# strobe_gen

Fig. 1: strobe_gen, port wiring
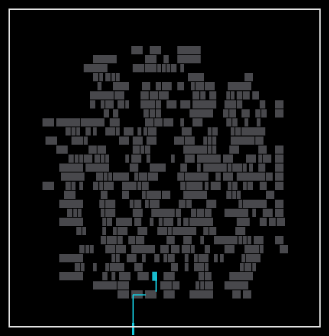

File: src/rtl/strobe_gen.sv
// Programmable countdown timer producing single-cycle enable strobes,
// either periodically every P_eff cycles or once (one-shot).
module strobe_gen #(
    parameter int unsigned w = 16
) (
    input  logic         clk,
    input  logic         rst,
    input  logic         start,
    input  logic         stop,
    input  logic         oneshot,
    input  logic [w-1:0] period,
    output logic         strobe,
    output logic         busy,
    output logic [w-1:0] remaining
);

    typedef enum logic {
        IDLE = 1'b0,
        RUN  = 1'b1
    } state_t;

    localparam logic [w-1:0] ONE = {{(w-1){1'b0}}, 1'b1};

    state_t       state_q, state_d;
    logic [w-1:0] cnt_q, cnt_d;
    logic [w-1:0] period_q, period_d;
    logic         oneshot_q, oneshot_d;
    logic         strobe_q, strobe_d;
    logic [w-1:0] p_eff;

    assign p_eff = (period == '0) ? ONE : period;

    always_comb begin
        state_d   = state_q;
        cnt_d     = cnt_q;
        period_d  = period_q;
        oneshot_d = oneshot_q;
        strobe_d  = 1'b0;
        if (stop) begin
            state_d = IDLE;
            cnt_d   = '0;
        end else if (start) begin
            // A restart abandons the current period without a strobe.
            period_d  = p_eff;
            oneshot_d = oneshot;
            cnt_d     = p_eff - ONE;
            state_d   = RUN;
        end else begin
            case (state_q)
                RUN: begin
                    if (cnt_q == '0) begin
                        strobe_d = 1'b1;
                        if (oneshot_q) begin
                            state_d = IDLE;
                            cnt_d   = '0;
                        end else begin
                            cnt_d = period_q - ONE;
                        end
                    end else begin
                        cnt_d = cnt_q - ONE;
                    end
                end
                default: begin
                    cnt_d = '0;
                end
            endcase
        end
    end

    always_ff @(posedge clk) begin
        if (rst) begin
            state_q   <= IDLE;
            cnt_q     <= '0;
            period_q  <= ONE;
            oneshot_q <= 1'b0;
            strobe_q  <= 1'b0;
        end else begin
            state_q   <= state_d;
            cnt_q     <= cnt_d;
            period_q  <= period_d;
            oneshot_q <= oneshot_d;
            strobe_q  <= strobe_d;
        end
    end

    assign strobe    = strobe_q;
    assign busy      = (state_q == RUN);
    assign remaining = cnt_q;

endmodule

File: config.mk
export PLATFORM = sky130hd
export DESIGN_NAME = strobe_gen
export DESIGN_NICKNAME = d
export VERILOG_FILES = /design/src/rtl/strobe_gen.sv
export SDC_FILE = /design/constraint.sdc
export NUM_CORES = 1
export LEC_CHECK = 0
export CAP_MARGIN = 10
export CELL_PAD_IN_SITES_DETAIL_PLACEMENT = 0
export CELL_PAD_IN_SITES_GLOBAL_PLACEMENT = 1
export CORE_AREA = 8 8 85 87
export CTS_BUF_LIST = sky130_fd_sc_hd__clkbuf_4 sky130_fd_sc_hd__clkbuf_8
export DETAILED_ROUTE_END_ITERATION = 12
export DIE_AREA = 0 0 93 95
export PLACE_DENSITY = 0.82
export SLEW_MARGIN = 20
export SYNTH_ARGS = -nofsm -noshare
export SYNTH_HDL_FRONTEND = slang
export SYNTH_SLANG_ARGS = --single-unit
File: constraint.sdc
create_clock -name clk -period 2.7 [get_ports clk]
set_input_delay 0.27 -clock clk [delete_from_list [all_inputs] [get_ports clk]]
set_output_delay 0.27 -clock clk [all_outputs]
set_load 0.1 [all_outputs]
# ram_load_arbiter

File: config.mk
export PLATFORM = sky130hd
export DESIGN_NAME = ram_load_arbiter
export DESIGN_NICKNAME = d
export VERILOG_FILES = /design/src/rtl/cpu_pkg.sv /design/src/rtl/ram_load_arbiter.sv
export SDC_FILE = /design/constraint.sdc
export NUM_CORES = 1
export LEC_CHECK = 0
export CORE_MARGIN = 2
export CORE_UTILIZATION = 41
export CTS_CLUSTER_SIZE = 10
export DETAILED_ROUTE_END_ITERATION = 8
export PLACE_DENSITY = 0.78
export SLEW_MARGIN = 20
export SYNTH_ARGS = -nofsm -noshare
export SYNTH_HDL_FRONTEND = slang
export SYNTH_SLANG_ARGS = --single-unit
File: constraint.sdc
create_clock -name clk -period 1.7 [get_ports clk]
set_input_delay 0.34 -clock clk [delete_from_list [all_inputs] [get_ports clk]]
set_output_delay 0.34 -clock clk [all_outputs]
set_load 0.005 [all_outputs]
File: src/rtl/cpu_pkg.sv
// Shared definitions for the CPU slice: RAM geometry, bus width and the
// program-load arbiter state encoding.
package cpu_pkg;

  localparam int RAM_DEPTH  = 16;
  localparam int RAM_ADDR_W = 4;
  localparam int BUS_W      = 8;

  // RUN passes the control block through; the others form the load sequence
  // WAIT_BYTE -> ADDR -> DATA -> WRITE (one cycle each after acceptance).
  typedef enum logic [2:0] {
    ST_RUN       = 3'd0,
    ST_WAIT_BYTE = 3'd1,
    ST_ADDR      = 3'd2,
    ST_DATA      = 3'd3,
    ST_WRITE     = 3'd4
  } load_state_t;

endpackage

File: src/rtl/ram_load_arbiter.sv
// ram_load_arbiter
// Arbitrates the MAR/RAM load path between the CPU control block and an
// external program-load port. In RUN the control-block strobes pass straight
// through. In the load states the CPU is held, the arbiter drives the bus and
// runs an address / data / write cycle for every accepted byte.
//
// Ports:
//   clk, rst                     clock, asynchronous active-high reset
//   load_req                     level request for program-load mode
//   prog_valid/prog_data/
//   prog_last/prog_ready         byte handshake (see below)
//   cpu_n_lma/lmd/lr/ce          control-block strobes (active-low)
//   n_lma/n_lmd/n_lr/n_ce        strobes to MAR/RAM (active-low)
//   bus_oe, bus_out              arbiter bus drive (bus_out is 0 when idle)
//   cpu_hold                     freezes PC / control-block sequencing
//   cpu_restart                  one-cycle pulse in the first RUN cycle after a load
//   load_addr                    current write address
//   dbg_state                    current FSM state
//
// Handshake: a byte transfers on a rising clock edge where prog_valid and
// prog_ready are both 1. prog_ready is 1 only in WAIT_BYTE, so prog_valid is
// ignored (no byte consumed) in every other state. prog_valid may not depend
// on prog_ready being low; the producer simply holds the byte until accepted.
module ram_load_arbiter
  import cpu_pkg::*;
#(
  parameter int ADDR_W = RAM_ADDR_W,
  parameter int DATA_W = BUS_W,
  parameter int DEPTH  = RAM_DEPTH
) (
  input  logic              clk,
  input  logic              rst,
  input  logic              load_req,
  input  logic              prog_valid,
  input  logic [DATA_W-1:0] prog_data,
  input  logic              prog_last,
  output logic              prog_ready,
  input  logic              cpu_n_lma,
  input  logic              cpu_n_lmd,
  input  logic              cpu_n_lr,
  input  logic              cpu_n_ce,
  output logic              n_lma,
  output logic              n_lmd,
  output logic              n_lr,
  output logic              n_ce,
  output logic              bus_oe,
  output logic [DATA_W-1:0] bus_out,
  output logic              cpu_hold,
  output logic              cpu_restart,
  output logic [ADDR_W-1:0] load_addr,
  output load_state_t       dbg_state
);

  localparam logic [ADDR_W-1:0] LAST_ADDR = ADDR_W'(DEPTH - 1);

  load_state_t       state_q, state_d;
  logic [ADDR_W-1:0] addr_q, addr_d;
  logic [DATA_W-1:0] data_q, data_d;
  logic              last_q, last_d;
  logic              restart_q, restart_d;

  // State register
  always_ff @(posedge clk or posedge rst) begin
    if (rst) begin
      state_q   <= ST_RUN;
      addr_q    <= '0;
      data_q    <= '0;
      last_q    <= 1'b0;
      restart_q <= 1'b0;
    end else begin
      state_q   <= state_d;
      addr_q    <= addr_d;
      data_q    <= data_d;
      last_q    <= last_d;
      restart_q <= restart_d;
    end
  end

  // Next-state logic
  always_comb begin
    state_d   = state_q;
    addr_d    = addr_q;
    data_d    = data_q;
    last_d    = last_q;
    restart_d = 1'b0;
    unique case (state_q)
      ST_RUN: begin
        if (load_req) begin
          state_d = ST_WAIT_BYTE;
          addr_d  = '0;
        end
      end
      ST_WAIT_BYTE: begin
        if (prog_valid) begin
          data_d  = prog_data;
          last_d  = prog_last;
          state_d = ST_ADDR;
        end
      end
      ST_ADDR:  state_d = ST_DATA;
      ST_DATA:  state_d = ST_WRITE;
      ST_WRITE: begin
        // The last RAM address ends the load even without prog_last; no wrap.
        if (last_q || (addr_q == LAST_ADDR)) begin
          state_d   = ST_RUN;
          restart_d = 1'b1;
        end else begin
          addr_d  = addr_q + 1'b1;
          state_d = ST_WAIT_BYTE;
        end
      end
      default: state_d = ST_RUN;
    endcase
  end

  // Output decode: everything comes from registered state except the RUN
  // pass-through of the control-block strobes.
  always_comb begin
    n_lma      = 1'b1;
    n_lmd      = 1'b1;
    n_lr       = 1'b1;
    n_ce       = 1'b1;
    bus_oe     = 1'b0;
    bus_out    = '0;
    cpu_hold   = 1'b1;
    prog_ready = 1'b0;
    unique case (state_q)
      ST_RUN: begin
        n_lma    = cpu_n_lma;
        n_lmd    = cpu_n_lmd;
        n_lr     = cpu_n_lr;
        n_ce     = cpu_n_ce;
        cpu_hold = 1'b0;
      end
      ST_WAIT_BYTE: prog_ready = 1'b1;
      ST_ADDR: begin
        bus_oe  = 1'b1;
        bus_out = DATA_W'(addr_q);
        n_lma   = 1'b0;
      end
      ST_DATA: begin
        bus_oe  = 1'b1;
        bus_out = data_q;
        n_lmd   = 1'b0;
      end
      ST_WRITE: n_lr = 1'b0;
      default: ;
    endcase
  end

  assign cpu_restart = restart_q;
  assign load_addr   = addr_q;
  assign dbg_state   = state_q;

endmodule

# gige_rx_pre

## config.mk

```make
export PLATFORM = sky130hd
export DESIGN_NAME = gige_rx_pre
export DESIGN_NICKNAME = d
export VERILOG_FILES = /design/src/rtl/gige_rx_pre.sv
export SDC_FILE = /design/constraint.sdc
export NUM_CORES = 1
export LEC_CHECK = 0
export CAP_MARGIN = 15
export CORE_MARGIN = 2
export CORE_UTILIZATION = 49
export DETAILED_ROUTE_END_ITERATION = 10
export PLACE_DENSITY = 0.82
export SLEW_MARGIN = 20
export SYNTH_ARGS = -nofsm -noshare
export SYNTH_HDL_FRONTEND = slang
export SYNTH_SLANG_ARGS = --single-unit
```

## constraint.sdc

```tcl
create_clock -name clk -period 2.4 [get_ports clk]
set_input_delay 0.48 -clock clk [delete_from_list [all_inputs] [get_ports clk]]
set_output_delay 0.48 -clock clk [all_outputs]
set_load 0.01 [all_outputs]
```

## src/rtl/gige_rx_pre.sv

```systemverilog
// ---------------------------------------------------------------------------
// gige_rx_pre
//   Receive front-end that sits ahead of gige_rx/gige_s2p. It checks the
//   preamble and SFD on raw GMII (1G) or MII-on-GMII (10/100) receive pins
//   and strips them. At 10/100 it assembles nibbles into bytes, low nibble
//   first. It also enforces a maximum post-SFD frame length.
//
// Ports
//   clk          in   1   GMII receive clock; all logic on the rising edge
//   reset_       in   1   asynchronous, active-low reset
//   fmac_speed   in   2   2'b10 = 1G bytes, otherwise 10/100 nibbles on rxd[3:0]
//   gmii_rxd     in   8   receive data
//   gmii_rx_dv   in   1   receive data valid
//   gmii_rx_er   in   1   receive error
//   data_out     out  8   stripped frame byte
//   byte_vld     out  1   data_out valid this cycle
//   rx_dv_out    out  1   high from the first frame byte through the last
//   pdet_out     out  1   one-cycle pulse with the first frame byte
//   frame_end    out  1   one-cycle pulse after the last byte of a frame
//   frame_len    out  16  post-SFD byte count, valid with frame_end
//   frame_err    out  1   rx_er seen, truncated or dribble nibble; valid with frame_end
// ---------------------------------------------------------------------------
module gige_rx_pre #(
    parameter int unsigned MIN_PRE = 1,
    parameter int unsigned MAX_LEN = 1522
) (
    input  logic        clk,
    input  logic        reset_,
    input  logic [1:0]  fmac_speed,
    input  logic [7:0]  gmii_rxd,
    input  logic        gmii_rx_dv,
    input  logic        gmii_rx_er,
    output logic [7:0]  data_out,
    output logic        byte_vld,
    output logic        rx_dv_out,
    output logic        pdet_out,
    output logic        frame_end,
    output logic [15:0] frame_len,
    output logic        frame_err
);

    typedef enum logic [1:0] {
        ST_IDLE,
        ST_PRE,
        ST_DATA,
        ST_DROP
    } state_t;

    // In nibble mode the preamble counter counts nibbles, so the
    // byte-equivalent threshold doubles.
    localparam logic [8:0]  PRE_NEED_1G  = 9'(MIN_PRE);
    localparam logic [8:0]  PRE_NEED_NIB = 9'(2 * MIN_PRE);
    localparam logic [15:0] LEN_MAX      = 16'(MAX_LEN);

    state_t      r_state;
    logic        r_is_1g;
    logic [7:0]  r_pre_cnt;
    logic [15:0] r_len;
    logic        r_err;
    logic [3:0]  r_nib;
    logic        r_have_lo;

    logic [3:0]  w_nib;
    logic        w_in_1g;
    logic        w_idle_pre;
    logic        w_pre_sym;
    logic        w_sfd;
    logic        w_pre_ok;
    logic [7:0]  w_byte;
    logic        w_at_max;

    always_comb begin
        w_nib      = gmii_rxd[3:0];
        w_in_1g    = (fmac_speed == 2'b10);
        // Speed is not yet latched in IDLE, so use the live pin.
        w_idle_pre = w_in_1g ? (gmii_rxd == 8'h55) : (w_nib == 4'h5);
        w_pre_sym  = r_is_1g ? (gmii_rxd == 8'h55) : (w_nib == 4'h5);
        // In nibble mode every symbol accepted in PRE is a 0x5 nibble.
        // A 0xD nibble seen there therefore always follows a 0x5.
        w_sfd      = r_is_1g ? (gmii_rxd == 8'hD5) : (w_nib == 4'hD);
        w_pre_ok   = r_is_1g ? ({1'b0, r_pre_cnt} >= PRE_NEED_1G)
                             : ({1'b0, r_pre_cnt} >= PRE_NEED_NIB);
        w_byte     = r_is_1g ? gmii_rxd : {w_nib, r_nib};
        w_at_max   = (r_len == LEN_MAX);
    end

    always_ff @(posedge clk or negedge reset_) begin
        if (!reset_) begin
            r_state   <= ST_IDLE;
            r_is_1g   <= 1'b0;
            r_pre_cnt <= '0;
            r_len     <= '0;
            r_err     <= 1'b0;
            r_nib     <= '0;
            r_have_lo <= 1'b0;
            data_out  <= '0;
            byte_vld  <= 1'b0;
            rx_dv_out <= 1'b0;
            pdet_out  <= 1'b0;
            frame_end <= 1'b0;
            frame_len <= '0;
            frame_err <= 1'b0;
        end else begin
            byte_vld  <= 1'b0;
            pdet_out  <= 1'b0;
            frame_end <= 1'b0;
            case (r_state)
                ST_IDLE: begin
                    if (gmii_rx_dv) begin
                        if (w_idle_pre) begin
                            r_state   <= ST_PRE;
                            r_pre_cnt <= 8'd1;
                            r_is_1g   <= w_in_1g;
                        end else begin
                            r_state <= ST_DROP;
                        end
                    end
                end
                ST_PRE: begin
                    if (!gmii_rx_dv) begin
                        r_state <= ST_IDLE;
                    end else if (gmii_rx_er) begin
                        r_state <= ST_DROP;
                    end else if (w_pre_sym) begin
                        if (r_pre_cnt != 8'hFF) begin
                            r_pre_cnt <= r_pre_cnt + 8'd1;
                        end
                    end else if (w_sfd && w_pre_ok) begin
                        r_state   <= ST_DATA;
                        r_len     <= '0;
                        r_err     <= 1'b0;
                        r_have_lo <= 1'b0;
                    end else begin
                        r_state <= ST_DROP;
                    end
                end
                ST_DATA: begin
                    if (!gmii_rx_dv) begin
                        // A lone low nibble still held here is a dribble nibble.
                        r_state   <= ST_IDLE;
                        rx_dv_out <= 1'b0;
                        frame_end <= 1'b1;
                        frame_len <= r_len;
                        frame_err <= r_err | r_have_lo;
                        r_have_lo <= 1'b0;
                    end else begin
                        if (gmii_rx_er) begin
                            r_err <= 1'b1;
                        end
                        if (!r_is_1g && !r_have_lo) begin
                            r_nib     <= w_nib;
                            r_have_lo <= 1'b1;
                        end else begin
                            r_have_lo <= 1'b0;
                            if (w_at_max) begin
                                // Byte MAX_LEN+1: close the frame as truncated.
                                r_state   <= ST_DROP;
                                rx_dv_out <= 1'b0;
                                frame_end <= 1'b1;
                                frame_len <= r_len;
                                frame_err <= 1'b1;
                            end else begin
                                data_out  <= w_byte;
                                byte_vld  <= 1'b1;
                                rx_dv_out <= 1'b1;
                                pdet_out  <= (r_len == 16'd0);
                                r_len     <= r_len + 16'd1;
                            end
                        end
                    end
                end
                ST_DROP: begin
                    if (!gmii_rx_dv) begin
                        r_state <= ST_IDLE;
                    end
                end
                default: r_state <= ST_IDLE;
            endcase
        end
    end

endmodule
```

# seq_multiplier_flat

<file path="src/rtl/seq_multiplier_if.sv">
// Host-side handshake and operand/result bundle for seq_multiplier.
// The host drives it through the master modport and the multiplier through the slave modport.
interface seq_multiplier_if #(
    parameter int N = 8
);
    logic           start;
    logic           signed_mode;
    logic [N-1:0]   multiplicand;
    logic [N-1:0]   multiplier;
    logic [2*N-1:0] product;
    logic           busy;
    logic           ready;
    logic           done;

    modport master (
        output start, signed_mode, multiplicand, multiplier,
        input  product, busy, ready, done
    );

    modport slave (
        input  start, signed_mode, multiplicand, multiplier,
        output product, busy, ready, done
    );
endinterface

</file>
<file path="src/rtl/seq_multiplier.sv">
// Shift-add multiplier for unsigned or radix-2 Booth signed operands.
// SKIP_NOP=1 bypasses the ADD phase for bits that need no add/subtract.
module seq_multiplier #(
    parameter int N        = 8,
    parameter bit SKIP_NOP = 1'b0
) (
    input  logic           clock,
    input  logic           reset,
    seq_multiplier_if.slave bus
);
    localparam int CW = $clog2(N + 1);

    typedef enum logic [1:0] {S_IDLE, S_ADD, S_SHIFT, S_DONE} state_t;

    state_t         state_q, state_d;
    logic [N:0]     a_q, a_d;
    logic [N-1:0]   q_q, q_d;
    logic [N-1:0]   m_q, m_d;
    logic           qm1_q, qm1_d;
    logic [CW-1:0]  cnt_q, cnt_d;
    logic           mode_q, mode_d;
    logic           dec_q, dec_d;
    logic [2*N-1:0] product_q, product_d;
    logic           busy_q, busy_d;
    logic           ready_q, ready_d;
    logic           done_q, done_d;

    logic [N:0]     m_ext_s;
    logic [N:0]     a_sh_s;
    logic [N-1:0]   q_sh_s;
    logic           qm1_sh_s;
    logic           next_op_s;
    logic           skip0_s;
    logic [CW-1:0]  cnt_sh_s;

    // Next-state, datapath and registered-output decode
    always_comb begin
        state_d   = state_q;
        a_d       = a_q;
        q_d       = q_q;
        m_d       = m_q;
        qm1_d     = qm1_q;
        cnt_d     = cnt_q;
        mode_d    = mode_q;
        dec_d     = dec_q;
        product_d = product_q;

        m_ext_s   = mode_q ? {m_q[N-1], m_q} : {1'b0, m_q};
        a_sh_s    = {(mode_q ? a_q[N] : 1'b0), a_q[N:1]};
        q_sh_s    = {a_q[0], q_q[N-1:1]};
        qm1_sh_s  = q_q[0];
        next_op_s = mode_q ? (q_sh_s[0] ^ qm1_sh_s) : q_sh_s[0];
        skip0_s   = (SKIP_NOP == 1'b1) && !bus.multiplier[0];
        // a skipped ADD leaves its count decrement to the following SHIFT
        cnt_sh_s  = dec_q ? (cnt_q - CW'(1)) : cnt_q;

        case (state_q)
            S_IDLE, S_DONE: begin
                if (bus.start) begin
                    a_d     = '0;
                    q_d     = bus.multiplier;
                    m_d     = bus.multiplicand;
                    qm1_d   = 1'b0;
                    cnt_d   = CW'(N);
                    mode_d  = bus.signed_mode;
                    dec_d   = skip0_s;
                    state_d = skip0_s ? S_SHIFT : S_ADD;
                end else begin
                    state_d = state_q;
                end
            end
            S_ADD: begin
                if (mode_q) begin
                    case ({q_q[0], qm1_q})
                        2'b10:   a_d = a_q - m_ext_s;
                        2'b01:   a_d = a_q + m_ext_s;
                        default: a_d = a_q;
                    endcase
                end else if (q_q[0]) begin
                    a_d = a_q + m_ext_s;
                end else begin
                    a_d = a_q;
                end
                cnt_d   = cnt_q - CW'(1);
                dec_d   = 1'b0;
                state_d = S_SHIFT;
            end
            S_SHIFT: begin
                a_d   = a_sh_s;
                q_d   = q_sh_s;
                qm1_d = qm1_sh_s;
                cnt_d = cnt_sh_s;
                if (cnt_sh_s == CW'(0)) begin
                    product_d = {a_sh_s[N-1:0], q_sh_s};
                    dec_d     = 1'b0;
                    state_d   = S_DONE;
                end else if ((SKIP_NOP == 1'b1) && !next_op_s) begin
                    dec_d     = 1'b1;
                    state_d   = S_SHIFT;
                end else begin
                    dec_d     = 1'b0;
                    state_d   = S_ADD;
                end
            end
            default: state_d = S_IDLE;
        endcase

        busy_d  = (state_d == S_ADD) || (state_d == S_SHIFT);
        ready_d = (state_d == S_IDLE) || (state_d == S_DONE);
        done_d  = (state_d == S_DONE) && (state_q != S_DONE);
    end

    // State, datapath and output registers
    always_ff @(posedge clock or posedge reset) begin
        if (reset) begin
            state_q   <= S_IDLE;
            a_q       <= '0;
            q_q       <= '0;
            m_q       <= '0;
            qm1_q     <= 1'b0;
            cnt_q     <= '0;
            mode_q    <= 1'b0;
            dec_q     <= 1'b0;
            product_q <= '0;
            busy_q    <= 1'b0;
            ready_q   <= 1'b1;
            done_q    <= 1'b0;
        end else begin
            state_q   <= state_d;
            a_q       <= a_d;
            q_q       <= q_d;
            m_q       <= m_d;
            qm1_q     <= qm1_d;
            cnt_q     <= cnt_d;
            mode_q    <= mode_d;
            dec_q     <= dec_d;
            product_q <= product_d;
            busy_q    <= busy_d;
            ready_q   <= ready_d;
            done_q    <= done_d;
        end
    end

    assign bus.product = product_q;
    assign bus.busy    = busy_q;
    assign bus.ready   = ready_q;
    assign bus.done    = done_q;
endmodule

</file>
<file path="src/flat_wrapper.sv">
// flat-port wrapper written by rule: the top's interface ports become plain ports
module seq_multiplier_flat 
#(
    parameter int N        = 8,
    parameter bit SKIP_NOP = 1'b0
)
  (clock, reset, bus_start, bus_signed_mode, bus_multiplicand, bus_multiplier, bus_product, bus_busy, bus_ready, bus_done);
  seq_multiplier_if #(.N(N)) bus_i ();
  input  logic clock;
  input  logic reset;
  input wire logic [$bits(bus_i.start)-1:0] bus_start;
  input wire logic [$bits(bus_i.signed_mode)-1:0] bus_signed_mode;
  input wire logic [$bits(bus_i.multiplicand)-1:0] bus_multiplicand;
  input wire logic [$bits(bus_i.multiplier)-1:0] bus_multiplier;
  output wire logic [$bits(bus_i.product)-1:0] bus_product;
  output wire logic [$bits(bus_i.busy)-1:0] bus_busy;
  output wire logic [$bits(bus_i.ready)-1:0] bus_ready;
  output wire logic [$bits(bus_i.done)-1:0] bus_done;
  assign bus_i.start = bus_start;
  assign bus_i.signed_mode = bus_signed_mode;
  assign bus_i.multiplicand = bus_multiplicand;
  assign bus_i.multiplier = bus_multiplier;
  assign bus_product = bus_i.product;
  assign bus_busy = bus_i.busy;
  assign bus_ready = bus_i.ready;
  assign bus_done = bus_i.done;
  seq_multiplier #(.N(N), .SKIP_NOP(SKIP_NOP)) u_core (.clock(clock), .reset(reset), .bus(bus_i));
endmodule
</file>
<file path="config.mk">
export PLATFORM = sky130hd
export DESIGN_NAME = seq_multiplier_flat
export DESIGN_NICKNAME = d
export VERILOG_FILES = /design/src/rtl/seq_multiplier_if.sv /design/src/rtl/seq_multiplier.sv /design/src/flat_wrapper.sv
export SDC_FILE = /design/constraint.sdc
export NUM_CORES = 1
export LEC_CHECK = 0
export ABC_AREA = 0
export CORE_UTILIZATION = 30
export DETAILED_ROUTE_END_ITERATION = 6
export PLACE_DENSITY_LB_ADDON = 0.25
export SKIP_LAST_GASP = 1
export SLEW_MARGIN = 20
export SYNTH_ARGS = -nofsm -noshare
export SYNTH_HDL_FRONTEND = slang
export SYNTH_SLANG_ARGS = --single-unit
</file>
<file path="constraint.sdc">
create_clock -name clock -period 3 [get_ports clock]
set_clock_uncertainty 0.2 [all_clocks]
set_input_delay 0.75 -clock clock [delete_from_list [all_inputs] [get_ports clock]]
set_output_delay 0.75 -clock clock [all_outputs]
set_load 0.05 [all_outputs]
</file>
# dc_tag_rmw_ctrl

<file path="src/rtl/dc_tag_rmw_ctrl.sv">
// Tag-bank read-modify-write controller: one core op in flight, read/compare/update/write-back, then ack.
// Ack 3 cycles after accept (4 with write-back); every handshake holds its payload while retry is high.
module dc_tag_rmw_ctrl #(
  parameter int Width   = 24,
  parameter int Size    = 32,
  parameter int ReqBits = 5
) (
  input  logic                     clk,
  input  logic                     reset,
  input  logic                     core_req_valid,
  output logic                     core_req_retry,
  input  logic [ReqBits-1:0]       core_req_type,
  input  logic [$clog2(Size)-1:0]  core_req_pos,
  input  logic [17:0]              core_req_tag,
  output logic                     core_ack_valid,
  input  logic                     core_ack_retry,
  output logic                     core_ack_hit,
  output logic [2:0]               core_ack_state,
  output logic                     tb_req_valid,
  input  logic                     tb_req_retry,
  output logic                     tb_write,
  output logic [$clog2(Size)-1:0]  tb_req_pos,
  output logic [Width-1:0]         tb_req_data,
  input  logic                     tb_ack_valid,
  output logic                     tb_ack_retry,
  input  logic [Width-1:0]         tb_ack_data
);

  // Coherence encodings: I=0 S=1 E=2 M=3 US=4 UM=5; only those that transition are named.
  localparam logic [2:0] ST_I  = 3'd0;
  localparam logic [2:0] ST_S  = 3'd1;
  localparam logic [2:0] ST_US = 3'd4;
  localparam logic [2:0] ST_UM = 3'd5;

  // Load ops (and any unlisted type) leave the state alone, so only the memory ops are decoded.
  localparam logic [ReqBits-1:0] CORE_MOP_BEGIN   = ReqBits'(16);
  localparam logic [ReqBits-1:0] CORE_MOP_COMMIT  = ReqBits'(17);
  localparam logic [ReqBits-1:0] CORE_MOP_CSYNC   = ReqBits'(18);
  localparam logic [ReqBits-1:0] CORE_MOP_KILL    = ReqBits'(19);
  localparam logic [ReqBits-1:0] CORE_MOP_RESTART = ReqBits'(20);

  typedef enum logic [2:0] {IDLE, RD_REQ, RD_WAIT, WR_REQ, RESP} fsm_t;

  fsm_t                    state_q, state_d;
  logic [ReqBits-1:0]      type_q;
  logic [$clog2(Size)-1:0] pos_q;
  logic [17:0]             tag_q;
  logic                    hit_q;
  logic [2:0]              st_q;
  logic [Width-1:0]        wr_q;

  logic [17:0]      ent_tag;
  logic             ent_rsv;
  logic [1:0]       ent_cnt;
  logic [2:0]       ent_st;
  logic             lookup_hit;
  logic             need_wr;
  logic [2:0]       new_st;
  logic [1:0]       new_cnt;
  logic [Width-1:0] new_entry;

  assign ent_tag = tb_ack_data[17:0];
  assign ent_rsv = tb_ack_data[18];
  assign ent_cnt = tb_ack_data[20:19];
  assign ent_st  = tb_ack_data[23:21];

  always_comb begin
    new_st  = ent_st;
    new_cnt = (ent_cnt == 2'd3) ? 2'd3 : ent_cnt + 2'd1;
    case (type_q)
      CORE_MOP_BEGIN:                  if (ent_st == ST_UM) new_st = ST_US;
      CORE_MOP_COMMIT, CORE_MOP_CSYNC: if (ent_st == ST_US) new_st = ST_S;
      CORE_MOP_KILL, CORE_MOP_RESTART: begin
        new_st  = ST_I;
        new_cnt = 2'd0;
      end
      default: ;
    endcase
    new_entry        = '0;
    new_entry[17:0]  = ent_tag;
    new_entry[18]    = ent_rsv;
    new_entry[20:19] = new_cnt;
    new_entry[23:21] = new_st;
  end

  assign lookup_hit = (ent_tag == tag_q) && (ent_st != ST_I);
  assign need_wr    = lookup_hit && ((new_st != ent_st) || (new_cnt != ent_cnt));

  always_comb begin
    state_d = state_q;
    case (state_q)
      IDLE:    if (core_req_valid)  state_d = RD_REQ;
      RD_REQ:  if (!tb_req_retry)   state_d = RD_WAIT;
      RD_WAIT: if (tb_ack_valid)    state_d = need_wr ? WR_REQ : RESP;
      WR_REQ:  if (!tb_req_retry)   state_d = RESP;
      RESP:    if (!core_ack_retry) state_d = IDLE;
      default:                      state_d = IDLE;
    endcase
  end

  always_ff @(posedge clk) begin
    if (reset) state_q <= IDLE;
    else       state_q <= state_d;
  end

  always_ff @(posedge clk) begin
    if (reset) begin
      type_q <= '0;
      pos_q  <= '0;
      tag_q  <= '0;
      hit_q  <= 1'b0;
      st_q   <= ST_I;
      wr_q   <= '0;
    end else begin
      if (state_q == IDLE && core_req_valid) begin
        type_q <= core_req_type;
        pos_q  <= core_req_pos;
        tag_q  <= core_req_tag;
      end
      if (state_q == RD_WAIT && tb_ack_valid) begin
        hit_q <= lookup_hit;
        st_q  <= lookup_hit ? new_st : ST_I;
        wr_q  <= new_entry;
      end
    end
  end

  // Outputs decode from the state register so nothing passes combinationally from the core side.
  assign core_req_retry = (state_q != IDLE);
  assign tb_req_valid   = (state_q == RD_REQ) || (state_q == WR_REQ);
  assign tb_write       = (state_q == WR_REQ);
  assign tb_req_pos     = tb_req_valid ? pos_q : '0;
  assign tb_req_data    = (state_q == WR_REQ) ? wr_q : '0;
  assign tb_ack_retry   = 1'b0;
  assign core_ack_valid = (state_q == RESP);
  assign core_ack_hit   = (state_q == RESP) && hit_q;
  assign core_ack_state = (state_q == RESP) ? st_q : ST_I;

endmodule

</file>
<file path="config.mk">
export PLATFORM = sky130hd
export DESIGN_NAME = dc_tag_rmw_ctrl
export DESIGN_NICKNAME = d
export VERILOG_FILES = /design/src/rtl/dc_tag_rmw_ctrl.sv
export SDC_FILE = /design/constraint.sdc
export NUM_CORES = 1
export LEC_CHECK = 0
export CORE_AREA = 2 2 78 80
export CTS_BUF_LIST = sky130_fd_sc_hd__clkbuf_8
export DETAILED_ROUTE_END_ITERATION = 12
export DIE_AREA = 0 0 80 82
export PLACE_DENSITY_LB_ADDON = 0.25
export REMOVE_ABC_BUFFERS = 1
export SYNTH_ARGS = -nofsm -noshare
export SYNTH_HDL_FRONTEND = slang
export SYNTH_SLANG_ARGS = --single-unit
</file>
<file path="constraint.sdc">
create_clock -name clk -period 4.52 [get_ports clk]
set_clock_uncertainty 0.05 [all_clocks]
set_input_delay 0.904 -clock clk [delete_from_list [all_inputs] [get_ports clk]]
set_output_delay 0.904 -clock clk [all_outputs]
set_load 0.01 [all_outputs]
</file>

## Gallery

Selected gate families.
The bar under the picture is 20 um long.
image #1
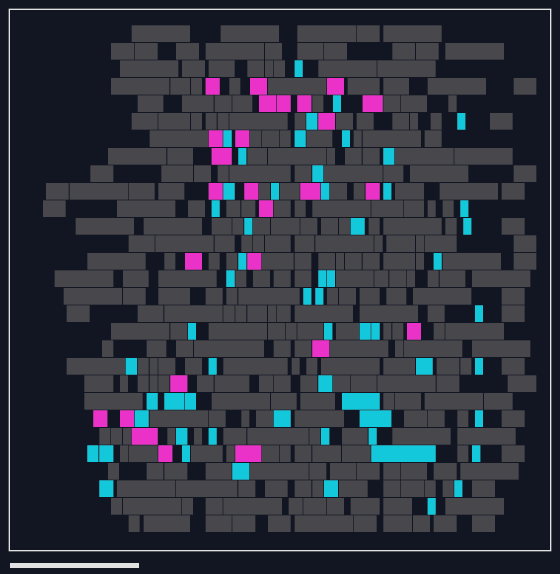
image #2
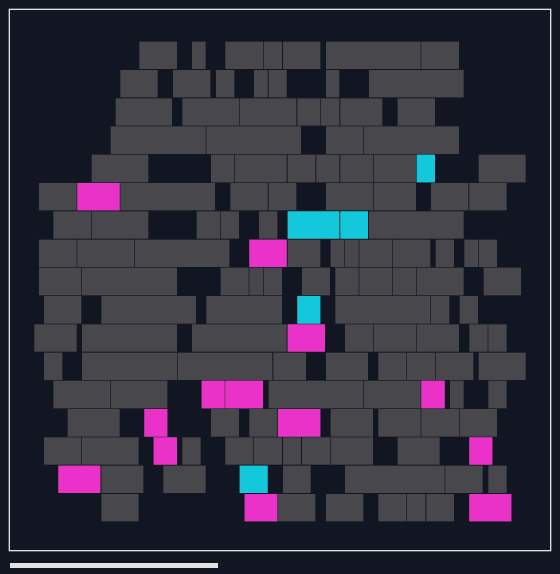
image #3
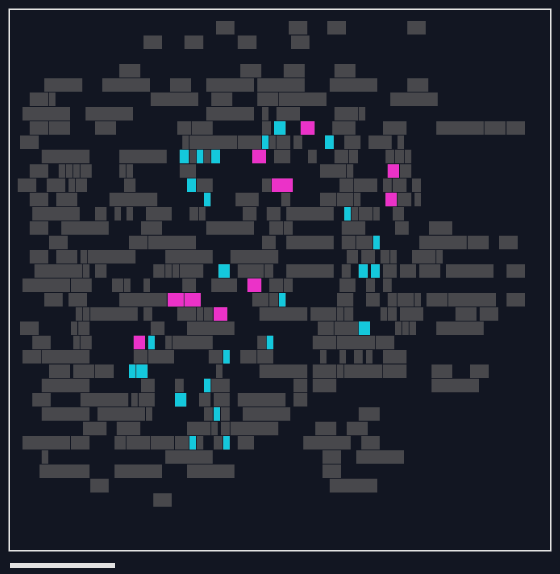
image #4
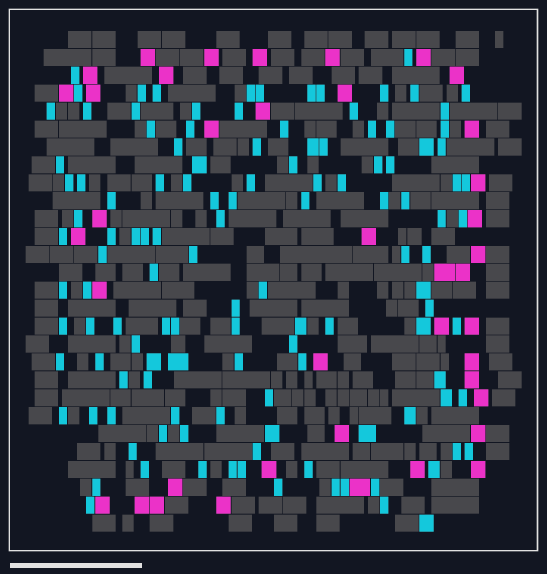
image #5
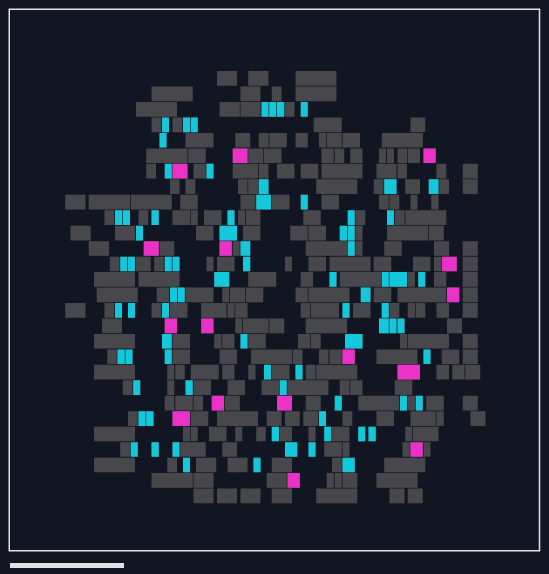
- image #2 = ram_load_arbiter
- image #1 = gige_rx_pre
- image #3 = seq_multiplier_flat
- image #5 = strobe_gen
- image #4 = dc_tag_rmw_ctrl
The one with the smallest die is image #2.
The one with the fewest cells is image #2.

Key to image #4:
- cyan: nand cells (cells 123; most used nand2_1; where spread over the die)
- magenta: and/or cells (cells 40; most used and3_1; where spread over the die)

Fig. 2: ram_load_arbiter, cell density map
The die is cut into 10 by 10 equal tiles; black is low, pale yellow is high, 0 to 100% covered.
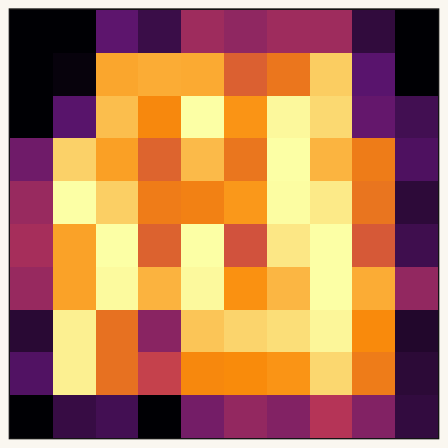
- mean over tiles: 58%
- tiles over 75% full: 40%
- emptiest ninth of the die: top left

==> reports/metrics.csv, ram_load_arbiter <==
stage;metric;value;unit
yosys;Synth Area in XOR/XNOR;0;
global_route;grt met1 use;0.237;
layout;share of layout cells above drive strength 1;0.472;
global_route;grt total ovfl;0;
layout;flop count;17;
critical_path;Critical Path Max Stage Delay;430;ps
clock_network;CTS resizes;63;
outcome;failing checks;negative setup slack;
sta;final worst setup slack;-133;ps
yosys;yosys synthesis chip area;943;um^2
yosys;mux share;0.208;
yosys;Area leader share;0.451;
clock_network;hold-fix buffer count after cts;0;
yosys;cells in synth_stat.txt;84;
placement;post-place setup slack;-236;ps
yosys;commonest cells in the netlist;dfrtp_1 (17), mux2_4 (9), nor2_1 (8);
sta;Setup-failing EPs final;12;
outcome;outcome;complete, but fails checks;
flow_run;Max-Cap Viols;0;
global_route;met3 Use GR;0.0431;
[ram_load_arbiter: path summary, 6_finish.rpt]
kind                           endpoint  slack (ps)         start  depth (start not counted)
hold reg to reg               data_q[5]         510     data_q[5]                          1
min in group clk              data_q[5]         510     data_q[5]                          1
hold / removal                data_q[3]         410           rst                          2
setup / recovery             bus_out[7]        -130  dbg_state[2]                          5
setup reg to reg              data_q[4]         -10  dbg_state[2]                          6
max in group asynchronous  dbg_state[0]         840           rst                          2
[ram_load_arbiter: sequential cells by signal, summed over array words and instances, names as in the netlist]
signal	cells
dbg_state	3
cpu_restart	1
load_addr	4
last_q	1
data_q	8
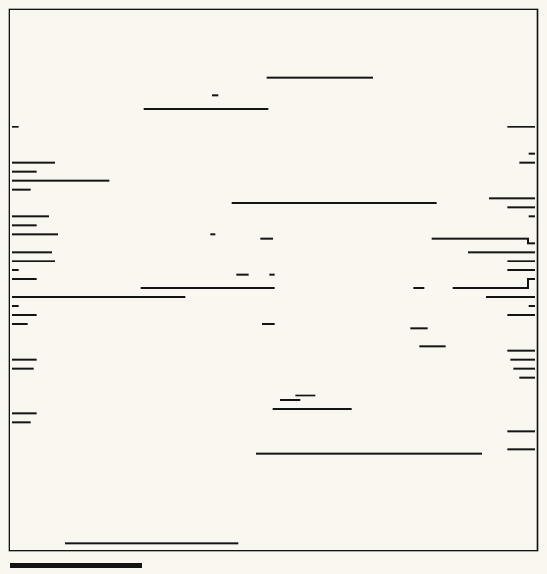
Fig. 3. Metal 3 (dc_tag_rmw_ctrl).
The bar under the picture is 20 um long.
- share of all routed wire: 5.3%
- main direction: horizontal
- nets with wire on the layer: 50
- wire length on this layer: 377 um

==> reports/metrics.csv, dc_tag_rmw_ctrl <==
stage;metric;value;unit
outcome;outcome;finished clean;
global_route;GR Util All Layers;0.224;
detailed_routing;routed vias;2767;
power_and_ir_drop;P_leak;1.46;nW
detailed_routing;met3 routed WL;376;um
layout;Top class by area;multi-input combinational cells;
sta;Tcrit/Tclk final;0.770;
power_and_ir_drop;leading power group;registers;
detailed_routing;number of vias per cell;5.25;
min_path;WHS Endpoint;wr_q[18];
critical_path;Buf/Inv on CP;1;
yosys;count leader, synth;nand2_1;
detailed_routing;DRC Markers;0;
sta;worst-margin pin slew;1080;ps
critical_path;CP max FO;32;
layout;flop count;59;
die;initial core utilization;0.487;
critical_path;R2R setup slack;1700;ps
layout;fillers;525;
power_and_ir_drop;power per cell area;318;nW/um^2
clock_network;cts bufs inserted;9;
yosys;Simple-Gate Area Share;0.300;
sta;max-slew violation count;0;
critical_path;Req. time, crit path;3570;ps
critical_path;worst setup path endpoint;tb_req_data[7];
min_path;Hold Path Class;flip-flop to flip-flop;
flow_run;Max-Cap Viols;0;
## dc_tag_rmw_ctrl: per-stage QoR
| stage | hold WS, ps | cell area [um^2] | worst slack [ps] | total power, mW |
|---|---|---|---|---|
| floorplan | 371 | 2680 | 1960 | 0.682 |
| global placement | 387 | 3720 | 1490 | 0.786 |
| detailed placement | 392 | 3720 | 1390 | 0.793 |
| CTS | 401 | 3920 | 1030 | 1.26 |
| global route | 418 | 3920 | 883 | 1.31 |
| finish | 401 | 3920 | 1040 | 1.25 |
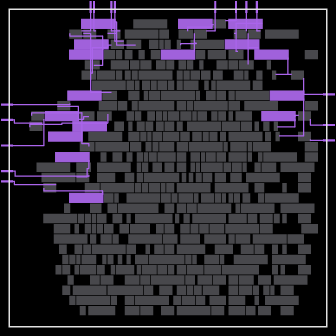
Fig. 4. Port wiring (gige_rx_pre).
- purple: frame_len (bits 16; direction output; edge 8 top, 5 left, 3 right; end cells 16; buffers 16; wire 382 um)

==> reports/metrics.csv, gige_rx_pre <==
stage;metric;value;unit
sta;Final Hold Fails;0;
detailed_routing;WL final;7980;um
power_and_ir_drop;sw frac;0.283;
placement;placed cells;451;
flow_run;Tool Warnings;33;
clock_network;H-tree depth;3;
layout;sequential cell area share;0.359;
sta;Setup-failing EPs final;1;
outcome;failing checks;negative setup slack;
critical_path;Critical Path End Type;flip-flop;
yosys;Avg Inst Size Synth;10.3;um^2
layout;most frequent logic cell in the layout;dfrtp_1;
outcome;outcome;complete, but fails checks;
yosys;Area leader share;0.496;
detailed_routing;M1 wire length;3360;um
clock_network;cts bufs inserted;9;
clock_network;Max clock buf depth;2;
critical_path;critical path startpoint category;flip-flop;
yosys;synthesized area;3130;um^2
min_path;Hold Path Class;input pin to asynchronous set/reset pin;
power_and_ir_drop;Sequential Power Share;0.439;
layout;area occupied by multi-input gates;1610;um^2
flow_run;Max-Cap Viols;0;
sta;final worst setup slack;-11.8;ps
yosys;Syn Nets;326;
critical_path;Buf/Inv on CP;1;
global_route;busiest layer in global routing;met2;
power_and_ir_drop;P_leak;1.98;nW
## gige_rx_pre: state kept, by name, indices dropped and copies added (netlist names)
name / flops
pdet_out: 1
data_out: 8
frame_len: 16
r_is_1g: 1
r_state: 2
frame_err: 1
byte_vld: 1
frame_end: 1
r_have_lo: 1
r_err: 1
r_len: 16
r_nib: 4
rx_dv_out: 1
r_pre_cnt: 8
## gige_rx_pre: through the flow
step / utilization / area (um^2)
6_report: 0.689 / 4330
4_1_cts: 0.659 / 4140
3_3_place_gp: 0.618 / 3880
2_1_floorplan: - / 3130
3_5_place_dp: 0.618 / 3880
5_1_grt: 0.689 / 4330
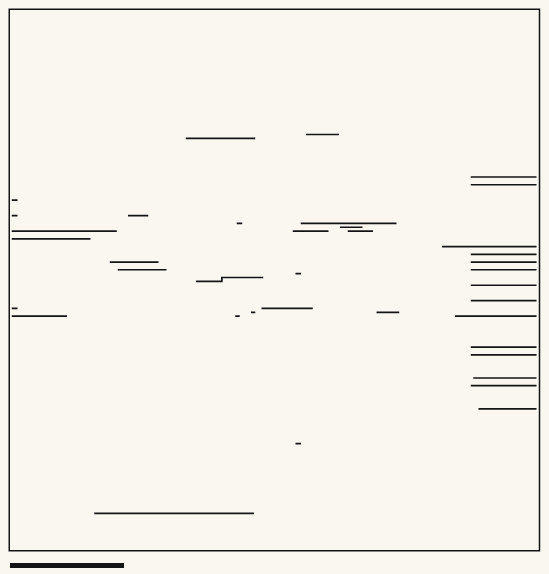
Fig. 5. Metal 3 (strobe_gen).
The bar under the picture is 20 um long.
- main direction: horizontal
- nets with wire on the layer: 33
- wire length on this layer: 330 um

## Picture notes: Fig. 1
- cyan: oneshot (bits 1; direction input; edge bottom; end cells 1; buffers 1; wire 17.1 um)

==> reports/metrics.csv, strobe_gen <==
stage;metric;value;unit
layout;dominant logic cell types in the final layout;nand2_1 (64), dfxtp_1 (35), buf_4 (29);
critical_path;Worst EP arrival;2410;ps
layout;logic share of the area;0.516;
placement;post-place setup slack;147;ps
layout;count of plain and timing-repair buffers;49;
layout;Non-clock inverters;7;
sta;max-slew violation count;0;
layout;share of layout cells above drive strength 1;0.135;
detailed_routing;number of vias per cell;5.20;
layout;Area Growth Syn to Fin;24.7;%
detailed_routing;met3 routed WL;329;um
clock_network;CTS resizes;0;
min_path;Hold Path Class;flip-flop to flip-flop;
yosys;count of library flops with an enable pin;0;
critical_path;R2R setup slack;460;ps
yosys;top_reg_cell synth;dfxtp_1;
power_and_ir_drop;Clk pwr share;0.286;
layout;layout net count;365;
layout;Sequential Area;701;um^2
critical_path;worst setup path endpoint;remaining[10];
detailed_routing;DRT iter0 DRCs;84;
detailed_routing;M1 wire length;3000;um
outcome;outcome;finished clean;
-- strobe_gen: logic make-up (layout without fill, tap and decap cells) --
kind of cell    Yosys count  in the layout  share of synthesized area
flops                    35             35                      0.319
xor+xnor                 33             33                      0.131
fa+ha+maj                 4              4                     0.0228
compound gates           52             52                      0.144
simple gates            152            152                      0.341
mux                       1              1                    0.00455
buf+inv                  19             63                     0.0376
-- strobe_gen: critical path: stages --
cell and delay (ps):
clkdlybuf4s50_1 480, or4_1 600, nor4_2 200, a31oi_1 150, ha_1 310, nand3_1 110, xor2_1 170, o221ai_1 130
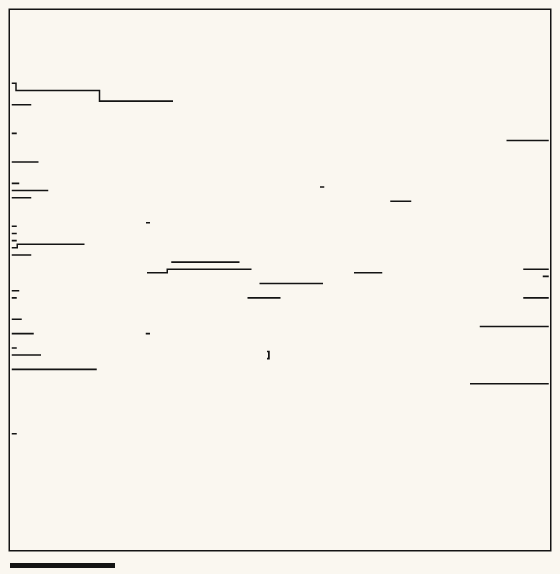
Fig. 6. Metal 3 (seq_multiplier_flat).
The bar under the picture is 20 um long.
- main direction: horizontal
- longest straight run: 15.9 um
- wire length on this layer: 211 um
- share of all routed wire: 3.2%
- nets with wire on the layer: 31

==> reports/metrics.csv, seq_multiplier_flat <==
stage;metric;value;unit
global_route;initial antenna violation count;0;
yosys;Top cells by area;dfrtp_1 (42%), ha_1 (9.5%), mux2_2 (9.3%);
layout;clkbuf count;5;
flow_run;Tool Warnings;37;
clock_network;TritonCTS clock tree;done;
layout;Final Core Density;0.371;
sta;Highest Clock Rate;387;MHz
power_and_ir_drop;P_clk;0.428;mW
detailed_routing;WL final;6600;um
yosys;ys flops;52;
critical_path;critical path startpoint category;flip-flop;
layout;ant diodes;0;
sta;Setup-failing EPs final;0;
global_route;first-pass GRT wire length;11300;um
detailed_routing;DR pass1 iterations;4;
outcome;outcome;finished clean;
-- seq_multiplier_flat: cell families after synthesis --
kind of cell	count (synthesis)
AND-OR/OR-AND	70
XOR/XNOR	5
adder cells (fa/ha/maj)	25
buffers and inverters	39
flip-flops	52
multiplexers	27
AND/OR/NAND/NOR	73
-- seq_multiplier_flat: sequential cells by signal, summed over array words and instances (netlist names) --
register	cells
u_core.bus.done	1
u_core.cnt_q	4
u_core.qm1_q	1
u_core.m_q	8
u_core.bus.product	16
u_core.state_q	2
u_core.bus.busy	1
u_core.mode_q	1
u_core.q_q	8
u_core.a_q	9
u_core.bus.ready	1

# pwm_peripheral_flat

Fig. 7: pwm_peripheral_flat, port wiring
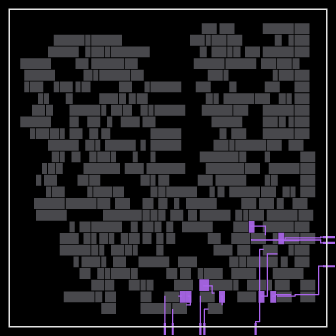

File: src/rtl/pwm_pkg.sv
// Shared constants and helpers for the 16-channel PWM output block.
// The PWM counter is 8 bits wide and runs 0..254, so one period is 255 ticks.
package pwm_pkg;

  localparam int PWM_CNT_W           = 8;
  localparam int PWM_PERIOD_TICKS    = 255;
  localparam int PWM_NUM_OUT         = 16;
  localparam int PWM_CLK_DIV_DEFAULT = 13;
  localparam int PWM_PRESC_W         = 16;

  // Last counter value before the wrap back to zero.
  localparam logic [PWM_CNT_W-1:0] PWM_CNT_LAST = 8'(PWM_PERIOD_TICKS - 1);

  // Per-bit output function.
  // A disabled bit is low. An enabled static bit is high. An enabled PWM bit
  // follows the shared waveform.
  function automatic logic [PWM_NUM_OUT-1:0] pwm_out_mask(
    input logic [PWM_NUM_OUT-1:0] en_out,
    input logic [PWM_NUM_OUT-1:0] en_pwm,
    input logic                   pwm_raw
  );
    return en_out & (~en_pwm | {PWM_NUM_OUT{pwm_raw}});
  endfunction

endpackage

File: src/rtl/pwm_peripheral_if.sv
// Register-file side of the PWM block: the five control bytes written over SPI.
// The register file drives the bytes through the master modport.
// The PWM peripheral consumes them through the slave modport.
interface pwm_peripheral_if;

  logic [7:0] en_reg_out_7_0;
  logic [7:0] en_reg_out_15_8;
  logic [7:0] en_reg_pwm_7_0;
  logic [7:0] en_reg_pwm_15_8;
  logic [7:0] pwm_duty_cycle;

  modport master (
    output en_reg_out_7_0,
    output en_reg_out_15_8,
    output en_reg_pwm_7_0,
    output en_reg_pwm_15_8,
    output pwm_duty_cycle
  );

  modport slave (
    input en_reg_out_7_0,
    input en_reg_out_15_8,
    input en_reg_pwm_7_0,
    input en_reg_pwm_15_8,
    input pwm_duty_cycle
  );

endinterface

File: src/rtl/pwm_prescaler.sv
// Reusable clock prescaler.
// It counts 0..CLK_DIV-1 and asserts tick in the last cycle of each count.
// With CLK_DIV = 1, tick is high every cycle.
module pwm_prescaler
  import pwm_pkg::*;
#(
  parameter int CLK_DIV = PWM_CLK_DIV_DEFAULT
) (
  input  logic clk,
  input  logic rst,
  output logic tick
);

  localparam logic [PWM_PRESC_W-1:0] PRESC_LAST = PWM_PRESC_W'(CLK_DIV - 1);

  logic [PWM_PRESC_W-1:0] presc_r;

  // Free-running prescale count with synchronous reset and wrap at CLK_DIV-1.
  always_ff @(posedge clk) begin
    if (rst) begin
      presc_r <= {PWM_PRESC_W{1'b0}};
    end else if (presc_r == PRESC_LAST) begin
      presc_r <= {PWM_PRESC_W{1'b0}};
    end else begin
      presc_r <= presc_r + {{(PWM_PRESC_W-1){1'b0}}, 1'b1};
    end
  end

  assign tick = (presc_r == PRESC_LAST);

endmodule

File: src/rtl/pwm_peripheral.sv
// 16-channel PWM / static output driver.
// It sits directly downstream of the SPI register file.
// Each output is off, static high, or the shared PWM waveform.
// Outputs and period_start are registered, so they lag the counter state by one clk.
// Optional build macro: PWM_SYNC_UPDATE_EN.
//   When defined, the duty and enable words are sampled only at the period boundary.
//   This means mid-period writes cannot produce runt or double pulses.
module pwm_peripheral
  import pwm_pkg::*;
#(
  parameter int CLK_DIV = PWM_CLK_DIV_DEFAULT
) (
  input  logic                   clk,
  input  logic                   rst,
  pwm_peripheral_if.slave        regs,
  output logic [PWM_NUM_OUT-1:0] out,
  output logic                   period_start
);

  logic                   tick_s;
  logic                   presc_zero_r;
  logic [PWM_CNT_W-1:0]   cnt_r;
  logic                   boundary_s;
  logic [PWM_NUM_OUT-1:0] en_out_in_s;
  logic [PWM_NUM_OUT-1:0] en_pwm_in_s;
  logic [PWM_NUM_OUT-1:0] en_out_act_s;
  logic [PWM_NUM_OUT-1:0] en_pwm_act_s;
  logic [PWM_CNT_W-1:0]   duty_act_s;
  logic                   pwm_raw_s;
  logic [PWM_NUM_OUT-1:0] next_out_s;
  logic [PWM_NUM_OUT-1:0] out_r;
  logic                   period_start_r;

  pwm_prescaler #(
    .CLK_DIV (CLK_DIV)
  ) u_prescaler (
    .clk  (clk),
    .rst  (rst),
    .tick (tick_s)
  );

  // The prescaler is at zero right after reset, and in every cycle that follows a tick.
  always_ff @(posedge clk) begin
    if (rst) begin
      presc_zero_r <= 1'b1;
    end else begin
      presc_zero_r <= tick_s;
    end
  end

  // Tick counter: advances on tick and wraps from 254 to 0, giving a 255-tick period.
  always_ff @(posedge clk) begin
    if (rst) begin
      cnt_r <= {PWM_CNT_W{1'b0}};
    end else if (tick_s) begin
      if (cnt_r == PWM_CNT_LAST) begin
        cnt_r <= {PWM_CNT_W{1'b0}};
      end else begin
        cnt_r <= cnt_r + {{(PWM_CNT_W-1){1'b0}}, 1'b1};
      end
    end else begin
      cnt_r <= cnt_r;
    end
  end

  assign boundary_s  = presc_zero_r && (cnt_r == {PWM_CNT_W{1'b0}});
  assign en_out_in_s = {regs.en_reg_out_15_8, regs.en_reg_out_7_0};
  assign en_pwm_in_s = {regs.en_reg_pwm_15_8, regs.en_reg_pwm_7_0};

`ifdef PWM_SYNC_UPDATE_EN
  logic [PWM_CNT_W-1:0]   duty_sh_r;
  logic [PWM_NUM_OUT-1:0] en_out_sh_r;
  logic [PWM_NUM_OUT-1:0] en_pwm_sh_r;

  // Shadow copies of the control words, refreshed only at the period boundary.
  always_ff @(posedge clk) begin
    if (rst) begin
      duty_sh_r   <= {PWM_CNT_W{1'b0}};
      en_out_sh_r <= {PWM_NUM_OUT{1'b0}};
      en_pwm_sh_r <= {PWM_NUM_OUT{1'b0}};
    end else if (boundary_s) begin
      duty_sh_r   <= regs.pwm_duty_cycle;
      en_out_sh_r <= en_out_in_s;
      en_pwm_sh_r <= en_pwm_in_s;
    end else begin
      duty_sh_r   <= duty_sh_r;
      en_out_sh_r <= en_out_sh_r;
      en_pwm_sh_r <= en_pwm_sh_r;
    end
  end

  // Use the values being captured in the boundary cycle itself.
  // This lets the new settings govern tick 0 of the new period.
  always_comb begin
    duty_act_s   = duty_sh_r;
    en_out_act_s = en_out_sh_r;
    en_pwm_act_s = en_pwm_sh_r;
    if (boundary_s) begin
      duty_act_s   = regs.pwm_duty_cycle;
      en_out_act_s = en_out_in_s;
      en_pwm_act_s = en_pwm_in_s;
    end else begin
      duty_act_s   = duty_sh_r;
      en_out_act_s = en_out_sh_r;
      en_pwm_act_s = en_pwm_sh_r;
    end
  end
`else
  assign duty_act_s   = regs.pwm_duty_cycle;
  assign en_out_act_s = en_out_in_s;
  assign en_pwm_act_s = en_pwm_in_s;
`endif

  // The counter never reaches 255, so duty 0xFF is a constant high.
  assign pwm_raw_s  = (cnt_r < duty_act_s);
  assign next_out_s = pwm_out_mask(en_out_act_s, en_pwm_act_s, pwm_raw_s);

  // Registered outputs, so the pins are glitch-free.
  always_ff @(posedge clk) begin
    if (rst) begin
      out_r          <= {PWM_NUM_OUT{1'b0}};
      period_start_r <= 1'b0;
    end else begin
      out_r          <= next_out_s;
      period_start_r <= boundary_s;
    end
  end

  assign out          = out_r;
  assign period_start = period_start_r;

endmodule

File: src/flat_wrapper.sv
// flat-port wrapper written by rule: the top's interface ports become plain ports
module pwm_peripheral_flat import pwm_pkg::*;
#(
  parameter int CLK_DIV = PWM_CLK_DIV_DEFAULT
)
  (clk, rst, out, period_start, regs_en_reg_out_7_0, regs_en_reg_out_15_8, regs_en_reg_pwm_7_0, regs_en_reg_pwm_15_8, regs_pwm_duty_cycle);
  pwm_peripheral_if regs_i ();
  input  logic clk;
  input  logic rst;
  output logic [PWM_NUM_OUT-1:0] out;
  output logic period_start;
  input wire logic [$bits(regs_i.en_reg_out_7_0)-1:0] regs_en_reg_out_7_0;
  input wire logic [$bits(regs_i.en_reg_out_15_8)-1:0] regs_en_reg_out_15_8;
  input wire logic [$bits(regs_i.en_reg_pwm_7_0)-1:0] regs_en_reg_pwm_7_0;
  input wire logic [$bits(regs_i.en_reg_pwm_15_8)-1:0] regs_en_reg_pwm_15_8;
  input wire logic [$bits(regs_i.pwm_duty_cycle)-1:0] regs_pwm_duty_cycle;
  assign regs_i.en_reg_out_7_0 = regs_en_reg_out_7_0;
  assign regs_i.en_reg_out_15_8 = regs_en_reg_out_15_8;
  assign regs_i.en_reg_pwm_7_0 = regs_en_reg_pwm_7_0;
  assign regs_i.en_reg_pwm_15_8 = regs_en_reg_pwm_15_8;
  assign regs_i.pwm_duty_cycle = regs_pwm_duty_cycle;
  pwm_peripheral #(.CLK_DIV(CLK_DIV)) u_core (.clk(clk), .rst(rst), .regs(regs_i), .out(out), .period_start(period_start));
endmodule
File: config.mk
export PLATFORM = sky130hd
export DESIGN_NAME = pwm_peripheral_flat
export DESIGN_NICKNAME = d
export VERILOG_FILES = /design/src/rtl/pwm_pkg.sv /design/src/rtl/pwm_peripheral_if.sv /design/src/rtl/pwm_prescaler.sv /design/src/rtl/pwm_peripheral.sv /design/src/flat_wrapper.sv
export SDC_FILE = /design/constraint.sdc
export NUM_CORES = 1
export LEC_CHECK = 0
export CAP_MARGIN = 5
export CORE_MARGIN = 2
export CORE_UTILIZATION = 40
export CTS_BUF_LIST = sky130_fd_sc_hd__clkbuf_16
export CTS_CLUSTER_SIZE = 10
export DETAILED_ROUTE_END_ITERATION = 10
export PLACE_DENSITY = 0.67
export SETUP_SLACK_MARGIN = 0.05
export SLEW_MARGIN = 10
export SYNTH_ARGS = -nofsm -noshare
export SYNTH_HDL_FRONTEND = slang
export SYNTH_SLANG_ARGS = --single-unit
File: constraint.sdc
create_clock -name clk -period 2.1 [get_ports clk]
set_clock_uncertainty 0.1 [all_clocks]
set_input_delay 0.21 -clock clk [delete_from_list [all_inputs] [get_ports clk]]
set_output_delay 0.21 -clock clk [all_outputs]
set_load 0.02 [all_outputs]
# is_uart_rx_ctrl

## config.mk

```make
export PLATFORM = sky130hd
export DESIGN_NAME = is_uart_rx_ctrl
export DESIGN_NICKNAME = d
export VERILOG_FILES = /design/src/rtl/is_uart_rx_ctrl.sv
export SDC_FILE = /design/constraint.sdc
export NUM_CORES = 1
export LEC_CHECK = 0
export ABC_AREA = 1
export CAP_MARGIN = 0
export CORE_MARGIN = 5
export CORE_UTILIZATION = 45
export CTS_CLUSTER_DIAMETER = 200
export CTS_CLUSTER_SIZE = 24
export DETAILED_ROUTE_END_ITERATION = 8
export GPL_ROUTABILITY_DRIVEN = 0
export HOLD_SLACK_MARGIN = 0.03
export PLACE_DENSITY = 0.8
export REMOVE_ABC_BUFFERS = 1
export SLEW_MARGIN = 20
export SYNTH_ARGS = -nofsm -noshare
export SYNTH_HDL_FRONTEND = slang
export SYNTH_SLANG_ARGS = --single-unit
```

## constraint.sdc

```tcl
create_clock -name clk_i -period 1.5 [get_ports clk_i]
set_input_delay 0.225 -clock clk_i [delete_from_list [all_inputs] [get_ports clk_i]]
set_output_delay 0.225 -clock clk_i [all_outputs]
set_load 0.05 [all_outputs]
```

## src/rtl/is_uart_rx_ctrl.sv

```systemverilog
// is_uart_rx_ctrl: UART receive sequencer. Detects the start bit, samples each
// bit mid-period, checks parity/stop and holds the word in a one-entry buffer.
module is_uart_rx_ctrl #(
  parameter int CLKS_PER_BIT = 868,
  parameter int DATA_BITS    = 8,
  parameter int PARITY_EN    = 0,
  parameter int PARITY_ODD   = 0
) (
  input  logic                 clk_i,
  input  logic                 rstn_i,
  input  logic                 uart_rxd_r_i,
  output logic [DATA_BITS-1:0] rx_data_o,
  output logic                 rx_valid_o,
  input  logic                 rx_ready_i,
  output logic                 frame_err_o,
  output logic                 parity_err_o,
  output logic                 overrun_err_o,
  output logic                 busy_o
);

  localparam int CNT_W = $clog2(CLKS_PER_BIT);
  localparam int IDX_W = $clog2(DATA_BITS + 1);
  localparam logic [CNT_W-1:0] HALF_TGT = CNT_W'(CLKS_PER_BIT / 2 - 1);
  localparam logic [CNT_W-1:0] FULL_TGT = CNT_W'(CLKS_PER_BIT - 1);
  localparam logic [IDX_W-1:0] LAST_IDX = IDX_W'(DATA_BITS - 1);
  localparam logic             PAR_ON   = (PARITY_EN != 0);
  localparam logic             PAR_ODD  = (PARITY_ODD != 0);

  typedef enum logic [2:0] {
    S_IDLE,
    S_START,
    S_DATA,
    S_PARITY,
    S_STOP,
    S_BREAK
  } state_t;

  state_t               state_reg;
  logic [CNT_W-1:0]     cnt_reg;
  logic [IDX_W-1:0]     idx_reg;
  logic [DATA_BITS-1:0] shift_reg;
  logic                 par_err_reg;
  logic [DATA_BITS-1:0] data_reg;
  logic                 valid_reg;
  logic                 ferr_reg;
  logic                 perr_reg;
  logic                 ovr_reg;
  logic                 busy_reg;

  logic [CNT_W-1:0] cnt_tgt;
  logic             sample_hit;
  logic             frame_done;
  logic             accept;
  logic             par_mismatch;

  always_comb begin
    cnt_tgt      = (state_reg == S_START) ? HALF_TGT : FULL_TGT;
    sample_hit   = (cnt_reg == cnt_tgt);
    frame_done   = (state_reg == S_STOP) && sample_hit;
    accept       = valid_reg && rx_ready_i;
    par_mismatch = ((^shift_reg) ^ uart_rxd_r_i) != PAR_ODD;
  end

  always_ff @(posedge clk_i or negedge rstn_i) begin
    if (!rstn_i) begin
      state_reg   <= S_IDLE;
      cnt_reg     <= '0;
      idx_reg     <= '0;
      shift_reg   <= '0;
      par_err_reg <= 1'b0;
      data_reg    <= '0;
      valid_reg   <= 1'b0;
      ferr_reg    <= 1'b0;
      perr_reg    <= 1'b0;
      ovr_reg     <= 1'b0;
      busy_reg    <= 1'b0;
    end else begin
      ovr_reg <= 1'b0;

      // Counter idles at zero so the first START cycle starts counting from 0.
      if (state_reg == S_IDLE || state_reg == S_BREAK || sample_hit)
        cnt_reg <= '0;
      else
        cnt_reg <= cnt_reg + CNT_W'(1);

      case (state_reg)
        S_IDLE: begin
          if (!uart_rxd_r_i) begin
            state_reg <= S_START;
            busy_reg  <= 1'b1;
          end
        end
        S_START: begin
          if (sample_hit) begin
            if (uart_rxd_r_i) begin
              state_reg <= S_IDLE;
              busy_reg  <= 1'b0;
            end else begin
              state_reg <= S_DATA;
              idx_reg   <= '0;
            end
          end
        end
        S_DATA: begin
          if (sample_hit) begin
            shift_reg <= {uart_rxd_r_i, shift_reg[DATA_BITS-1:1]};
            idx_reg   <= idx_reg + IDX_W'(1);
            if (idx_reg == LAST_IDX)
              state_reg <= PAR_ON ? S_PARITY : S_STOP;
          end
        end
        S_PARITY: begin
          if (sample_hit) begin
            par_err_reg <= par_mismatch;
            state_reg   <= S_STOP;
          end
        end
        S_STOP: begin
          // Leaving at mid-stop-bit keeps back-to-back frames in step.
          if (sample_hit) begin
            if (uart_rxd_r_i) begin
              state_reg <= S_IDLE;
              busy_reg  <= 1'b0;
            end else begin
              state_reg <= S_BREAK;
            end
          end
        end
        S_BREAK: begin
          if (uart_rxd_r_i) begin
            state_reg <= S_IDLE;
            busy_reg  <= 1'b0;
          end
        end
        default: begin
          state_reg <= S_IDLE;
          busy_reg  <= 1'b0;
        end
      endcase

      // An accept in the completion cycle frees the slot for the new word.
      if (frame_done) begin
        if (!valid_reg || rx_ready_i) begin
          data_reg  <= shift_reg;
          valid_reg <= 1'b1;
          ferr_reg  <= ~uart_rxd_r_i;
          perr_reg  <= PAR_ON & par_err_reg;
        end else begin
          ovr_reg <= 1'b1;
        end
      end else if (accept) begin
        valid_reg <= 1'b0;
        ferr_reg  <= 1'b0;
        perr_reg  <= 1'b0;
      end
    end
  end

  assign rx_data_o     = data_reg;
  assign rx_valid_o    = valid_reg;
  assign frame_err_o   = ferr_reg;
  assign parity_err_o  = perr_reg;
  assign overrun_err_o = ovr_reg;
  assign busy_o        = busy_reg;

endmodule
```

# debug_cmd_rx_flat

`config.mk`:
```
export PLATFORM = sky130hd
export DESIGN_NAME = debug_cmd_rx_flat
export DESIGN_NICKNAME = d
export VERILOG_FILES = /design/src/rtl/debug_cmd_rx_if.sv /design/src/rtl/debug_cmd_rx.sv /design/src/flat_wrapper.sv
export SDC_FILE = /design/constraint.sdc
export NUM_CORES = 1
export LEC_CHECK = 0
export CAP_MARGIN = 20
export CORE_ASPECT_RATIO = 1.1
export CORE_MARGIN = 2
export CORE_UTILIZATION = 63
export DETAILED_ROUTE_END_ITERATION = 10
export GPL_TIMING_DRIVEN = 0
export PLACE_DENSITY = 0.84
export RECOVER_POWER = 100
export SLEW_MARGIN = 20
export SYNTH_ARGS = -nofsm -noshare
export SYNTH_HDL_FRONTEND = slang
export SYNTH_SLANG_ARGS = --single-unit
```
`constraint.sdc`:
```
create_clock -name clk -period 3.3 [get_ports clk]
set_clock_uncertainty 0.05 [all_clocks]
set_input_delay 0.33 -clock clk [delete_from_list [all_inputs] [get_ports clk]]
set_output_delay 0.33 -clock clk [all_outputs]
set_load 0.05 [all_outputs]
```
`src/rtl/debug_cmd_rx_if.sv`:
```
// debug_cmd_rx_if: UART/gb_clk inputs and halt/command outputs of the debug command receiver.
interface debug_cmd_rx_if;
  logic       rx;
  logic       gb_clk;
  logic       halt;
  logic       stepping;
  logic       cmd_valid;
  logic [7:0] cmd_byte;
  logic       frame_err;
  logic       tx;
  modport master (output rx, gb_clk, input halt, stepping, cmd_valid, cmd_byte, frame_err, tx);
  modport slave (input rx, gb_clk, output halt, stepping, cmd_valid, cmd_byte, frame_err, tx);
endinterface

```
`src/rtl/debug_cmd_rx.sv`:
```
// debug_cmd_rx: UART command receiver driving a glitch-free core halt level with N-cycle stepping.
// Define CMD_ECHO_EN to build the 8N1 echo transmitter on tx; otherwise tx is tied high.
module debug_cmd_rx #(
  parameter int CLKS_PER_BIT = 868,
  parameter int SYNC_STAGES  = 2
) (
  input logic           clk,
  input logic           rst_n,
  debug_cmd_rx_if.slave bus
);
  localparam int CW = $clog2(CLKS_PER_BIT);
  localparam logic [CW-1:0] HALF = CW'(CLKS_PER_BIT / 2);
  localparam logic [CW-1:0] LAST = CW'(CLKS_PER_BIT - 1);
  localparam logic [1:0] RX_IDLE = 2'd0, RX_START = 2'd1, RX_DATA = 2'd2, RX_STOP = 2'd3;
  localparam logic [1:0] DEC_CMD = 2'd0, DEC_ARG = 2'd1, DEC_STEP = 2'd2;
  logic [SYNC_STAGES-1:0] rx_sync_q, gb_sync_q;
  logic                   gb_prev_q, rx_s, gb_rise;
  logic [1:0]             rx_st_q, rx_st_d, dec_q, dec_d;
  logic [CW-1:0]          cnt_q, cnt_d;
  logic [2:0]             idx_q, idx_d;
  logic [7:0]             shift_q, shift_d, step_q, step_d, byte_q, byte_d;
  logic                   wait_hi_q, wait_hi_d, byte_rdy, ferr;
  logic                   halt_q, halt_d, stepping_q, stepping_d, valid_q, valid_d;
  logic                   ferr_q, done_q, done_d;
  logic                   is_h, is_r, is_t, is_s;
  assign rx_s    = rx_sync_q[SYNC_STAGES-1];
  assign gb_rise = gb_sync_q[SYNC_STAGES-1] & ~gb_prev_q;
  assign is_h    = shift_q == 8'h48;
  assign is_r    = shift_q == 8'h52;
  assign is_t    = shift_q == 8'h54;
  assign is_s    = shift_q == 8'h53;
  always_comb begin
    rx_st_d   = rx_st_q;
    cnt_d     = cnt_q + 1'b1;
    idx_d     = idx_q;
    shift_d   = shift_q;
    wait_hi_d = wait_hi_q & ~rx_s;
    byte_rdy  = 1'b0;
    ferr      = 1'b0;
    case (rx_st_q)
      RX_IDLE: begin
        cnt_d   = '0;
        rx_st_d = (!rx_s && !wait_hi_q) ? RX_START : RX_IDLE;
      end
      RX_START: if (cnt_q == HALF) begin
        cnt_d   = '0;
        idx_d   = '0;
        ferr    = rx_s;
        rx_st_d = rx_s ? RX_IDLE : RX_DATA;
      end
      RX_DATA: if (cnt_q == LAST) begin
        cnt_d          = '0;
        shift_d[idx_q] = rx_s;
        idx_d          = idx_q + 1'b1;
        rx_st_d        = (idx_q == 3'd7) ? RX_STOP : RX_DATA;
      end
      default: if (cnt_q == LAST) begin
        // A low stop bit means the line may still be low: wait for idle before re-arming.
        cnt_d     = '0;
        rx_st_d   = RX_IDLE;
        byte_rdy  = rx_s;
        ferr      = ~rx_s;
        wait_hi_d = ~rx_s;
      end
    endcase
  end
  always_comb begin
    dec_d      = dec_q;
    step_d     = step_q;
    halt_d     = halt_q;
    stepping_d = stepping_q;
    valid_d    = 1'b0;
    byte_d     = byte_q;
    done_d     = 1'b0;
    case (dec_q)
      DEC_CMD: if (byte_rdy && (is_h || is_r || is_t || is_s)) begin
        valid_d = 1'b1;
        byte_d  = shift_q;
        halt_d  = is_h ? 1'b1 : is_t ? ~halt_q : is_s ? halt_q : 1'b0;
        dec_d   = is_s ? DEC_ARG : DEC_CMD;
      end
      DEC_ARG: if (ferr) dec_d = DEC_CMD;
      else if (byte_rdy) begin
        step_d     = shift_q;
        halt_d     = (shift_q != 8'd0) ? 1'b0 : halt_q;
        stepping_d = shift_q != 8'd0;
        dec_d      = (shift_q != 8'd0) ? DEC_STEP : DEC_CMD;
      end
      default: if (byte_rdy && (is_h || is_r)) begin
        // Abort bytes take priority over a coincident gb_rise.
        valid_d    = 1'b1;
        byte_d     = shift_q;
        halt_d     = is_h;
        stepping_d = 1'b0;
        dec_d      = DEC_CMD;
      end else if (gb_rise) begin
        step_d = step_q - 1'b1;
        if (step_q == 8'd1) begin
          halt_d     = 1'b1;
          stepping_d = 1'b0;
          done_d     = 1'b1;
          dec_d      = DEC_CMD;
        end
      end
    endcase
  end
  always_ff @(posedge clk or negedge rst_n) begin
    if (!rst_n) begin
      rx_sync_q  <= '1;
      gb_sync_q  <= '0;
      gb_prev_q  <= 1'b0;
      rx_st_q    <= RX_IDLE;
      cnt_q      <= '0;
      idx_q      <= '0;
      shift_q    <= '0;
      wait_hi_q  <= 1'b0;
      dec_q      <= DEC_CMD;
      step_q     <= '0;
      halt_q     <= 1'b0;
      stepping_q <= 1'b0;
      valid_q    <= 1'b0;
      byte_q     <= '0;
      ferr_q     <= 1'b0;
      done_q     <= 1'b0;
    end else begin
      rx_sync_q  <= {rx_sync_q[SYNC_STAGES-2:0], bus.rx};
      gb_sync_q  <= {gb_sync_q[SYNC_STAGES-2:0], bus.gb_clk};
      gb_prev_q  <= gb_sync_q[SYNC_STAGES-1];
      rx_st_q    <= rx_st_d;
      cnt_q      <= cnt_d;
      idx_q      <= idx_d;
      shift_q    <= shift_d;
      wait_hi_q  <= wait_hi_d;
      dec_q      <= dec_d;
      step_q     <= step_d;
      halt_q     <= halt_d;
      stepping_q <= stepping_d;
      valid_q    <= valid_d;
      byte_q     <= byte_d;
      ferr_q     <= ferr;
      done_q     <= done_d;
    end
  end
  assign bus.halt      = halt_q;
  assign bus.stepping  = stepping_q;
  assign bus.cmd_valid = valid_q;
  assign bus.cmd_byte  = byte_q;
  assign bus.frame_err = ferr_q;
`ifdef CMD_ECHO_EN
  logic          tx_busy_q;
  logic [9:0]    tx_frame_q;
  logic [CW-1:0] tx_cnt_q;
  logic [3:0]    tx_bits_q;
  // Frame is {stop, data, start} shifted out LSB first; shifting in ones leaves the line idle.
  always_ff @(posedge clk or negedge rst_n) begin
    if (!rst_n) begin
      tx_busy_q  <= 1'b0;
      tx_frame_q <= '1;
      tx_cnt_q   <= '0;
      tx_bits_q  <= '0;
    end else if (!tx_busy_q) begin
      if (valid_q || done_q) begin
        tx_busy_q  <= 1'b1;
        tx_frame_q <= {1'b1, done_q ? 8'h2E : byte_q, 1'b0};
        tx_cnt_q   <= '0;
        tx_bits_q  <= '0;
      end
    end else if (tx_cnt_q == LAST) begin
      tx_cnt_q   <= '0;
      tx_frame_q <= {1'b1, tx_frame_q[9:1]};
      tx_bits_q  <= tx_bits_q + 1'b1;
      tx_busy_q  <= tx_bits_q != 4'd9;
    end else tx_cnt_q <= tx_cnt_q + 1'b1;
  end
  assign bus.tx = tx_frame_q[0];
`else
  logic unused_done;
  assign unused_done = done_q;
  assign bus.tx      = 1'b1;
`endif
endmodule

```
`src/flat_wrapper.sv`:
```
// flat-port wrapper written by rule: the top's interface ports become plain ports
module debug_cmd_rx_flat 
#(
  parameter int CLKS_PER_BIT = 868,
  parameter int SYNC_STAGES  = 2
)
  (clk, rst_n, bus_rx, bus_gb_clk, bus_halt, bus_stepping, bus_cmd_valid, bus_cmd_byte, bus_frame_err, bus_tx);
  debug_cmd_rx_if bus_i ();
  input logic clk;
  input logic rst_n;
  input wire logic [$bits(bus_i.rx)-1:0] bus_rx;
  input wire logic [$bits(bus_i.gb_clk)-1:0] bus_gb_clk;
  output wire logic [$bits(bus_i.halt)-1:0] bus_halt;
  output wire logic [$bits(bus_i.stepping)-1:0] bus_stepping;
  output wire logic [$bits(bus_i.cmd_valid)-1:0] bus_cmd_valid;
  output wire logic [$bits(bus_i.cmd_byte)-1:0] bus_cmd_byte;
  output wire logic [$bits(bus_i.frame_err)-1:0] bus_frame_err;
  output wire logic [$bits(bus_i.tx)-1:0] bus_tx;
  assign bus_i.rx = bus_rx;
  assign bus_i.gb_clk = bus_gb_clk;
  assign bus_halt = bus_i.halt;
  assign bus_stepping = bus_i.stepping;
  assign bus_cmd_valid = bus_i.cmd_valid;
  assign bus_cmd_byte = bus_i.cmd_byte;
  assign bus_frame_err = bus_i.frame_err;
  assign bus_tx = bus_i.tx;
  debug_cmd_rx #(.CLKS_PER_BIT(CLKS_PER_BIT), .SYNC_STAGES(SYNC_STAGES)) u_core (.clk(clk), .rst_n(rst_n), .bus(bus_i));
endmodule
```

==> notes/layouts.md <==
Pictures saved along the way, in no particular order.

Selected gate families.
The bar under the picture is 20 um long.
Plate I
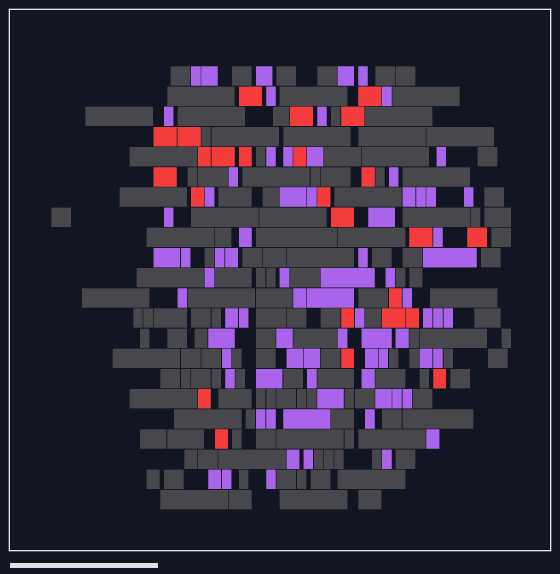
Plate II
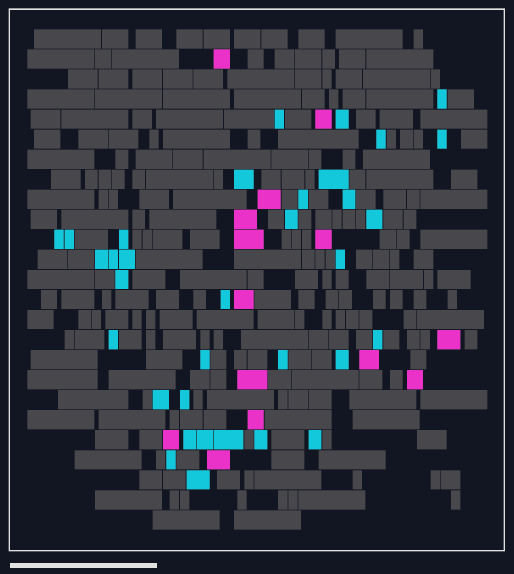
Plate III
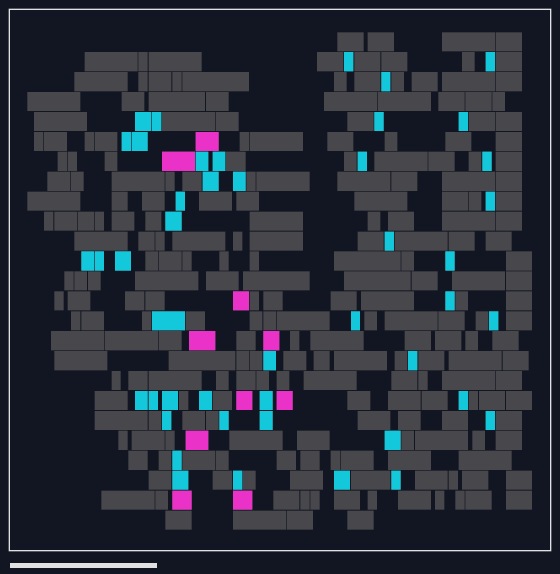
Plate II is debug_cmd_rx_flat.
Plate III is pwm_peripheral_flat.
Plate I is is_uart_rx_ctrl.
- fewest cells: Plate I

Key to Plate I:
- red: aoi and oai cells (cells 25; most used o21ai_2)
- purple: nand cells (cells 77; most used nand2_1)

Fig. 8: pwm_peripheral_flat, cell placement
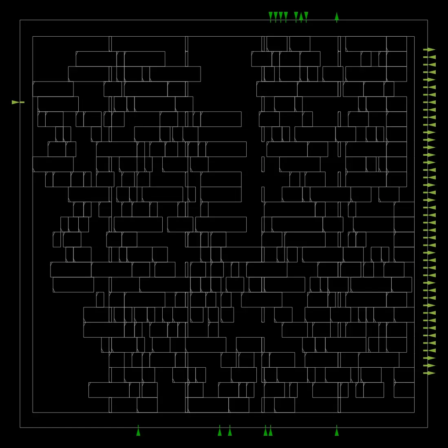
total core area: 4690 um^2
Final Core Density: 0.591
# rows: 25

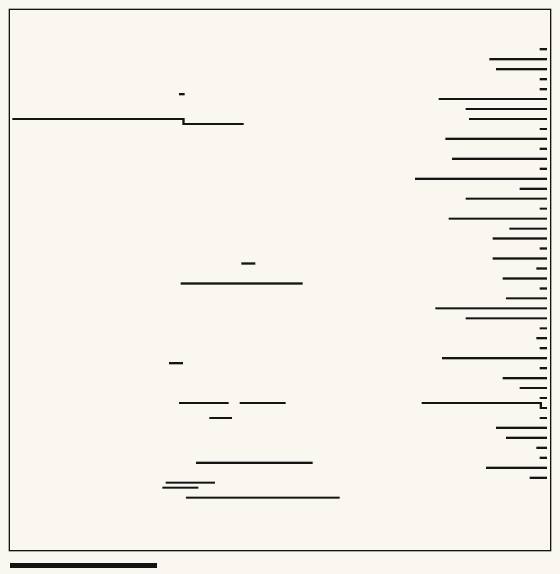
Fig. 9. Metal 3 (pwm_peripheral_flat).
The bar under the picture is 20 um long.
- main direction: horizontal
- share of all routed wire: 8.8%
- wire length on this layer: 368 um
WL final: 4200 um
routed vias: 1735

About Fig. 7:
- purple: regs_pwm_duty_cycle (bits 8; direction input; edge 5 bottom, 3 right; end cells 8; buffers 8; wire 125 um)
port bufs: 58
Ports: 59

==> reports/metrics.csv, pwm_peripheral_flat <==
stage;metric;value;unit
clock_network;clk latency late pin;280;ps
detailed_routing;Avg WL per Cell;12.3;um
global_route;largest net degree at the start of global routing;18;
critical_path;CP top delay family;simple AND/OR/NAND/NOR gates;
clock_network;Max clock buf depth;2;
die;DIE AREA;5430;um^2
power_and_ir_drop;Power Internal;1.39;mW
critical_path;worst-path cell chain;inv_1 > ha_1 > nor4b_4 > nand4_2 > or4_1 > a21oi_1;
critical_path;Req. time, crit path;2210;ps
placement;post-place setup slack;107;ps
critical_path;critical path startpoint category;flip-flop;
global_route;vias in the first global route;1560;
sta;final worst setup slack;211;ps
clock_network;clock-pin slew on the worst setup and hold paths;60;ps
critical_path;Worst EP arrival;2000;ps
yosys;cells in synth_stat.txt;220;
yosys;Simple-Gate Area Share;0.241;
critical_path;Crit. path cell count;6;
yosys;ys flops;42;
detailed_routing;DRT iter0 DRCs;49;
yosys;Synth Area in XOR/XNOR;0.0631;
power_and_ir_drop;combinational power share;0.116;
yosys;count of library flops with an enable pin;0;
yosys;Yosys warnings;0;
clock_network;post-CTS setup buffer count;0;
outcome;outcome;finished clean;
critical_path;path depth of the worst reg2reg path;6;
==> pwm_peripheral_flat: final cells by class <==
type | instances | area, um^2
Tap cell | 54 | 67.6
Multi-Input combinational cell | 155 | 1000
Clock inverter | 3 | 25.0
Clock buffer | 5 | 125
Fill cell | 427 | 1920
Inverter | 16 | 60.1
Sequential cell | 42 | 841
Timing Repair Buffer | 66 | 653
==> pwm_peripheral_flat: layer usage <==
layer	part of all wire	vias up	track usage
met4	0.013	0	0.0545
li1	-	904	-
met1	0.47	763	0.215
met5	0	-	0
met3	0.087	5	0.0412
met2	0.43	63	0.261
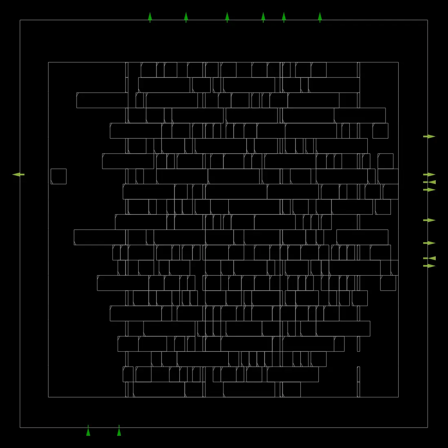
Fig. 10. Cell placement (is_uart_rx_ctrl).
# rows: 22
fillers: 314
flop count: 37
total core area: 3740 um^2

==> reports/metrics.csv, is_uart_rx_ctrl <==
stage;metric;value;unit
outcome;outcome;complete, but fails checks;
outcome;failing checks;negative setup slack;
power_and_ir_drop;sw frac;0.310;
critical_path;Worst EP arrival;1770;ps
yosys;Dominant comb cell;simple AND/OR/NAND/NOR gates;
yosys;cell type with the largest total area;dfrtp_1;
min_path;Hold Path Class;flip-flop to flip-flop;
critical_path;CP max FO;8;
sta;Hold WS;479;ps
power_and_ir_drop;combinational power share;0.241;
layout;max reg flops;10;
global_route;GR Util All Layers;0.143;
sta;final worst setup slack;-76.2;ps
sta;Setup-failing EPs final;31;
yosys;count of library flops with an enable pin;0;
clock_network;CTS resizes;7;
clock_network;post-CTS setup buffer count;2;
yosys;top_reg_cell synth;dfrtp_1;
## is_uart_rx_ctrl: worst max-delay path: stages, from the launching register on
cell and delay [ps]:
dfrtp_1 400, inv_2 100, nand2_2 70, nor2_4 100, nand2_1 90, nand2_2 100, nand3_4 140, inv_4 140
nand2_8 80, buf_6 150, nand2_2 60, o21ai_2 50
## is_uart_rx_ctrl: final cells by class
class,instances,area [um^2]
inverters,23,88.8
fillers,314,1400
multi-input cells,138,828
clock buffers,5,68.8
repair buffers,41,328
flip-flops and latches,37,927
clock inverters,3,46.3
well taps,48,60.1
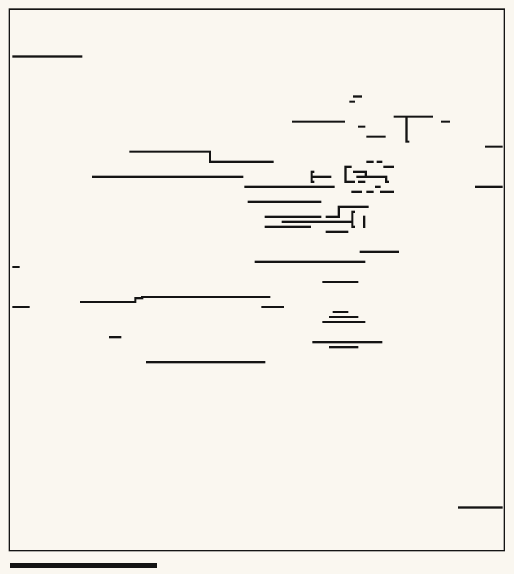
Fig. 11. Metal 3 (debug_cmd_rx_flat).
The bar under the picture is 20 um long.
- longest straight run: 20.2 um
- main direction: horizontal
- share of all routed wire: 4.7%
- nets with wire on the layer: 32
- wire length on this layer: 259 um

==> reports/metrics.csv, debug_cmd_rx_flat <==
stage;metric;value;unit
yosys;AND-OR/OR-AND share of the synthesized area;0.138;
placement;port bufs;15;
sta;Highest Clock Rate;361;MHz
die;Die Span Y;73.3;um
sta;Hold WS;307;ps
yosys;number of library cell types mapped by synthesis;58;
clock_network;Clock Sinks;51;
sta;Tcrit/Tclk final;0.840;
clock_network;post-CTS setup buffer count;0;
detailed_routing;DR WL met2;2670;um
global_route;busiest layer in global routing;met2;
yosys;count leader, synth;dfrtp_1;
outcome;outcome;finished clean;
die;total core area;4250;um^2
detailed_routing;top sig layer;met4;
yosys;count of library flops with an enable pin;0;
critical_path;critical path startpoint category;flip-flop;
-- debug_cmd_rx_flat: report_power, final --
part	leakage (nW)	total [mW]	internal, mW	switching, mW
clock network	0.0548	0.444	0.229	0.215
logic	0.696	0.0203	0.00359	0.0167
registers	0.684	0.631	0.629	0.00209
total	1.43	1.09	0.861	0.234
-- debug_cmd_rx_flat: final cells by class --
class | instances | area (um^2)
plain buffers | 10 | 52.6
clock buffers | 5 | 68.8
clock inverters | 3 | 46.3
fillers | 309 | 1180
inverters | 14 | 52.6
multi-input cells | 193 | 1360
flip-flops and latches | 51 | 1280
well taps | 54 | 67.6
repair buffers | 16 | 148

# nrisc_phase_sequencer

Fig. 12: nrisc_phase_sequencer, port wiring
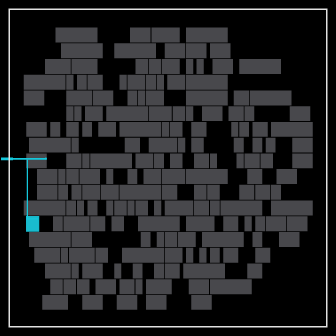

File: src/rtl/nrisc_pipe_pkg.sv
// -----------------------------------------------------------------------------
// nrisc_pipe_pkg
// Shared definitions for the nRisc pipeline phase sequencer:
//   - phase indices (fetch, decode, execute, writeback)
//   - sequencer FSM state encoding
//   - default phase length
//   - helper that turns a phase index into a one-hot stage enable
// -----------------------------------------------------------------------------
package nrisc_pipe_pkg;

    localparam logic [1:0] PH_FETCH  = 2'd0;
    localparam logic [1:0] PH_DECODE = 2'd1;
    localparam logic [1:0] PH_EXEC   = 2'd2;
    localparam logic [1:0] PH_WB     = 2'd3;

    localparam int PHASE_LEN_DEF = 2;

    typedef enum logic [1:0] {
        ST_IDLE  = 2'd0,
        ST_RUN   = 2'd1,
        ST_DRAIN = 2'd2
    } seq_state_e;

    // Map a phase index onto its stage-enable bit.
    function automatic logic [3:0] phase_onehot(input logic [1:0] ph);
        logic [3:0] oh_s;
        case (ph)
            PH_FETCH:  oh_s = 4'b0001;
            PH_DECODE: oh_s = 4'b0010;
            PH_EXEC:   oh_s = 4'b0100;
            PH_WB:     oh_s = 4'b1000;
            default:   oh_s = 4'b0000;
        endcase
        return oh_s;
    endfunction

endpackage

File: src/rtl/nrisc_phase_counter.sv
// -----------------------------------------------------------------------------
// nrisc_phase_counter
// Intra-phase cycle counter. Counts 0..PHASE_LEN-1 and flags the terminal
// count so the sequencer knows when the current phase ends.
// Ports:
//   clock_i  core clock
//   reset_i  synchronous active-high reset (count -> 0)
//   en_i     increment enable
//   load_i   synchronous clear to 0 (wins over en_i)
//   tc_o     high while count == PHASE_LEN-1
// -----------------------------------------------------------------------------
module nrisc_phase_counter #(
    parameter int PHASE_LEN = 2,
    parameter int CNT_W     = 3
) (
    input  logic clock_i,
    input  logic reset_i,
    input  logic en_i,
    input  logic load_i,
    output logic tc_o
);

    localparam logic [CNT_W-1:0] TERM_CNT = CNT_W'(PHASE_LEN - 1);

    logic [CNT_W-1:0] count_q;

    // Counter register: reset and load clear, enable increments.
    always_ff @(posedge clock_i) begin
        if (reset_i) begin
            count_q <= {CNT_W{1'b0}};
        end else if (load_i) begin
            count_q <= {CNT_W{1'b0}};
        end else if (en_i) begin
            count_q <= count_q + CNT_W'(1);
        end else begin
            count_q <= count_q;
        end
    end

    assign tc_o = (count_q == TERM_CNT);

endmodule

File: src/rtl/nrisc_phase_sequencer.sv
// -----------------------------------------------------------------------------
// nrisc_phase_sequencer
// Single-clock phase sequencer: drives one-hot stage enables for fetch,
// decode, execute and writeback, each lasting PHASE_LEN cycles, with
// run/halt (drain) and stall sequencing.
// Optional feature macro: STEP_MODE_EN (adds single-step request/ack).
// Ports:
//   clock_i        core clock
//   reset_i        synchronous active-high reset
//   run_i          level, sequence instruction cycles continuously
//   stall_i        level, freeze phase, counter and FSM
//   phase_en_o     one-hot stage enable (0 when idle)
//   phase_start_o  first cycle of each phase
//   cycle_done_o   writeback completes this cycle
//   busy_o         instruction cycle in progress
//   cycle_count_o  completed instruction cycles, wraps
//   step_req_i     single-step request (STEP_MODE_EN only)
//   step_ack_o     single-step completion pulse (STEP_MODE_EN only)
// -----------------------------------------------------------------------------
module nrisc_phase_sequencer
    import nrisc_pipe_pkg::*;
#(
    parameter int PHASE_LEN = PHASE_LEN_DEF,
    parameter int CNT_W     = 3
) (
    input  logic        clock_i,
    input  logic        reset_i,
    input  logic        run_i,
    input  logic        stall_i,
    output logic [3:0]  phase_en_o,
    output logic        phase_start_o,
    output logic        cycle_done_o,
    output logic        busy_o,
    output logic [15:0] cycle_count_o
`ifdef STEP_MODE_EN
    ,
    input  logic        step_req_i,
    output logic        step_ack_o
`endif
);

    seq_state_e  state_q, state_d;
    logic [1:0]  phase_q, phase_d;
    logic        start_q, start_d;
    logic [15:0] cycle_count_q, cycle_count_d;
`ifdef STEP_MODE_EN
    logic        step_q, step_d;
`endif

    logic busy_s;
    logic tc_s;
    logic adv_s;
    logic done_s;
    logic go_s;
    logic cnt_en_s;

    assign busy_s   = (state_q != ST_IDLE);
    assign adv_s    = busy_s & ~stall_i & tc_s;
    assign done_s   = adv_s & (phase_q == PH_WB);
    assign cnt_en_s = busy_s & ~stall_i & ~tc_s;

    // The counter restarts both when a new run begins and on every phase advance.
    nrisc_phase_counter #(
        .PHASE_LEN (PHASE_LEN),
        .CNT_W     (CNT_W)
    ) u_counter (
        .clock_i (clock_i),
        .reset_i (reset_i),
        .en_i    (cnt_en_s),
        .load_i  (go_s | adv_s),
        .tc_o    (tc_s)
    );

    // Next-state logic for FSM, phase, start flag, cycle count and step flag.
    always_comb begin
        state_d       = state_q;
        phase_d       = phase_q;
        go_s          = 1'b0;
`ifdef STEP_MODE_EN
        step_d        = step_q;
`endif

        case (state_q)
            ST_IDLE: begin
                if (stall_i) begin
                    state_d = ST_IDLE;
                end else if (run_i) begin
                    state_d = ST_RUN;
                    go_s    = 1'b1;
`ifdef STEP_MODE_EN
                end else if (step_req_i) begin
                    // A step is a drain that starts at fetch: one cycle, then idle.
                    state_d = ST_DRAIN;
                    go_s    = 1'b1;
                    step_d  = 1'b1;
`endif
                end else begin
                    state_d = ST_IDLE;
                end
            end
            ST_RUN: begin
                if (stall_i) begin
                    state_d = ST_RUN;
                end else if (!run_i) begin
                    // Halt requested on the final writeback cycle: nothing left to drain.
                    state_d = done_s ? ST_IDLE : ST_DRAIN;
                end else begin
                    state_d = ST_RUN;
                end
            end
            ST_DRAIN: begin
                if (stall_i) begin
                    state_d = ST_DRAIN;
                end else if (run_i) begin
                    state_d = ST_RUN;
                end else if (done_s) begin
                    state_d = ST_IDLE;
                end else begin
                    state_d = ST_DRAIN;
                end
            end
            default: begin
                state_d = ST_IDLE;
            end
        endcase

        if (go_s) begin
            phase_d = PH_FETCH;
        end else if (adv_s) begin
            phase_d = phase_q + 2'd1;
        end else begin
            phase_d = phase_q;
        end

        // Start flag lives exactly one cycle, even when that cycle is stalled.
        start_d = go_s | adv_s;

        if (done_s) begin
            cycle_count_d = cycle_count_q + 16'd1;
        end else begin
            cycle_count_d = cycle_count_q;
        end

`ifdef STEP_MODE_EN
        if (done_s) begin
            step_d = 1'b0;
        end else begin
            step_d = step_d;
        end
`endif
    end

    // Sequencer state registers.
    always_ff @(posedge clock_i) begin
        if (reset_i) begin
            state_q       <= ST_IDLE;
            phase_q       <= PH_FETCH;
            start_q       <= 1'b0;
            cycle_count_q <= 16'd0;
`ifdef STEP_MODE_EN
            step_q        <= 1'b0;
`endif
        end else begin
            state_q       <= state_d;
            phase_q       <= phase_d;
            start_q       <= start_d;
            cycle_count_q <= cycle_count_d;
`ifdef STEP_MODE_EN
            step_q        <= step_d;
`endif
        end
    end

    assign busy_o        = busy_s;
    assign phase_en_o    = busy_s ? phase_onehot(phase_q) : 4'b0000;
    assign phase_start_o = busy_s & start_q;
    assign cycle_done_o  = done_s;
    assign cycle_count_o = cycle_count_q;
`ifdef STEP_MODE_EN
    assign step_ack_o    = step_q & done_s;
`endif

endmodule

File: config.mk
export PLATFORM = sky130hd
export DESIGN_NAME = nrisc_phase_sequencer
export DESIGN_NICKNAME = d
export VERILOG_FILES = /design/src/rtl/nrisc_pipe_pkg.sv /design/src/rtl/nrisc_phase_counter.sv /design/src/rtl/nrisc_phase_sequencer.sv
export SDC_FILE = /design/constraint.sdc
export NUM_CORES = 1
export LEC_CHECK = 0
export CAP_MARGIN = 20
export CORE_MARGIN = 2
export CORE_UTILIZATION = 50
export CTS_BUF_LIST = sky130_fd_sc_hd__clkbuf_8 sky130_fd_sc_hd__clkbuf_16
export DETAILED_ROUTE_END_ITERATION = 16
export PLACE_DENSITY = 0.79
export SLEW_MARGIN = 20
export SYNTH_ARGS = -nofsm -noshare
export SYNTH_HDL_FRONTEND = slang
export SYNTH_HIERARCHICAL = 1
export SYNTH_SLANG_ARGS = --single-unit
File: constraint.sdc
create_clock -name clock_i -period 2.7 [get_ports clock_i]
set_input_delay 0.405 -clock clock_i [delete_from_list [all_inputs] [get_ports clock_i]]
set_output_delay 0.405 -clock clock_i [all_outputs]
set_load 0.02 [all_outputs]
# encoder_batch_dispatcher

`src/rtl/encoder_batch_pkg.sv`:
```
`default_nettype none
//==============================================================================
// Module   : encoder_batch_pkg
// Desc     : Shared state encodings and counter sizing for the batch dispatcher.
// Revision : 1.0 - initial release
//==============================================================================
package encoder_batch_pkg;

    typedef enum logic [1:0] {
        ST_IDLE     = 2'd0,
        ST_DISPATCH = 2'd1,
        ST_DRAIN    = 2'd2,
        ST_DONE     = 2'd3
    } batch_state_t;

    typedef enum logic [1:0] {
        SLOT_FREE  = 2'd0,
        SLOT_START = 2'd1,
        SLOT_RUN   = 2'd2
    } slot_state_t;

    // One counter covers both the start-hold window and the watchdog window.
    function automatic int slot_cnt_w(input int start_cycles, input int timeout_cycles);
        int w_max;
        w_max = (start_cycles > timeout_cycles) ? start_cycles : timeout_cycles;
        return $clog2(w_max) + 1;
    endfunction

    localparam int C_SLOT_CNT_W = slot_cnt_w(3, 4096);

endpackage
`default_nettype wire

```
`src/rtl/encoder_batch_slot.sv`:
```
`default_nettype none
//==============================================================================
// Module   : encoder_batch_slot
// Desc     : Per-engine FREE/START/RUN tracker with start-hold counter.
//            Optional macro: WATCHDOG_EN (frees a hung engine after timeout).
// Revision : 1.0 - initial release
//==============================================================================
module encoder_batch_slot #(
    parameter int START_CYCLES   = 3,
    parameter int TIMEOUT_CYCLES = 4096
) (
    input  logic clk,
    input  logic rst,
    input  logic i_dispatch,
    input  logic i_clear_timeout,
    input  logic i_finish,
    output logic o_start,
    output logic o_free,
    output logic o_finished,
    output logic o_timeout
);
    import encoder_batch_pkg::*;

    localparam int                 c_cnt_w      = slot_cnt_w(START_CYCLES, TIMEOUT_CYCLES);
    localparam logic [c_cnt_w-1:0] c_start_last = c_cnt_w'(START_CYCLES - 1);
    localparam logic [c_cnt_w-1:0] c_one        = c_cnt_w'(1);

    slot_state_t        r_state;
    slot_state_t        w_state_next;
    logic [c_cnt_w-1:0] r_cnt;
    logic               w_expired;
    logic               w_counting;

`ifdef WATCHDOG_EN
    localparam logic [c_cnt_w-1:0] c_timeout_last = c_cnt_w'(TIMEOUT_CYCLES - 1);
    logic r_timeout;

    // A real finish in the same cycle wins over the watchdog.
    assign w_expired  = (r_state == SLOT_RUN) && !i_finish && (r_cnt == c_timeout_last);
    assign w_counting = (r_state == SLOT_START) || (r_state == SLOT_RUN);
    assign o_timeout  = r_timeout;

    always_ff @(posedge clk) begin
        if (rst || i_clear_timeout) begin
            r_timeout <= 1'b0;
        end else if (w_expired) begin
            r_timeout <= 1'b1;
        end
    end
`else
    logic w_unused;
    assign w_unused   = i_clear_timeout;
    assign w_expired  = 1'b0;
    assign w_counting = (r_state == SLOT_START);
    assign o_timeout  = 1'b0;
`endif

    always_ff @(posedge clk) begin
        if (rst) begin
            r_state <= SLOT_FREE;
        end else begin
            r_state <= w_state_next;
        end
    end

    always_ff @(posedge clk) begin
        if (rst) begin
            r_cnt <= '0;
        end else if (i_dispatch && (r_state == SLOT_FREE)) begin
            r_cnt <= '0;
        end else if (w_counting) begin
            r_cnt <= r_cnt + c_one;
        end
    end

    // Finish is only looked at in RUN, so a level left high by the previous file is masked.
    always_comb begin
        w_state_next = r_state;
        case (r_state)
            SLOT_FREE:  if (i_dispatch) w_state_next = SLOT_START;
            SLOT_START: if (r_cnt == c_start_last) w_state_next = SLOT_RUN;
            SLOT_RUN:   if (i_finish || w_expired) w_state_next = SLOT_FREE;
            default:    w_state_next = SLOT_FREE;
        endcase
    end

    always_comb begin
        o_start    = (r_state == SLOT_START);
        o_free     = (r_state == SLOT_FREE);
        o_finished = (r_state == SLOT_RUN) && (i_finish || w_expired);
    end

endmodule
`default_nettype wire

```
`src/rtl/encoder_batch_dispatcher.sv`:
```
`default_nettype none
//==============================================================================
// Module   : encoder_batch_dispatcher
// Desc     : Spreads one batch of file indices over N_ENG encoder engines.
//            Optional macro: WATCHDOG_EN (per-engine hang timeout).
// Revision : 1.0 - initial release
//==============================================================================
module encoder_batch_dispatcher #(
    parameter int IDX_W          = 10,
    parameter int N_ENG          = 2,
    parameter int START_CYCLES   = 3,
    parameter int TIMEOUT_CYCLES = 4096
) (
    input  logic                   clk,
    input  logic                   rst,
    input  logic                   job_start,
    input  logic [IDX_W-1:0]       job_first,
    input  logic [IDX_W-1:0]       job_count,
    output logic                   job_busy,
    output logic                   job_done,
    output logic [IDX_W-1:0]       files_done,
    output logic [N_ENG-1:0]       eng_start,
    output logic [N_ENG*IDX_W-1:0] eng_file_index,
    input  logic [N_ENG-1:0]       eng_finish,
    output logic [N_ENG-1:0]       eng_timeout
);
    import encoder_batch_pkg::*;

    localparam logic [IDX_W-1:0] c_idx_one = IDX_W'(1);
    localparam logic [N_ENG-1:0] c_eng_one = N_ENG'(1);

    batch_state_t           r_state;
    batch_state_t           w_state_next;
    logic [IDX_W-1:0]       r_next_idx;
    logic [IDX_W-1:0]       r_remaining;
    logic [IDX_W-1:0]       r_files_done;
    logic [IDX_W-1:0]       w_pop;
    logic                   r_job_busy;
    logic                   r_job_done;
    logic [N_ENG*IDX_W-1:0] r_file_index;
    logic [N_ENG-1:0]       w_free;
    logic [N_ENG-1:0]       w_grant;
    logic [N_ENG-1:0]       w_dispatch;
    logic [N_ENG-1:0]       w_finished;
    logic [N_ENG-1:0]       w_start;
    logic [N_ENG-1:0]       w_timeout;
    logic                   w_accept;

    generate
        for (genvar gi = 0; gi < N_ENG; gi++) begin : g_slot
            encoder_batch_slot #(
                .START_CYCLES  (START_CYCLES),
                .TIMEOUT_CYCLES(TIMEOUT_CYCLES)
            ) u_slot (
                .clk            (clk),
                .rst            (rst),
                .i_dispatch     (w_dispatch[gi]),
                .i_clear_timeout(w_accept),
                .i_finish       (eng_finish[gi]),
                .o_start        (w_start[gi]),
                .o_free         (w_free[gi]),
                .o_finished     (w_finished[gi]),
                .o_timeout      (w_timeout[gi])
            );
        end
    endgenerate

    // Lowest set bit of the free mask is the slot that takes the next file.
    assign w_grant = w_free & (~w_free + c_eng_one);

    always_comb begin
        w_pop = '0;
        for (int i = 0; i < N_ENG; i++) begin
            w_pop = w_pop + IDX_W'(w_finished[i]);
        end
    end

    always_ff @(posedge clk) begin
        if (rst) begin
            r_state <= ST_IDLE;
        end else begin
            r_state <= w_state_next;
        end
    end

    always_comb begin
        w_state_next = r_state;
        case (r_state)
            ST_IDLE: begin
                if (job_start) begin
                    w_state_next = (job_count == '0) ? ST_DONE : ST_DISPATCH;
                end
            end
            ST_DISPATCH: if ((|w_free) && (r_remaining == c_idx_one)) w_state_next = ST_DRAIN;
            ST_DRAIN:    if (&w_free) w_state_next = ST_DONE;
            ST_DONE:     w_state_next = ST_IDLE;
            default:     w_state_next = ST_IDLE;
        endcase
    end

    always_comb begin
        w_accept   = (r_state == ST_IDLE) && job_start;
        w_dispatch = (r_state == ST_DISPATCH) ? w_grant : '0;
    end

    always_ff @(posedge clk) begin
        if (rst) begin
            r_next_idx   <= '0;
            r_remaining  <= '0;
            r_files_done <= '0;
            r_job_busy   <= 1'b0;
            r_job_done   <= 1'b0;
            r_file_index <= '0;
        end else begin
            r_job_done <= (r_state == ST_DONE);
            if (w_accept) begin
                r_next_idx   <= job_first;
                r_remaining  <= job_count;
                r_files_done <= '0;
                r_job_busy   <= 1'b1;
            end else begin
                if (|w_dispatch) begin
                    r_next_idx  <= r_next_idx + c_idx_one;
                    r_remaining <= r_remaining - c_idx_one;
                end
                r_files_done <= r_files_done + w_pop;
                if (r_state == ST_DONE) begin
                    r_job_busy <= 1'b0;
                end
            end
            for (int i = 0; i < N_ENG; i++) begin
                if (w_dispatch[i]) begin
                    r_file_index[i*IDX_W +: IDX_W] <= r_next_idx;
                end
            end
        end
    end

    assign job_busy       = r_job_busy;
    assign job_done       = r_job_done;
    assign files_done     = r_files_done;
    assign eng_start      = w_start;
    assign eng_file_index = r_file_index;
    assign eng_timeout    = w_timeout;

endmodule
`default_nettype wire

```
`config.mk`:
```
export PLATFORM = sky130hd
export DESIGN_NAME = encoder_batch_dispatcher
export DESIGN_NICKNAME = d
export VERILOG_FILES = /design/src/rtl/encoder_batch_pkg.sv /design/src/rtl/encoder_batch_slot.sv /design/src/rtl/encoder_batch_dispatcher.sv
export SDC_FILE = /design/constraint.sdc
export NUM_CORES = 1
export LEC_CHECK = 0
export ABC_AREA = 1
export CAP_MARGIN = 20
export CELL_PAD_IN_SITES_DETAIL_PLACEMENT = 0
export CELL_PAD_IN_SITES_GLOBAL_PLACEMENT = 2
export CORE_ASPECT_RATIO = 0.9
export CORE_MARGIN = 2
export CORE_UTILIZATION = 27
export DETAILED_ROUTE_END_ITERATION = 12
export PLACE_DENSITY_LB_ADDON = 0.2
export SYNTH_ARGS = -nofsm -noshare
export SYNTH_HDL_FRONTEND = slang
export SYNTH_HIERARCHICAL = 1
export SYNTH_SLANG_ARGS = --single-unit
export TNS_END_PERCENT = 30
```
`constraint.sdc`:
```
create_clock -name clk -period 1.75 [get_ports clk]
set_input_delay 0.35 -clock clk [delete_from_list [all_inputs] [get_ports clk]]
set_output_delay 0.35 -clock clk [all_outputs]
set_load 0.01 [all_outputs]
```
# wb_ps2_keyboard_flat

<file path="config.mk">
export PLATFORM = sky130hd
export DESIGN_NAME = wb_ps2_keyboard_flat
export DESIGN_NICKNAME = d
export VERILOG_FILES = /design/src/rtl/kbd_pkg.sv /design/src/rtl/wb_ps2_keyboard_if.sv /design/src/rtl/ps2_frame_rx.sv /design/src/rtl/wb_ps2_keyboard.sv /design/src/flat_wrapper.sv
export SDC_FILE = /design/constraint.sdc
export NUM_CORES = 1
export LEC_CHECK = 0
export CAP_MARGIN = 10
export CORE_MARGIN = 2
export CORE_UTILIZATION = 30
export CTS_CLUSTER_DIAMETER = 120
export DETAILED_ROUTE_END_ITERATION = 12
export PLACE_DENSITY = 0.48
export SLEW_MARGIN = 20
export SYNTH_ARGS = -nofsm -noshare
export SYNTH_HDL_FRONTEND = slang
export SYNTH_SLANG_ARGS = --single-unit
</file>
<file path="constraint.sdc">
create_clock -name clk -period 9.8 [get_ports clk]
set_clock_uncertainty 0.15 [all_clocks]
set_input_delay 2.45 -clock clk [delete_from_list [all_inputs] [get_ports clk]]
set_output_delay 2.45 -clock clk [all_outputs]
set_load 0.02 [all_outputs]
</file>
<file path="src/rtl/kbd_pkg.sv">
// kbd_pkg: register offsets, status bit indices and FSM state types shared by the PS/2 keyboard slave
package kbd_pkg;
  localparam logic [1:0] KBD_DATA = 2'd0;
  localparam logic [1:0] KBD_STATUS = 2'd1;
  localparam int ST_FERR = 0;
  localparam int ST_OVF = 1;
  localparam int ST_FULL = 2;
  localparam int ST_COUNT = 8;
  typedef enum logic [1:0] {RX_IDLE, RX_DATA, RX_PARITY, RX_STOP} rx_state_t;
  typedef enum logic [1:0] {BUS_IDLE, BUS_RESP, BUS_WAIT} bus_state_t;
endpackage

</file>
<file path="src/rtl/wb_ps2_keyboard_if.sv">
// wb_ps2_keyboard_if: STB/ACK bus bundle (STB, WE, ADDR, DAT_I from master; DAT_O, ACK from slave)
interface wb_ps2_keyboard_if;
  logic STB;
  logic WE;
  logic [31:0] ADDR;
  logic [31:0] DAT_I;
  logic [31:0] DAT_O;
  logic ACK;
  modport master(output STB, WE, ADDR, DAT_I, input DAT_O, ACK);
  modport slave(input STB, WE, ADDR, DAT_I, output DAT_O, ACK);
endinterface

</file>
<file path="src/rtl/ps2_frame_rx.sv">
// ps2_frame_rx: PS/2 frame receiver; in clk, rst, ps2_clk, ps2_data; out byte_valid pulse, rx_byte, frame_err pulse
module ps2_frame_rx
  import kbd_pkg::*;
#(
  parameter int TIMEOUT_CYCLES = 25000
) (
  input  logic       clk,
  input  logic       rst,
  input  logic       ps2_clk,
  input  logic       ps2_data,
  output logic       byte_valid,
  output logic [7:0] rx_byte,
  output logic       frame_err
);
  localparam int TW = $clog2(TIMEOUT_CYCLES + 1);
  logic [2:0] clk_s;
  logic [1:0] data_s;
  logic fall, d, par, tmo_hit;
  logic [2:0] bit_cnt;
  logic [TW-1:0] tmo;
  rx_state_t state, state_n;
  assign d = data_s[1];
  assign fall = clk_s[2] & ~clk_s[1];
  assign tmo_hit = state != RX_IDLE && !fall && tmo == TW'(TIMEOUT_CYCLES - 1);
  always_comb begin
    state_n = state;
    byte_valid = 1'b0;
    frame_err = tmo_hit;
    if (tmo_hit) state_n = RX_IDLE;
    else if (fall)
      case (state)
        RX_IDLE: state_n = d ? RX_IDLE : RX_DATA;
        RX_DATA: state_n = bit_cnt == 3'd7 ? RX_PARITY : RX_DATA;
        RX_PARITY: state_n = RX_STOP;
        default: begin
          state_n = RX_IDLE;
          byte_valid = d && ^{rx_byte, par};
          frame_err = !byte_valid;
        end
      endcase
  end
  always_ff @(posedge clk or posedge rst)
    if (rst) begin
      clk_s <= '1;
      data_s <= '1;
      state <= RX_IDLE;
      bit_cnt <= '0;
      par <= 1'b0;
      rx_byte <= '0;
      tmo <= '0;
    end else begin
      clk_s <= {clk_s[1:0], ps2_clk};
      data_s <= {data_s[0], ps2_data};
      state <= state_n;
      tmo <= (state == RX_IDLE || fall) ? '0 : tmo + 1'b1;
      if (fall && state == RX_DATA) begin
        rx_byte <= {d, rx_byte[7:1]};
        bit_cnt <= bit_cnt + 1'b1;
      end
      if (state == RX_IDLE) bit_cnt <= '0;
      if (fall && state == RX_PARITY) par <= d;
    end
endmodule

</file>
<file path="src/rtl/wb_ps2_keyboard.sv">
// wb_ps2_keyboard: PS/2 keyboard bus slave with scan-code FIFO; in clk, rst, ps2_clk, ps2_data; bus slave modport; out irq (FIFO non-empty)
module wb_ps2_keyboard
  import kbd_pkg::*;
#(
  parameter int FIFO_AW = 4,
  parameter int TIMEOUT_CYCLES = 25000
) (
  input  logic             clk,
  input  logic             rst,
  input  logic             ps2_clk,
  input  logic             ps2_data,
  wb_ps2_keyboard_if.slave bus,
  output logic             irq
);
  localparam int CW = FIFO_AW + 1;
  localparam int DEPTH = 1 << FIFO_AW;
  logic byte_valid, frame_err, full, empty, ovf, ferr;
  logic go, rd, wr, pop, push, flush, clr, unused;
  logic [7:0] rx_byte;
  logic [7:0] mem [DEPTH];
  logic [FIFO_AW-1:0] wr_ptr, rd_ptr;
  logic [CW-1:0] count, count_n;
  logic [1:0] reg_sel;
  logic [31:0] rdata;
  bus_state_t bus_state, bus_state_n;
  ps2_frame_rx #(.TIMEOUT_CYCLES(TIMEOUT_CYCLES)) u_rx (
    .clk, .rst, .ps2_clk, .ps2_data, .byte_valid, .rx_byte, .frame_err
  );
  assign unused = ^{bus.ADDR[31:4], bus.ADDR[1:0], bus.DAT_I[31:2]};
  assign full = count[FIFO_AW];
  assign empty = count == '0;
  assign reg_sel = bus.ADDR[3:2];
  assign go = bus_state == BUS_IDLE && bus.STB;
  assign rd = go && !bus.WE;
  assign wr = go && bus.WE && reg_sel == KBD_STATUS;
  assign pop = rd && reg_sel == KBD_DATA && !empty;
  assign flush = wr && bus.DAT_I[1];
  assign clr = wr && bus.DAT_I[0];
  assign push = byte_valid && (!full || pop) && !flush;
  assign count_n = flush ? '0 : count + CW'(push) - CW'(pop);
  assign rdata = reg_sel == KBD_DATA ? (empty ? '0 : {1'b1, 23'b0, mem[rd_ptr]})
               : reg_sel == KBD_STATUS ? (32'(count) << ST_COUNT) | (32'(full) << ST_FULL)
                                         | (32'(ovf) << ST_OVF) | (32'(ferr) << ST_FERR)
               : '0;
  assign bus.ACK = bus_state == BUS_RESP;
  always_comb
    bus_state_n = bus_state == BUS_IDLE ? (bus.STB ? BUS_RESP : BUS_IDLE)
                : bus_state == BUS_RESP ? BUS_WAIT
                : (bus.STB ? BUS_WAIT : BUS_IDLE);
  always_ff @(posedge clk or posedge rst)
    if (rst) begin
      bus_state <= BUS_IDLE;
      bus.DAT_O <= '0;
      wr_ptr <= '0;
      rd_ptr <= '0;
      count <= '0;
      ovf <= 1'b0;
      ferr <= 1'b0;
      irq <= 1'b0;
    end else begin
      bus_state <= bus_state_n;
      bus.DAT_O <= rd ? rdata : '0;
      wr_ptr <= flush ? '0 : wr_ptr + FIFO_AW'(push);
      rd_ptr <= flush ? '0 : rd_ptr + FIFO_AW'(pop);
      count <= count_n;
      ovf <= (byte_valid && full && !pop && !flush) || (ovf && !clr);
      ferr <= frame_err || (ferr && !clr);
      irq <= count_n != '0;
    end
  always_ff @(posedge clk)
    if (push) mem[wr_ptr] <= rx_byte;
endmodule

</file>
<file path="src/flat_wrapper.sv">
// flat-port wrapper written by rule: the top's interface ports become plain ports
module wb_ps2_keyboard_flat import kbd_pkg::*;
#(
  parameter int FIFO_AW = 4,
  parameter int TIMEOUT_CYCLES = 25000
)
  (clk, rst, ps2_clk, ps2_data, irq, bus_STB, bus_WE, bus_ADDR, bus_DAT_I, bus_DAT_O, bus_ACK);
  wb_ps2_keyboard_if bus_i ();
  input  logic clk;
  input  logic rst;
  input  logic ps2_clk;
  input  logic ps2_data;
  output logic irq;
  input wire logic [$bits(bus_i.STB)-1:0] bus_STB;
  input wire logic [$bits(bus_i.WE)-1:0] bus_WE;
  input wire logic [$bits(bus_i.ADDR)-1:0] bus_ADDR;
  input wire logic [$bits(bus_i.DAT_I)-1:0] bus_DAT_I;
  output wire logic [$bits(bus_i.DAT_O)-1:0] bus_DAT_O;
  output wire logic [$bits(bus_i.ACK)-1:0] bus_ACK;
  assign bus_i.STB = bus_STB;
  assign bus_i.WE = bus_WE;
  assign bus_i.ADDR = bus_ADDR;
  assign bus_i.DAT_I = bus_DAT_I;
  assign bus_DAT_O = bus_i.DAT_O;
  assign bus_ACK = bus_i.ACK;
  wb_ps2_keyboard #(.FIFO_AW(FIFO_AW), .TIMEOUT_CYCLES(TIMEOUT_CYCLES)) u_core (.clk(clk), .rst(rst), .ps2_clk(ps2_clk), .ps2_data(ps2_data), .bus(bus_i), .irq(irq));
endmodule
</file>
Fig. 13: nrisc_phase_sequencer, cell density map
The die is cut into 11 by 11 equal tiles; black is low, pale yellow is high, 0 to 100% covered.
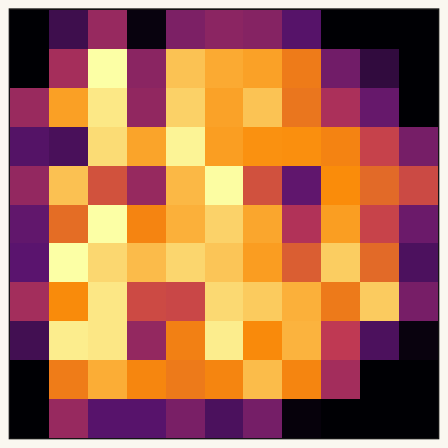
- densest ninth of the die: middle
- fullest tile: 100%
- mean over tiles: 54%
- tiles over 75% full: 34%
- nearly empty tiles: 12%

## Picture notes: Fig. 12
- cyan: phase_start_o (bits 1; direction output; edge left; end cells 1; buffers 1; wire 18.0 um)
port bufs: 26
Ports: 27

==> reports/metrics.csv, nrisc_phase_sequencer <==
stage;metric;value;unit
power_and_ir_drop;Max VDD drop;355;uV
placement;placed cells;202;
layout;#MultiIn Comb;110;
layout;count of plain and timing-repair buffers;30;
yosys;Avg Inst Size Synth;8.72;um^2
global_route;grt met1 use;0.222;
layout;Data buffer area share;0.178;
clock_network;hold-fix buffer count after cts;0;
clock_network;clock-pin slew on the worst setup and hold paths;80;ps
yosys;commonest cells in the netlist;dfxtp_1 (24), nor2_1 (15), a21oi_1 (14);
yosys;cells in synth_stat.txt;147;
min_path;Worst Hold Depth;2;
power_and_ir_drop;P_leak;0.595;nW
layout;Top class by area;multi-input combinational cells;
outcome;outcome;finished clean;
clock_network;clk latency late pin;270;ps
sta;Tmin final;2470;ps
layout;flop count;24;
clock_network;CTS root buf;clkbuf_8;
critical_path;Setup crit start;u_counter/count_q[0];
global_route;largest net degree at the start of global routing;15;
detailed_routing;DR pass1 iterations;4;
layout;Area Growth Syn to Fin;27.4;%
die;total core area;2450;um^2
yosys;Yosys warnings;6;
yosys;Seq/Total Area, Yosys;0.375;
critical_path;Worst EP arrival;2070;ps
nrisc_phase_sequencer: worst min-delay path: stages (launching register included):
cell	delay (ps)
dfxtp_1	330
o31ai_1	60
a21oi_1	60
nrisc_phase_sequencer: logic make-up after synthesis:
kind of cell / after synthesis / synth area share
AOI/OAI and AO/OA: 30 / 0.147
xor gates and xnor gates: 7 / 0.0478
adders and majority gates: 8 / 0.0781
buffers and inverters: 13 / 0.0498
DFF: 24 / 0.375
muxes: 1 / 0.00781
and+or+nand+nor: 64 / 0.295
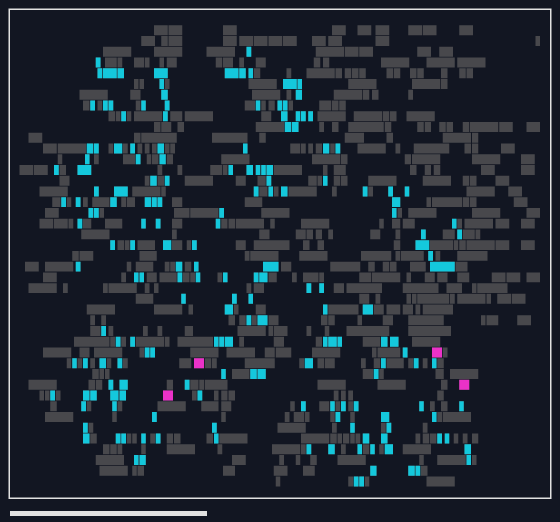
Fig. 14. Selected gate families (encoder_batch_dispatcher).
The bar under the picture is 50 um long.
- magenta: non-inverting ao/oa cells (cells 4; most used o21a_1)
- cyan: nand cells (cells 181; most used nand2_1)
most frequent logic cell in the layout: nand2_1
logic share of the area: 0.388

==> reports/metrics.csv, encoder_batch_dispatcher <==
stage;metric;value;unit
outcome;outcome;finished clean;
critical_path;path depth of the worst reg2reg path;10;
critical_path;Buf/Inv on CP;2;
detailed_routing;Avg WL per Cell;12.2;um
sta;unrepaired setup endpoints after global routing;true;
sta;setup TNS;0;ps
placement;RePlAce Congestion;0.763;
critical_path;worst-path cell chain;nor3_2 > inv_1 > fa_2 > inv_2 > ha_4 > nand3_4 > nor3_4 > nand2_1 > xor2_1 > nor2_1;
global_route;largest net degree at the start of global routing;29;
sta;Hold WS;471;ps
die;TAP cells;202;
critical_path;Worst EP arrival;1970;ps
detailed_routing;DRT antenna net count;0;
die;total core area;15400;um^2
layout;clkbuf count;10;
sta;max-slew violation count;0;
clock_network;CTS resizes;9;
yosys;count leader, synth;nand2_1;
clock_network;TritonCTS clock tree;done;
detailed_routing;DR pass1 iterations;4;
die;# rows;43;
clock_network;Max clock buf depth;2;
die;Die Span Y;123;um
clock_network;clock-pin slew on the worst setup and hold paths;70;ps
global_route;first-pass GRT wire length;18500;um
yosys;ys flops;84;
critical_path;Slowest-stage cell, CP;fa_2;
power_and_ir_drop;Pwr Total;7.55;mW
global_route;GR Util All Layers;0.139;
[encoder_batch_dispatcher: where the power goes]
part           internal (mW)  switching (mW)
logic                   1.21            1.65
registers               2.28           0.281
clock network           1.30           0.833
total                   4.79            2.76
[encoder_batch_dispatcher: cell families (layout without fill, tap and decap cells)]
kind of cell    count (synthesis)  in the layout  share of synthesized area
compound gates                125            125                      0.158
xor+xnor                        6              6                     0.0123
fa+ha+maj                      14             14                     0.0427
buf+inv                       107            198                      0.106
flops                          84             84                      0.393
other cells                     2              2                    0.00175
simple gates                  273            273                      0.286
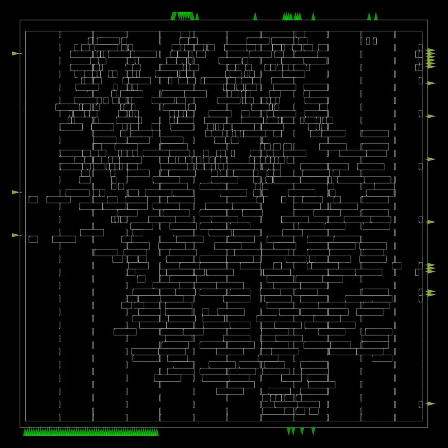
Fig. 15. Cell placement (wb_ps2_keyboard_flat).
TAP cells: 335
Final Core Density: 0.355
# rows: 59
total core area: 26200 um^2
fillers: 2447

==> reports/metrics.csv, wb_ps2_keyboard_flat <==
stage;metric;value;unit
global_route;grt met1 use;0.141;
die;die width;168;um
yosys;count of library flops with an enable pin;128;
layout;layout net count;616;
layout;area occupied by multi-input gates;2330;um^2
min_path;Hold Path Class;flip-flop to flip-flop;
outcome;outcome;finished clean;
yosys;synthesized area;8050;um^2
layout;Area Growth Syn to Fin;15.5;%
critical_path;worst r2r src;u_core.u_rx.rx_byte[0];
yosys;ys flops;194;
yosys;cells in synth_stat.txt;490;
sta;unrepaired setup endpoints after global routing;false;
layout;count of plain and timing-repair buffers;43;
yosys;yosys synthesis chip area;8050;um^2
sta;Final Hold Fails;0;
detailed_routing;WL final;14600;um
detailed_routing;DR WL met2;7450;um
global_route;GR Util All Layers;0.112;
placement;post-place setup slack;3440;ps
layout;most frequent logic cell in the layout;edfxtp_1;
yosys;number of library cell types mapped by synthesis;46;
sta;Setup-failing EPs final;0;
layout;Top class by area;flip-flops and latches;
power_and_ir_drop;Max VDD drop;103;uV
global_route;initial antenna violation count;0;
yosys;Yosys warnings;0;
wb_ps2_keyboard_flat: power by group:
group | switching, mW | total [mW] | internal (mW)
logic | 0.226 | 0.510 | 0.284
registers | 0.160 | 1.17 | 1.01
clock network | 0.314 | 0.699 | 0.384
wb_ps2_keyboard_flat: critical path, delay by kind of cell:
family / cells / cell delay (ps)
AND/OR/NAND/NOR: 3 / 1420
adder cells (fa/ha/maj): 3 / 780
AND-OR/OR-AND: 3 / 350
buffers and inverters: 5 / 840
XOR/XNOR: 1 / 160


==> layout pictures side by side <==
Cell density map.
shot_01.png
The die is cut into 9 by 10 equal tiles; black is low, pale yellow is high, 0 to 100% covered.
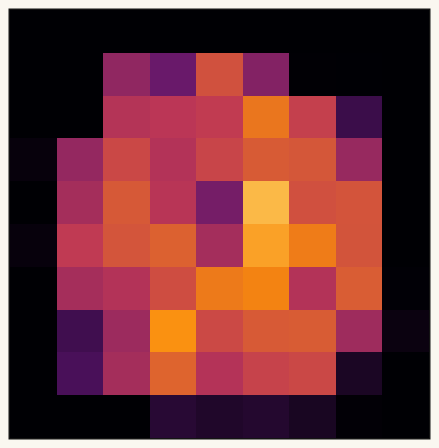
shot_02.png
The die is cut into 7 by 7 equal tiles; black is low, pale yellow is high, 0 to 100% covered.
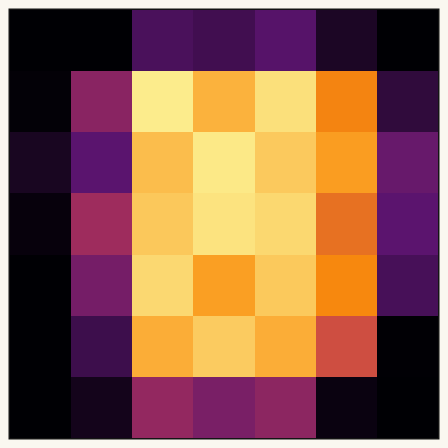
shot_03.png
The die is cut into 10 by 10 equal tiles; black is low, pale yellow is high, 0 to 100% covered.
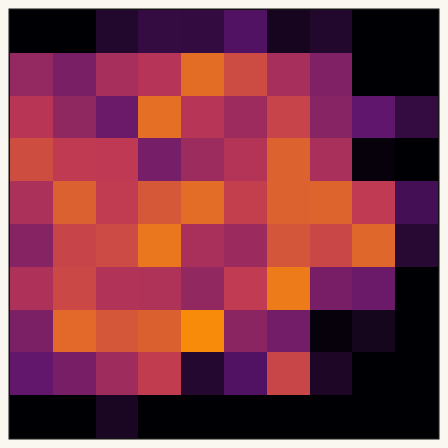
shot_04.png
The die is cut into 8 by 8 equal tiles; black is low, pale yellow is high, 0 to 100% covered.
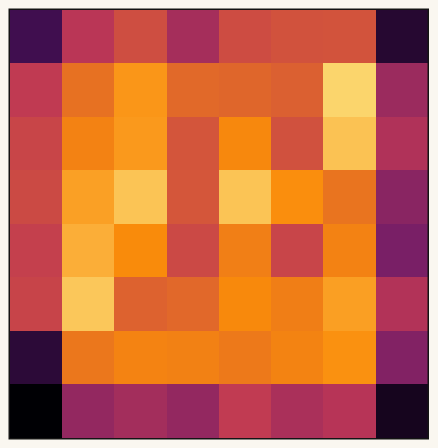
shot_05.png
The die is cut into 8 by 8 equal tiles; black is low, pale yellow is high, 0 to 100% covered.
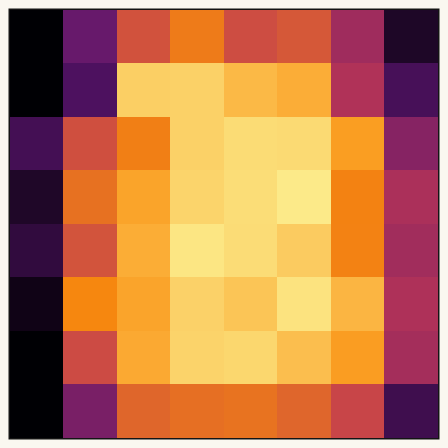
shot_06.png
The die is cut into 17 by 17 equal tiles; black is low, pale yellow is high, 0 to 100% covered.
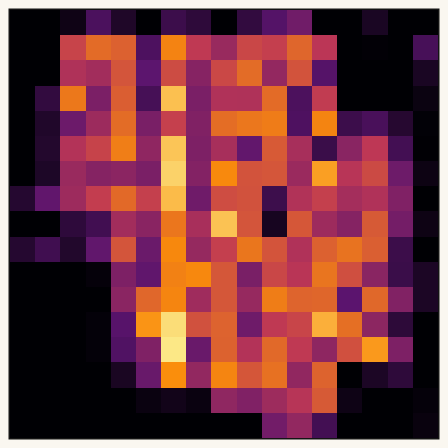
- seq_multiplier_flat = shot_03.png
- wb_ps2_keyboard_flat = shot_06.png
- strobe_gen = shot_01.png
- gige_rx_pre = shot_05.png
- dc_tag_rmw_ctrl = shot_04.png
- is_uart_rx_ctrl = shot_02.png

Key to shot_01.png:
- densest ninth of the die: middle
- tiles over 75% full: 3.3%
- emptiest ninth of the die: top right
- nearly empty tiles: 37%
- fullest tile: 85%


==> screenshots <==
Cell density map.
panel A
The die is cut into 7 by 7 equal tiles; black is low, pale yellow is high, 0 to 100% covered.
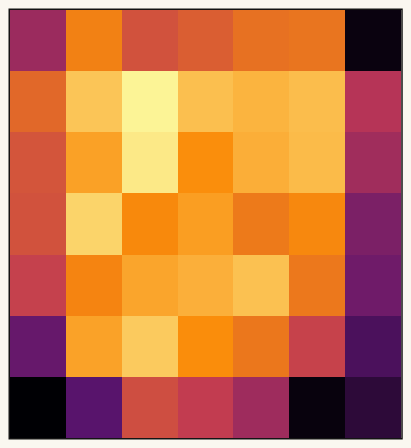
panel B
The die is cut into 14 by 12 equal tiles; black is low, pale yellow is high, 0 to 100% covered.
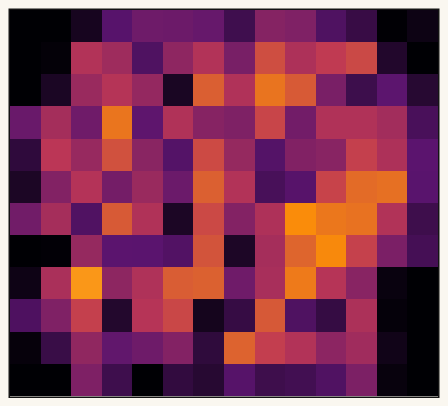
panel C
The die is cut into 7 by 7 equal tiles; black is low, pale yellow is high, 0 to 100% covered.
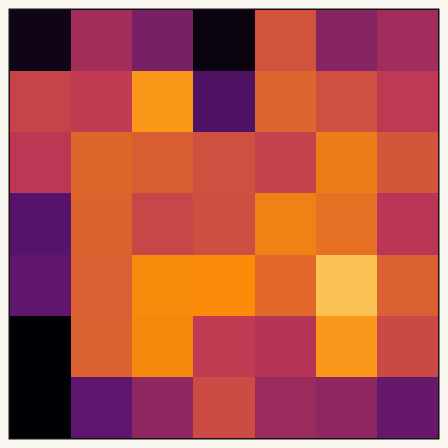
- debug_cmd_rx_flat = panel A
- encoder_batch_dispatcher = panel B
- pwm_peripheral_flat = panel C

Key to panel B:
- fullest tile: 77%
- emptiest ninth of the die: bottom right
- mean over tiles: 32%
- densest ninth of the die: right middle
- tiles over 75% full: 1.2%

Power is estimated from default activity; no workload was simulated.
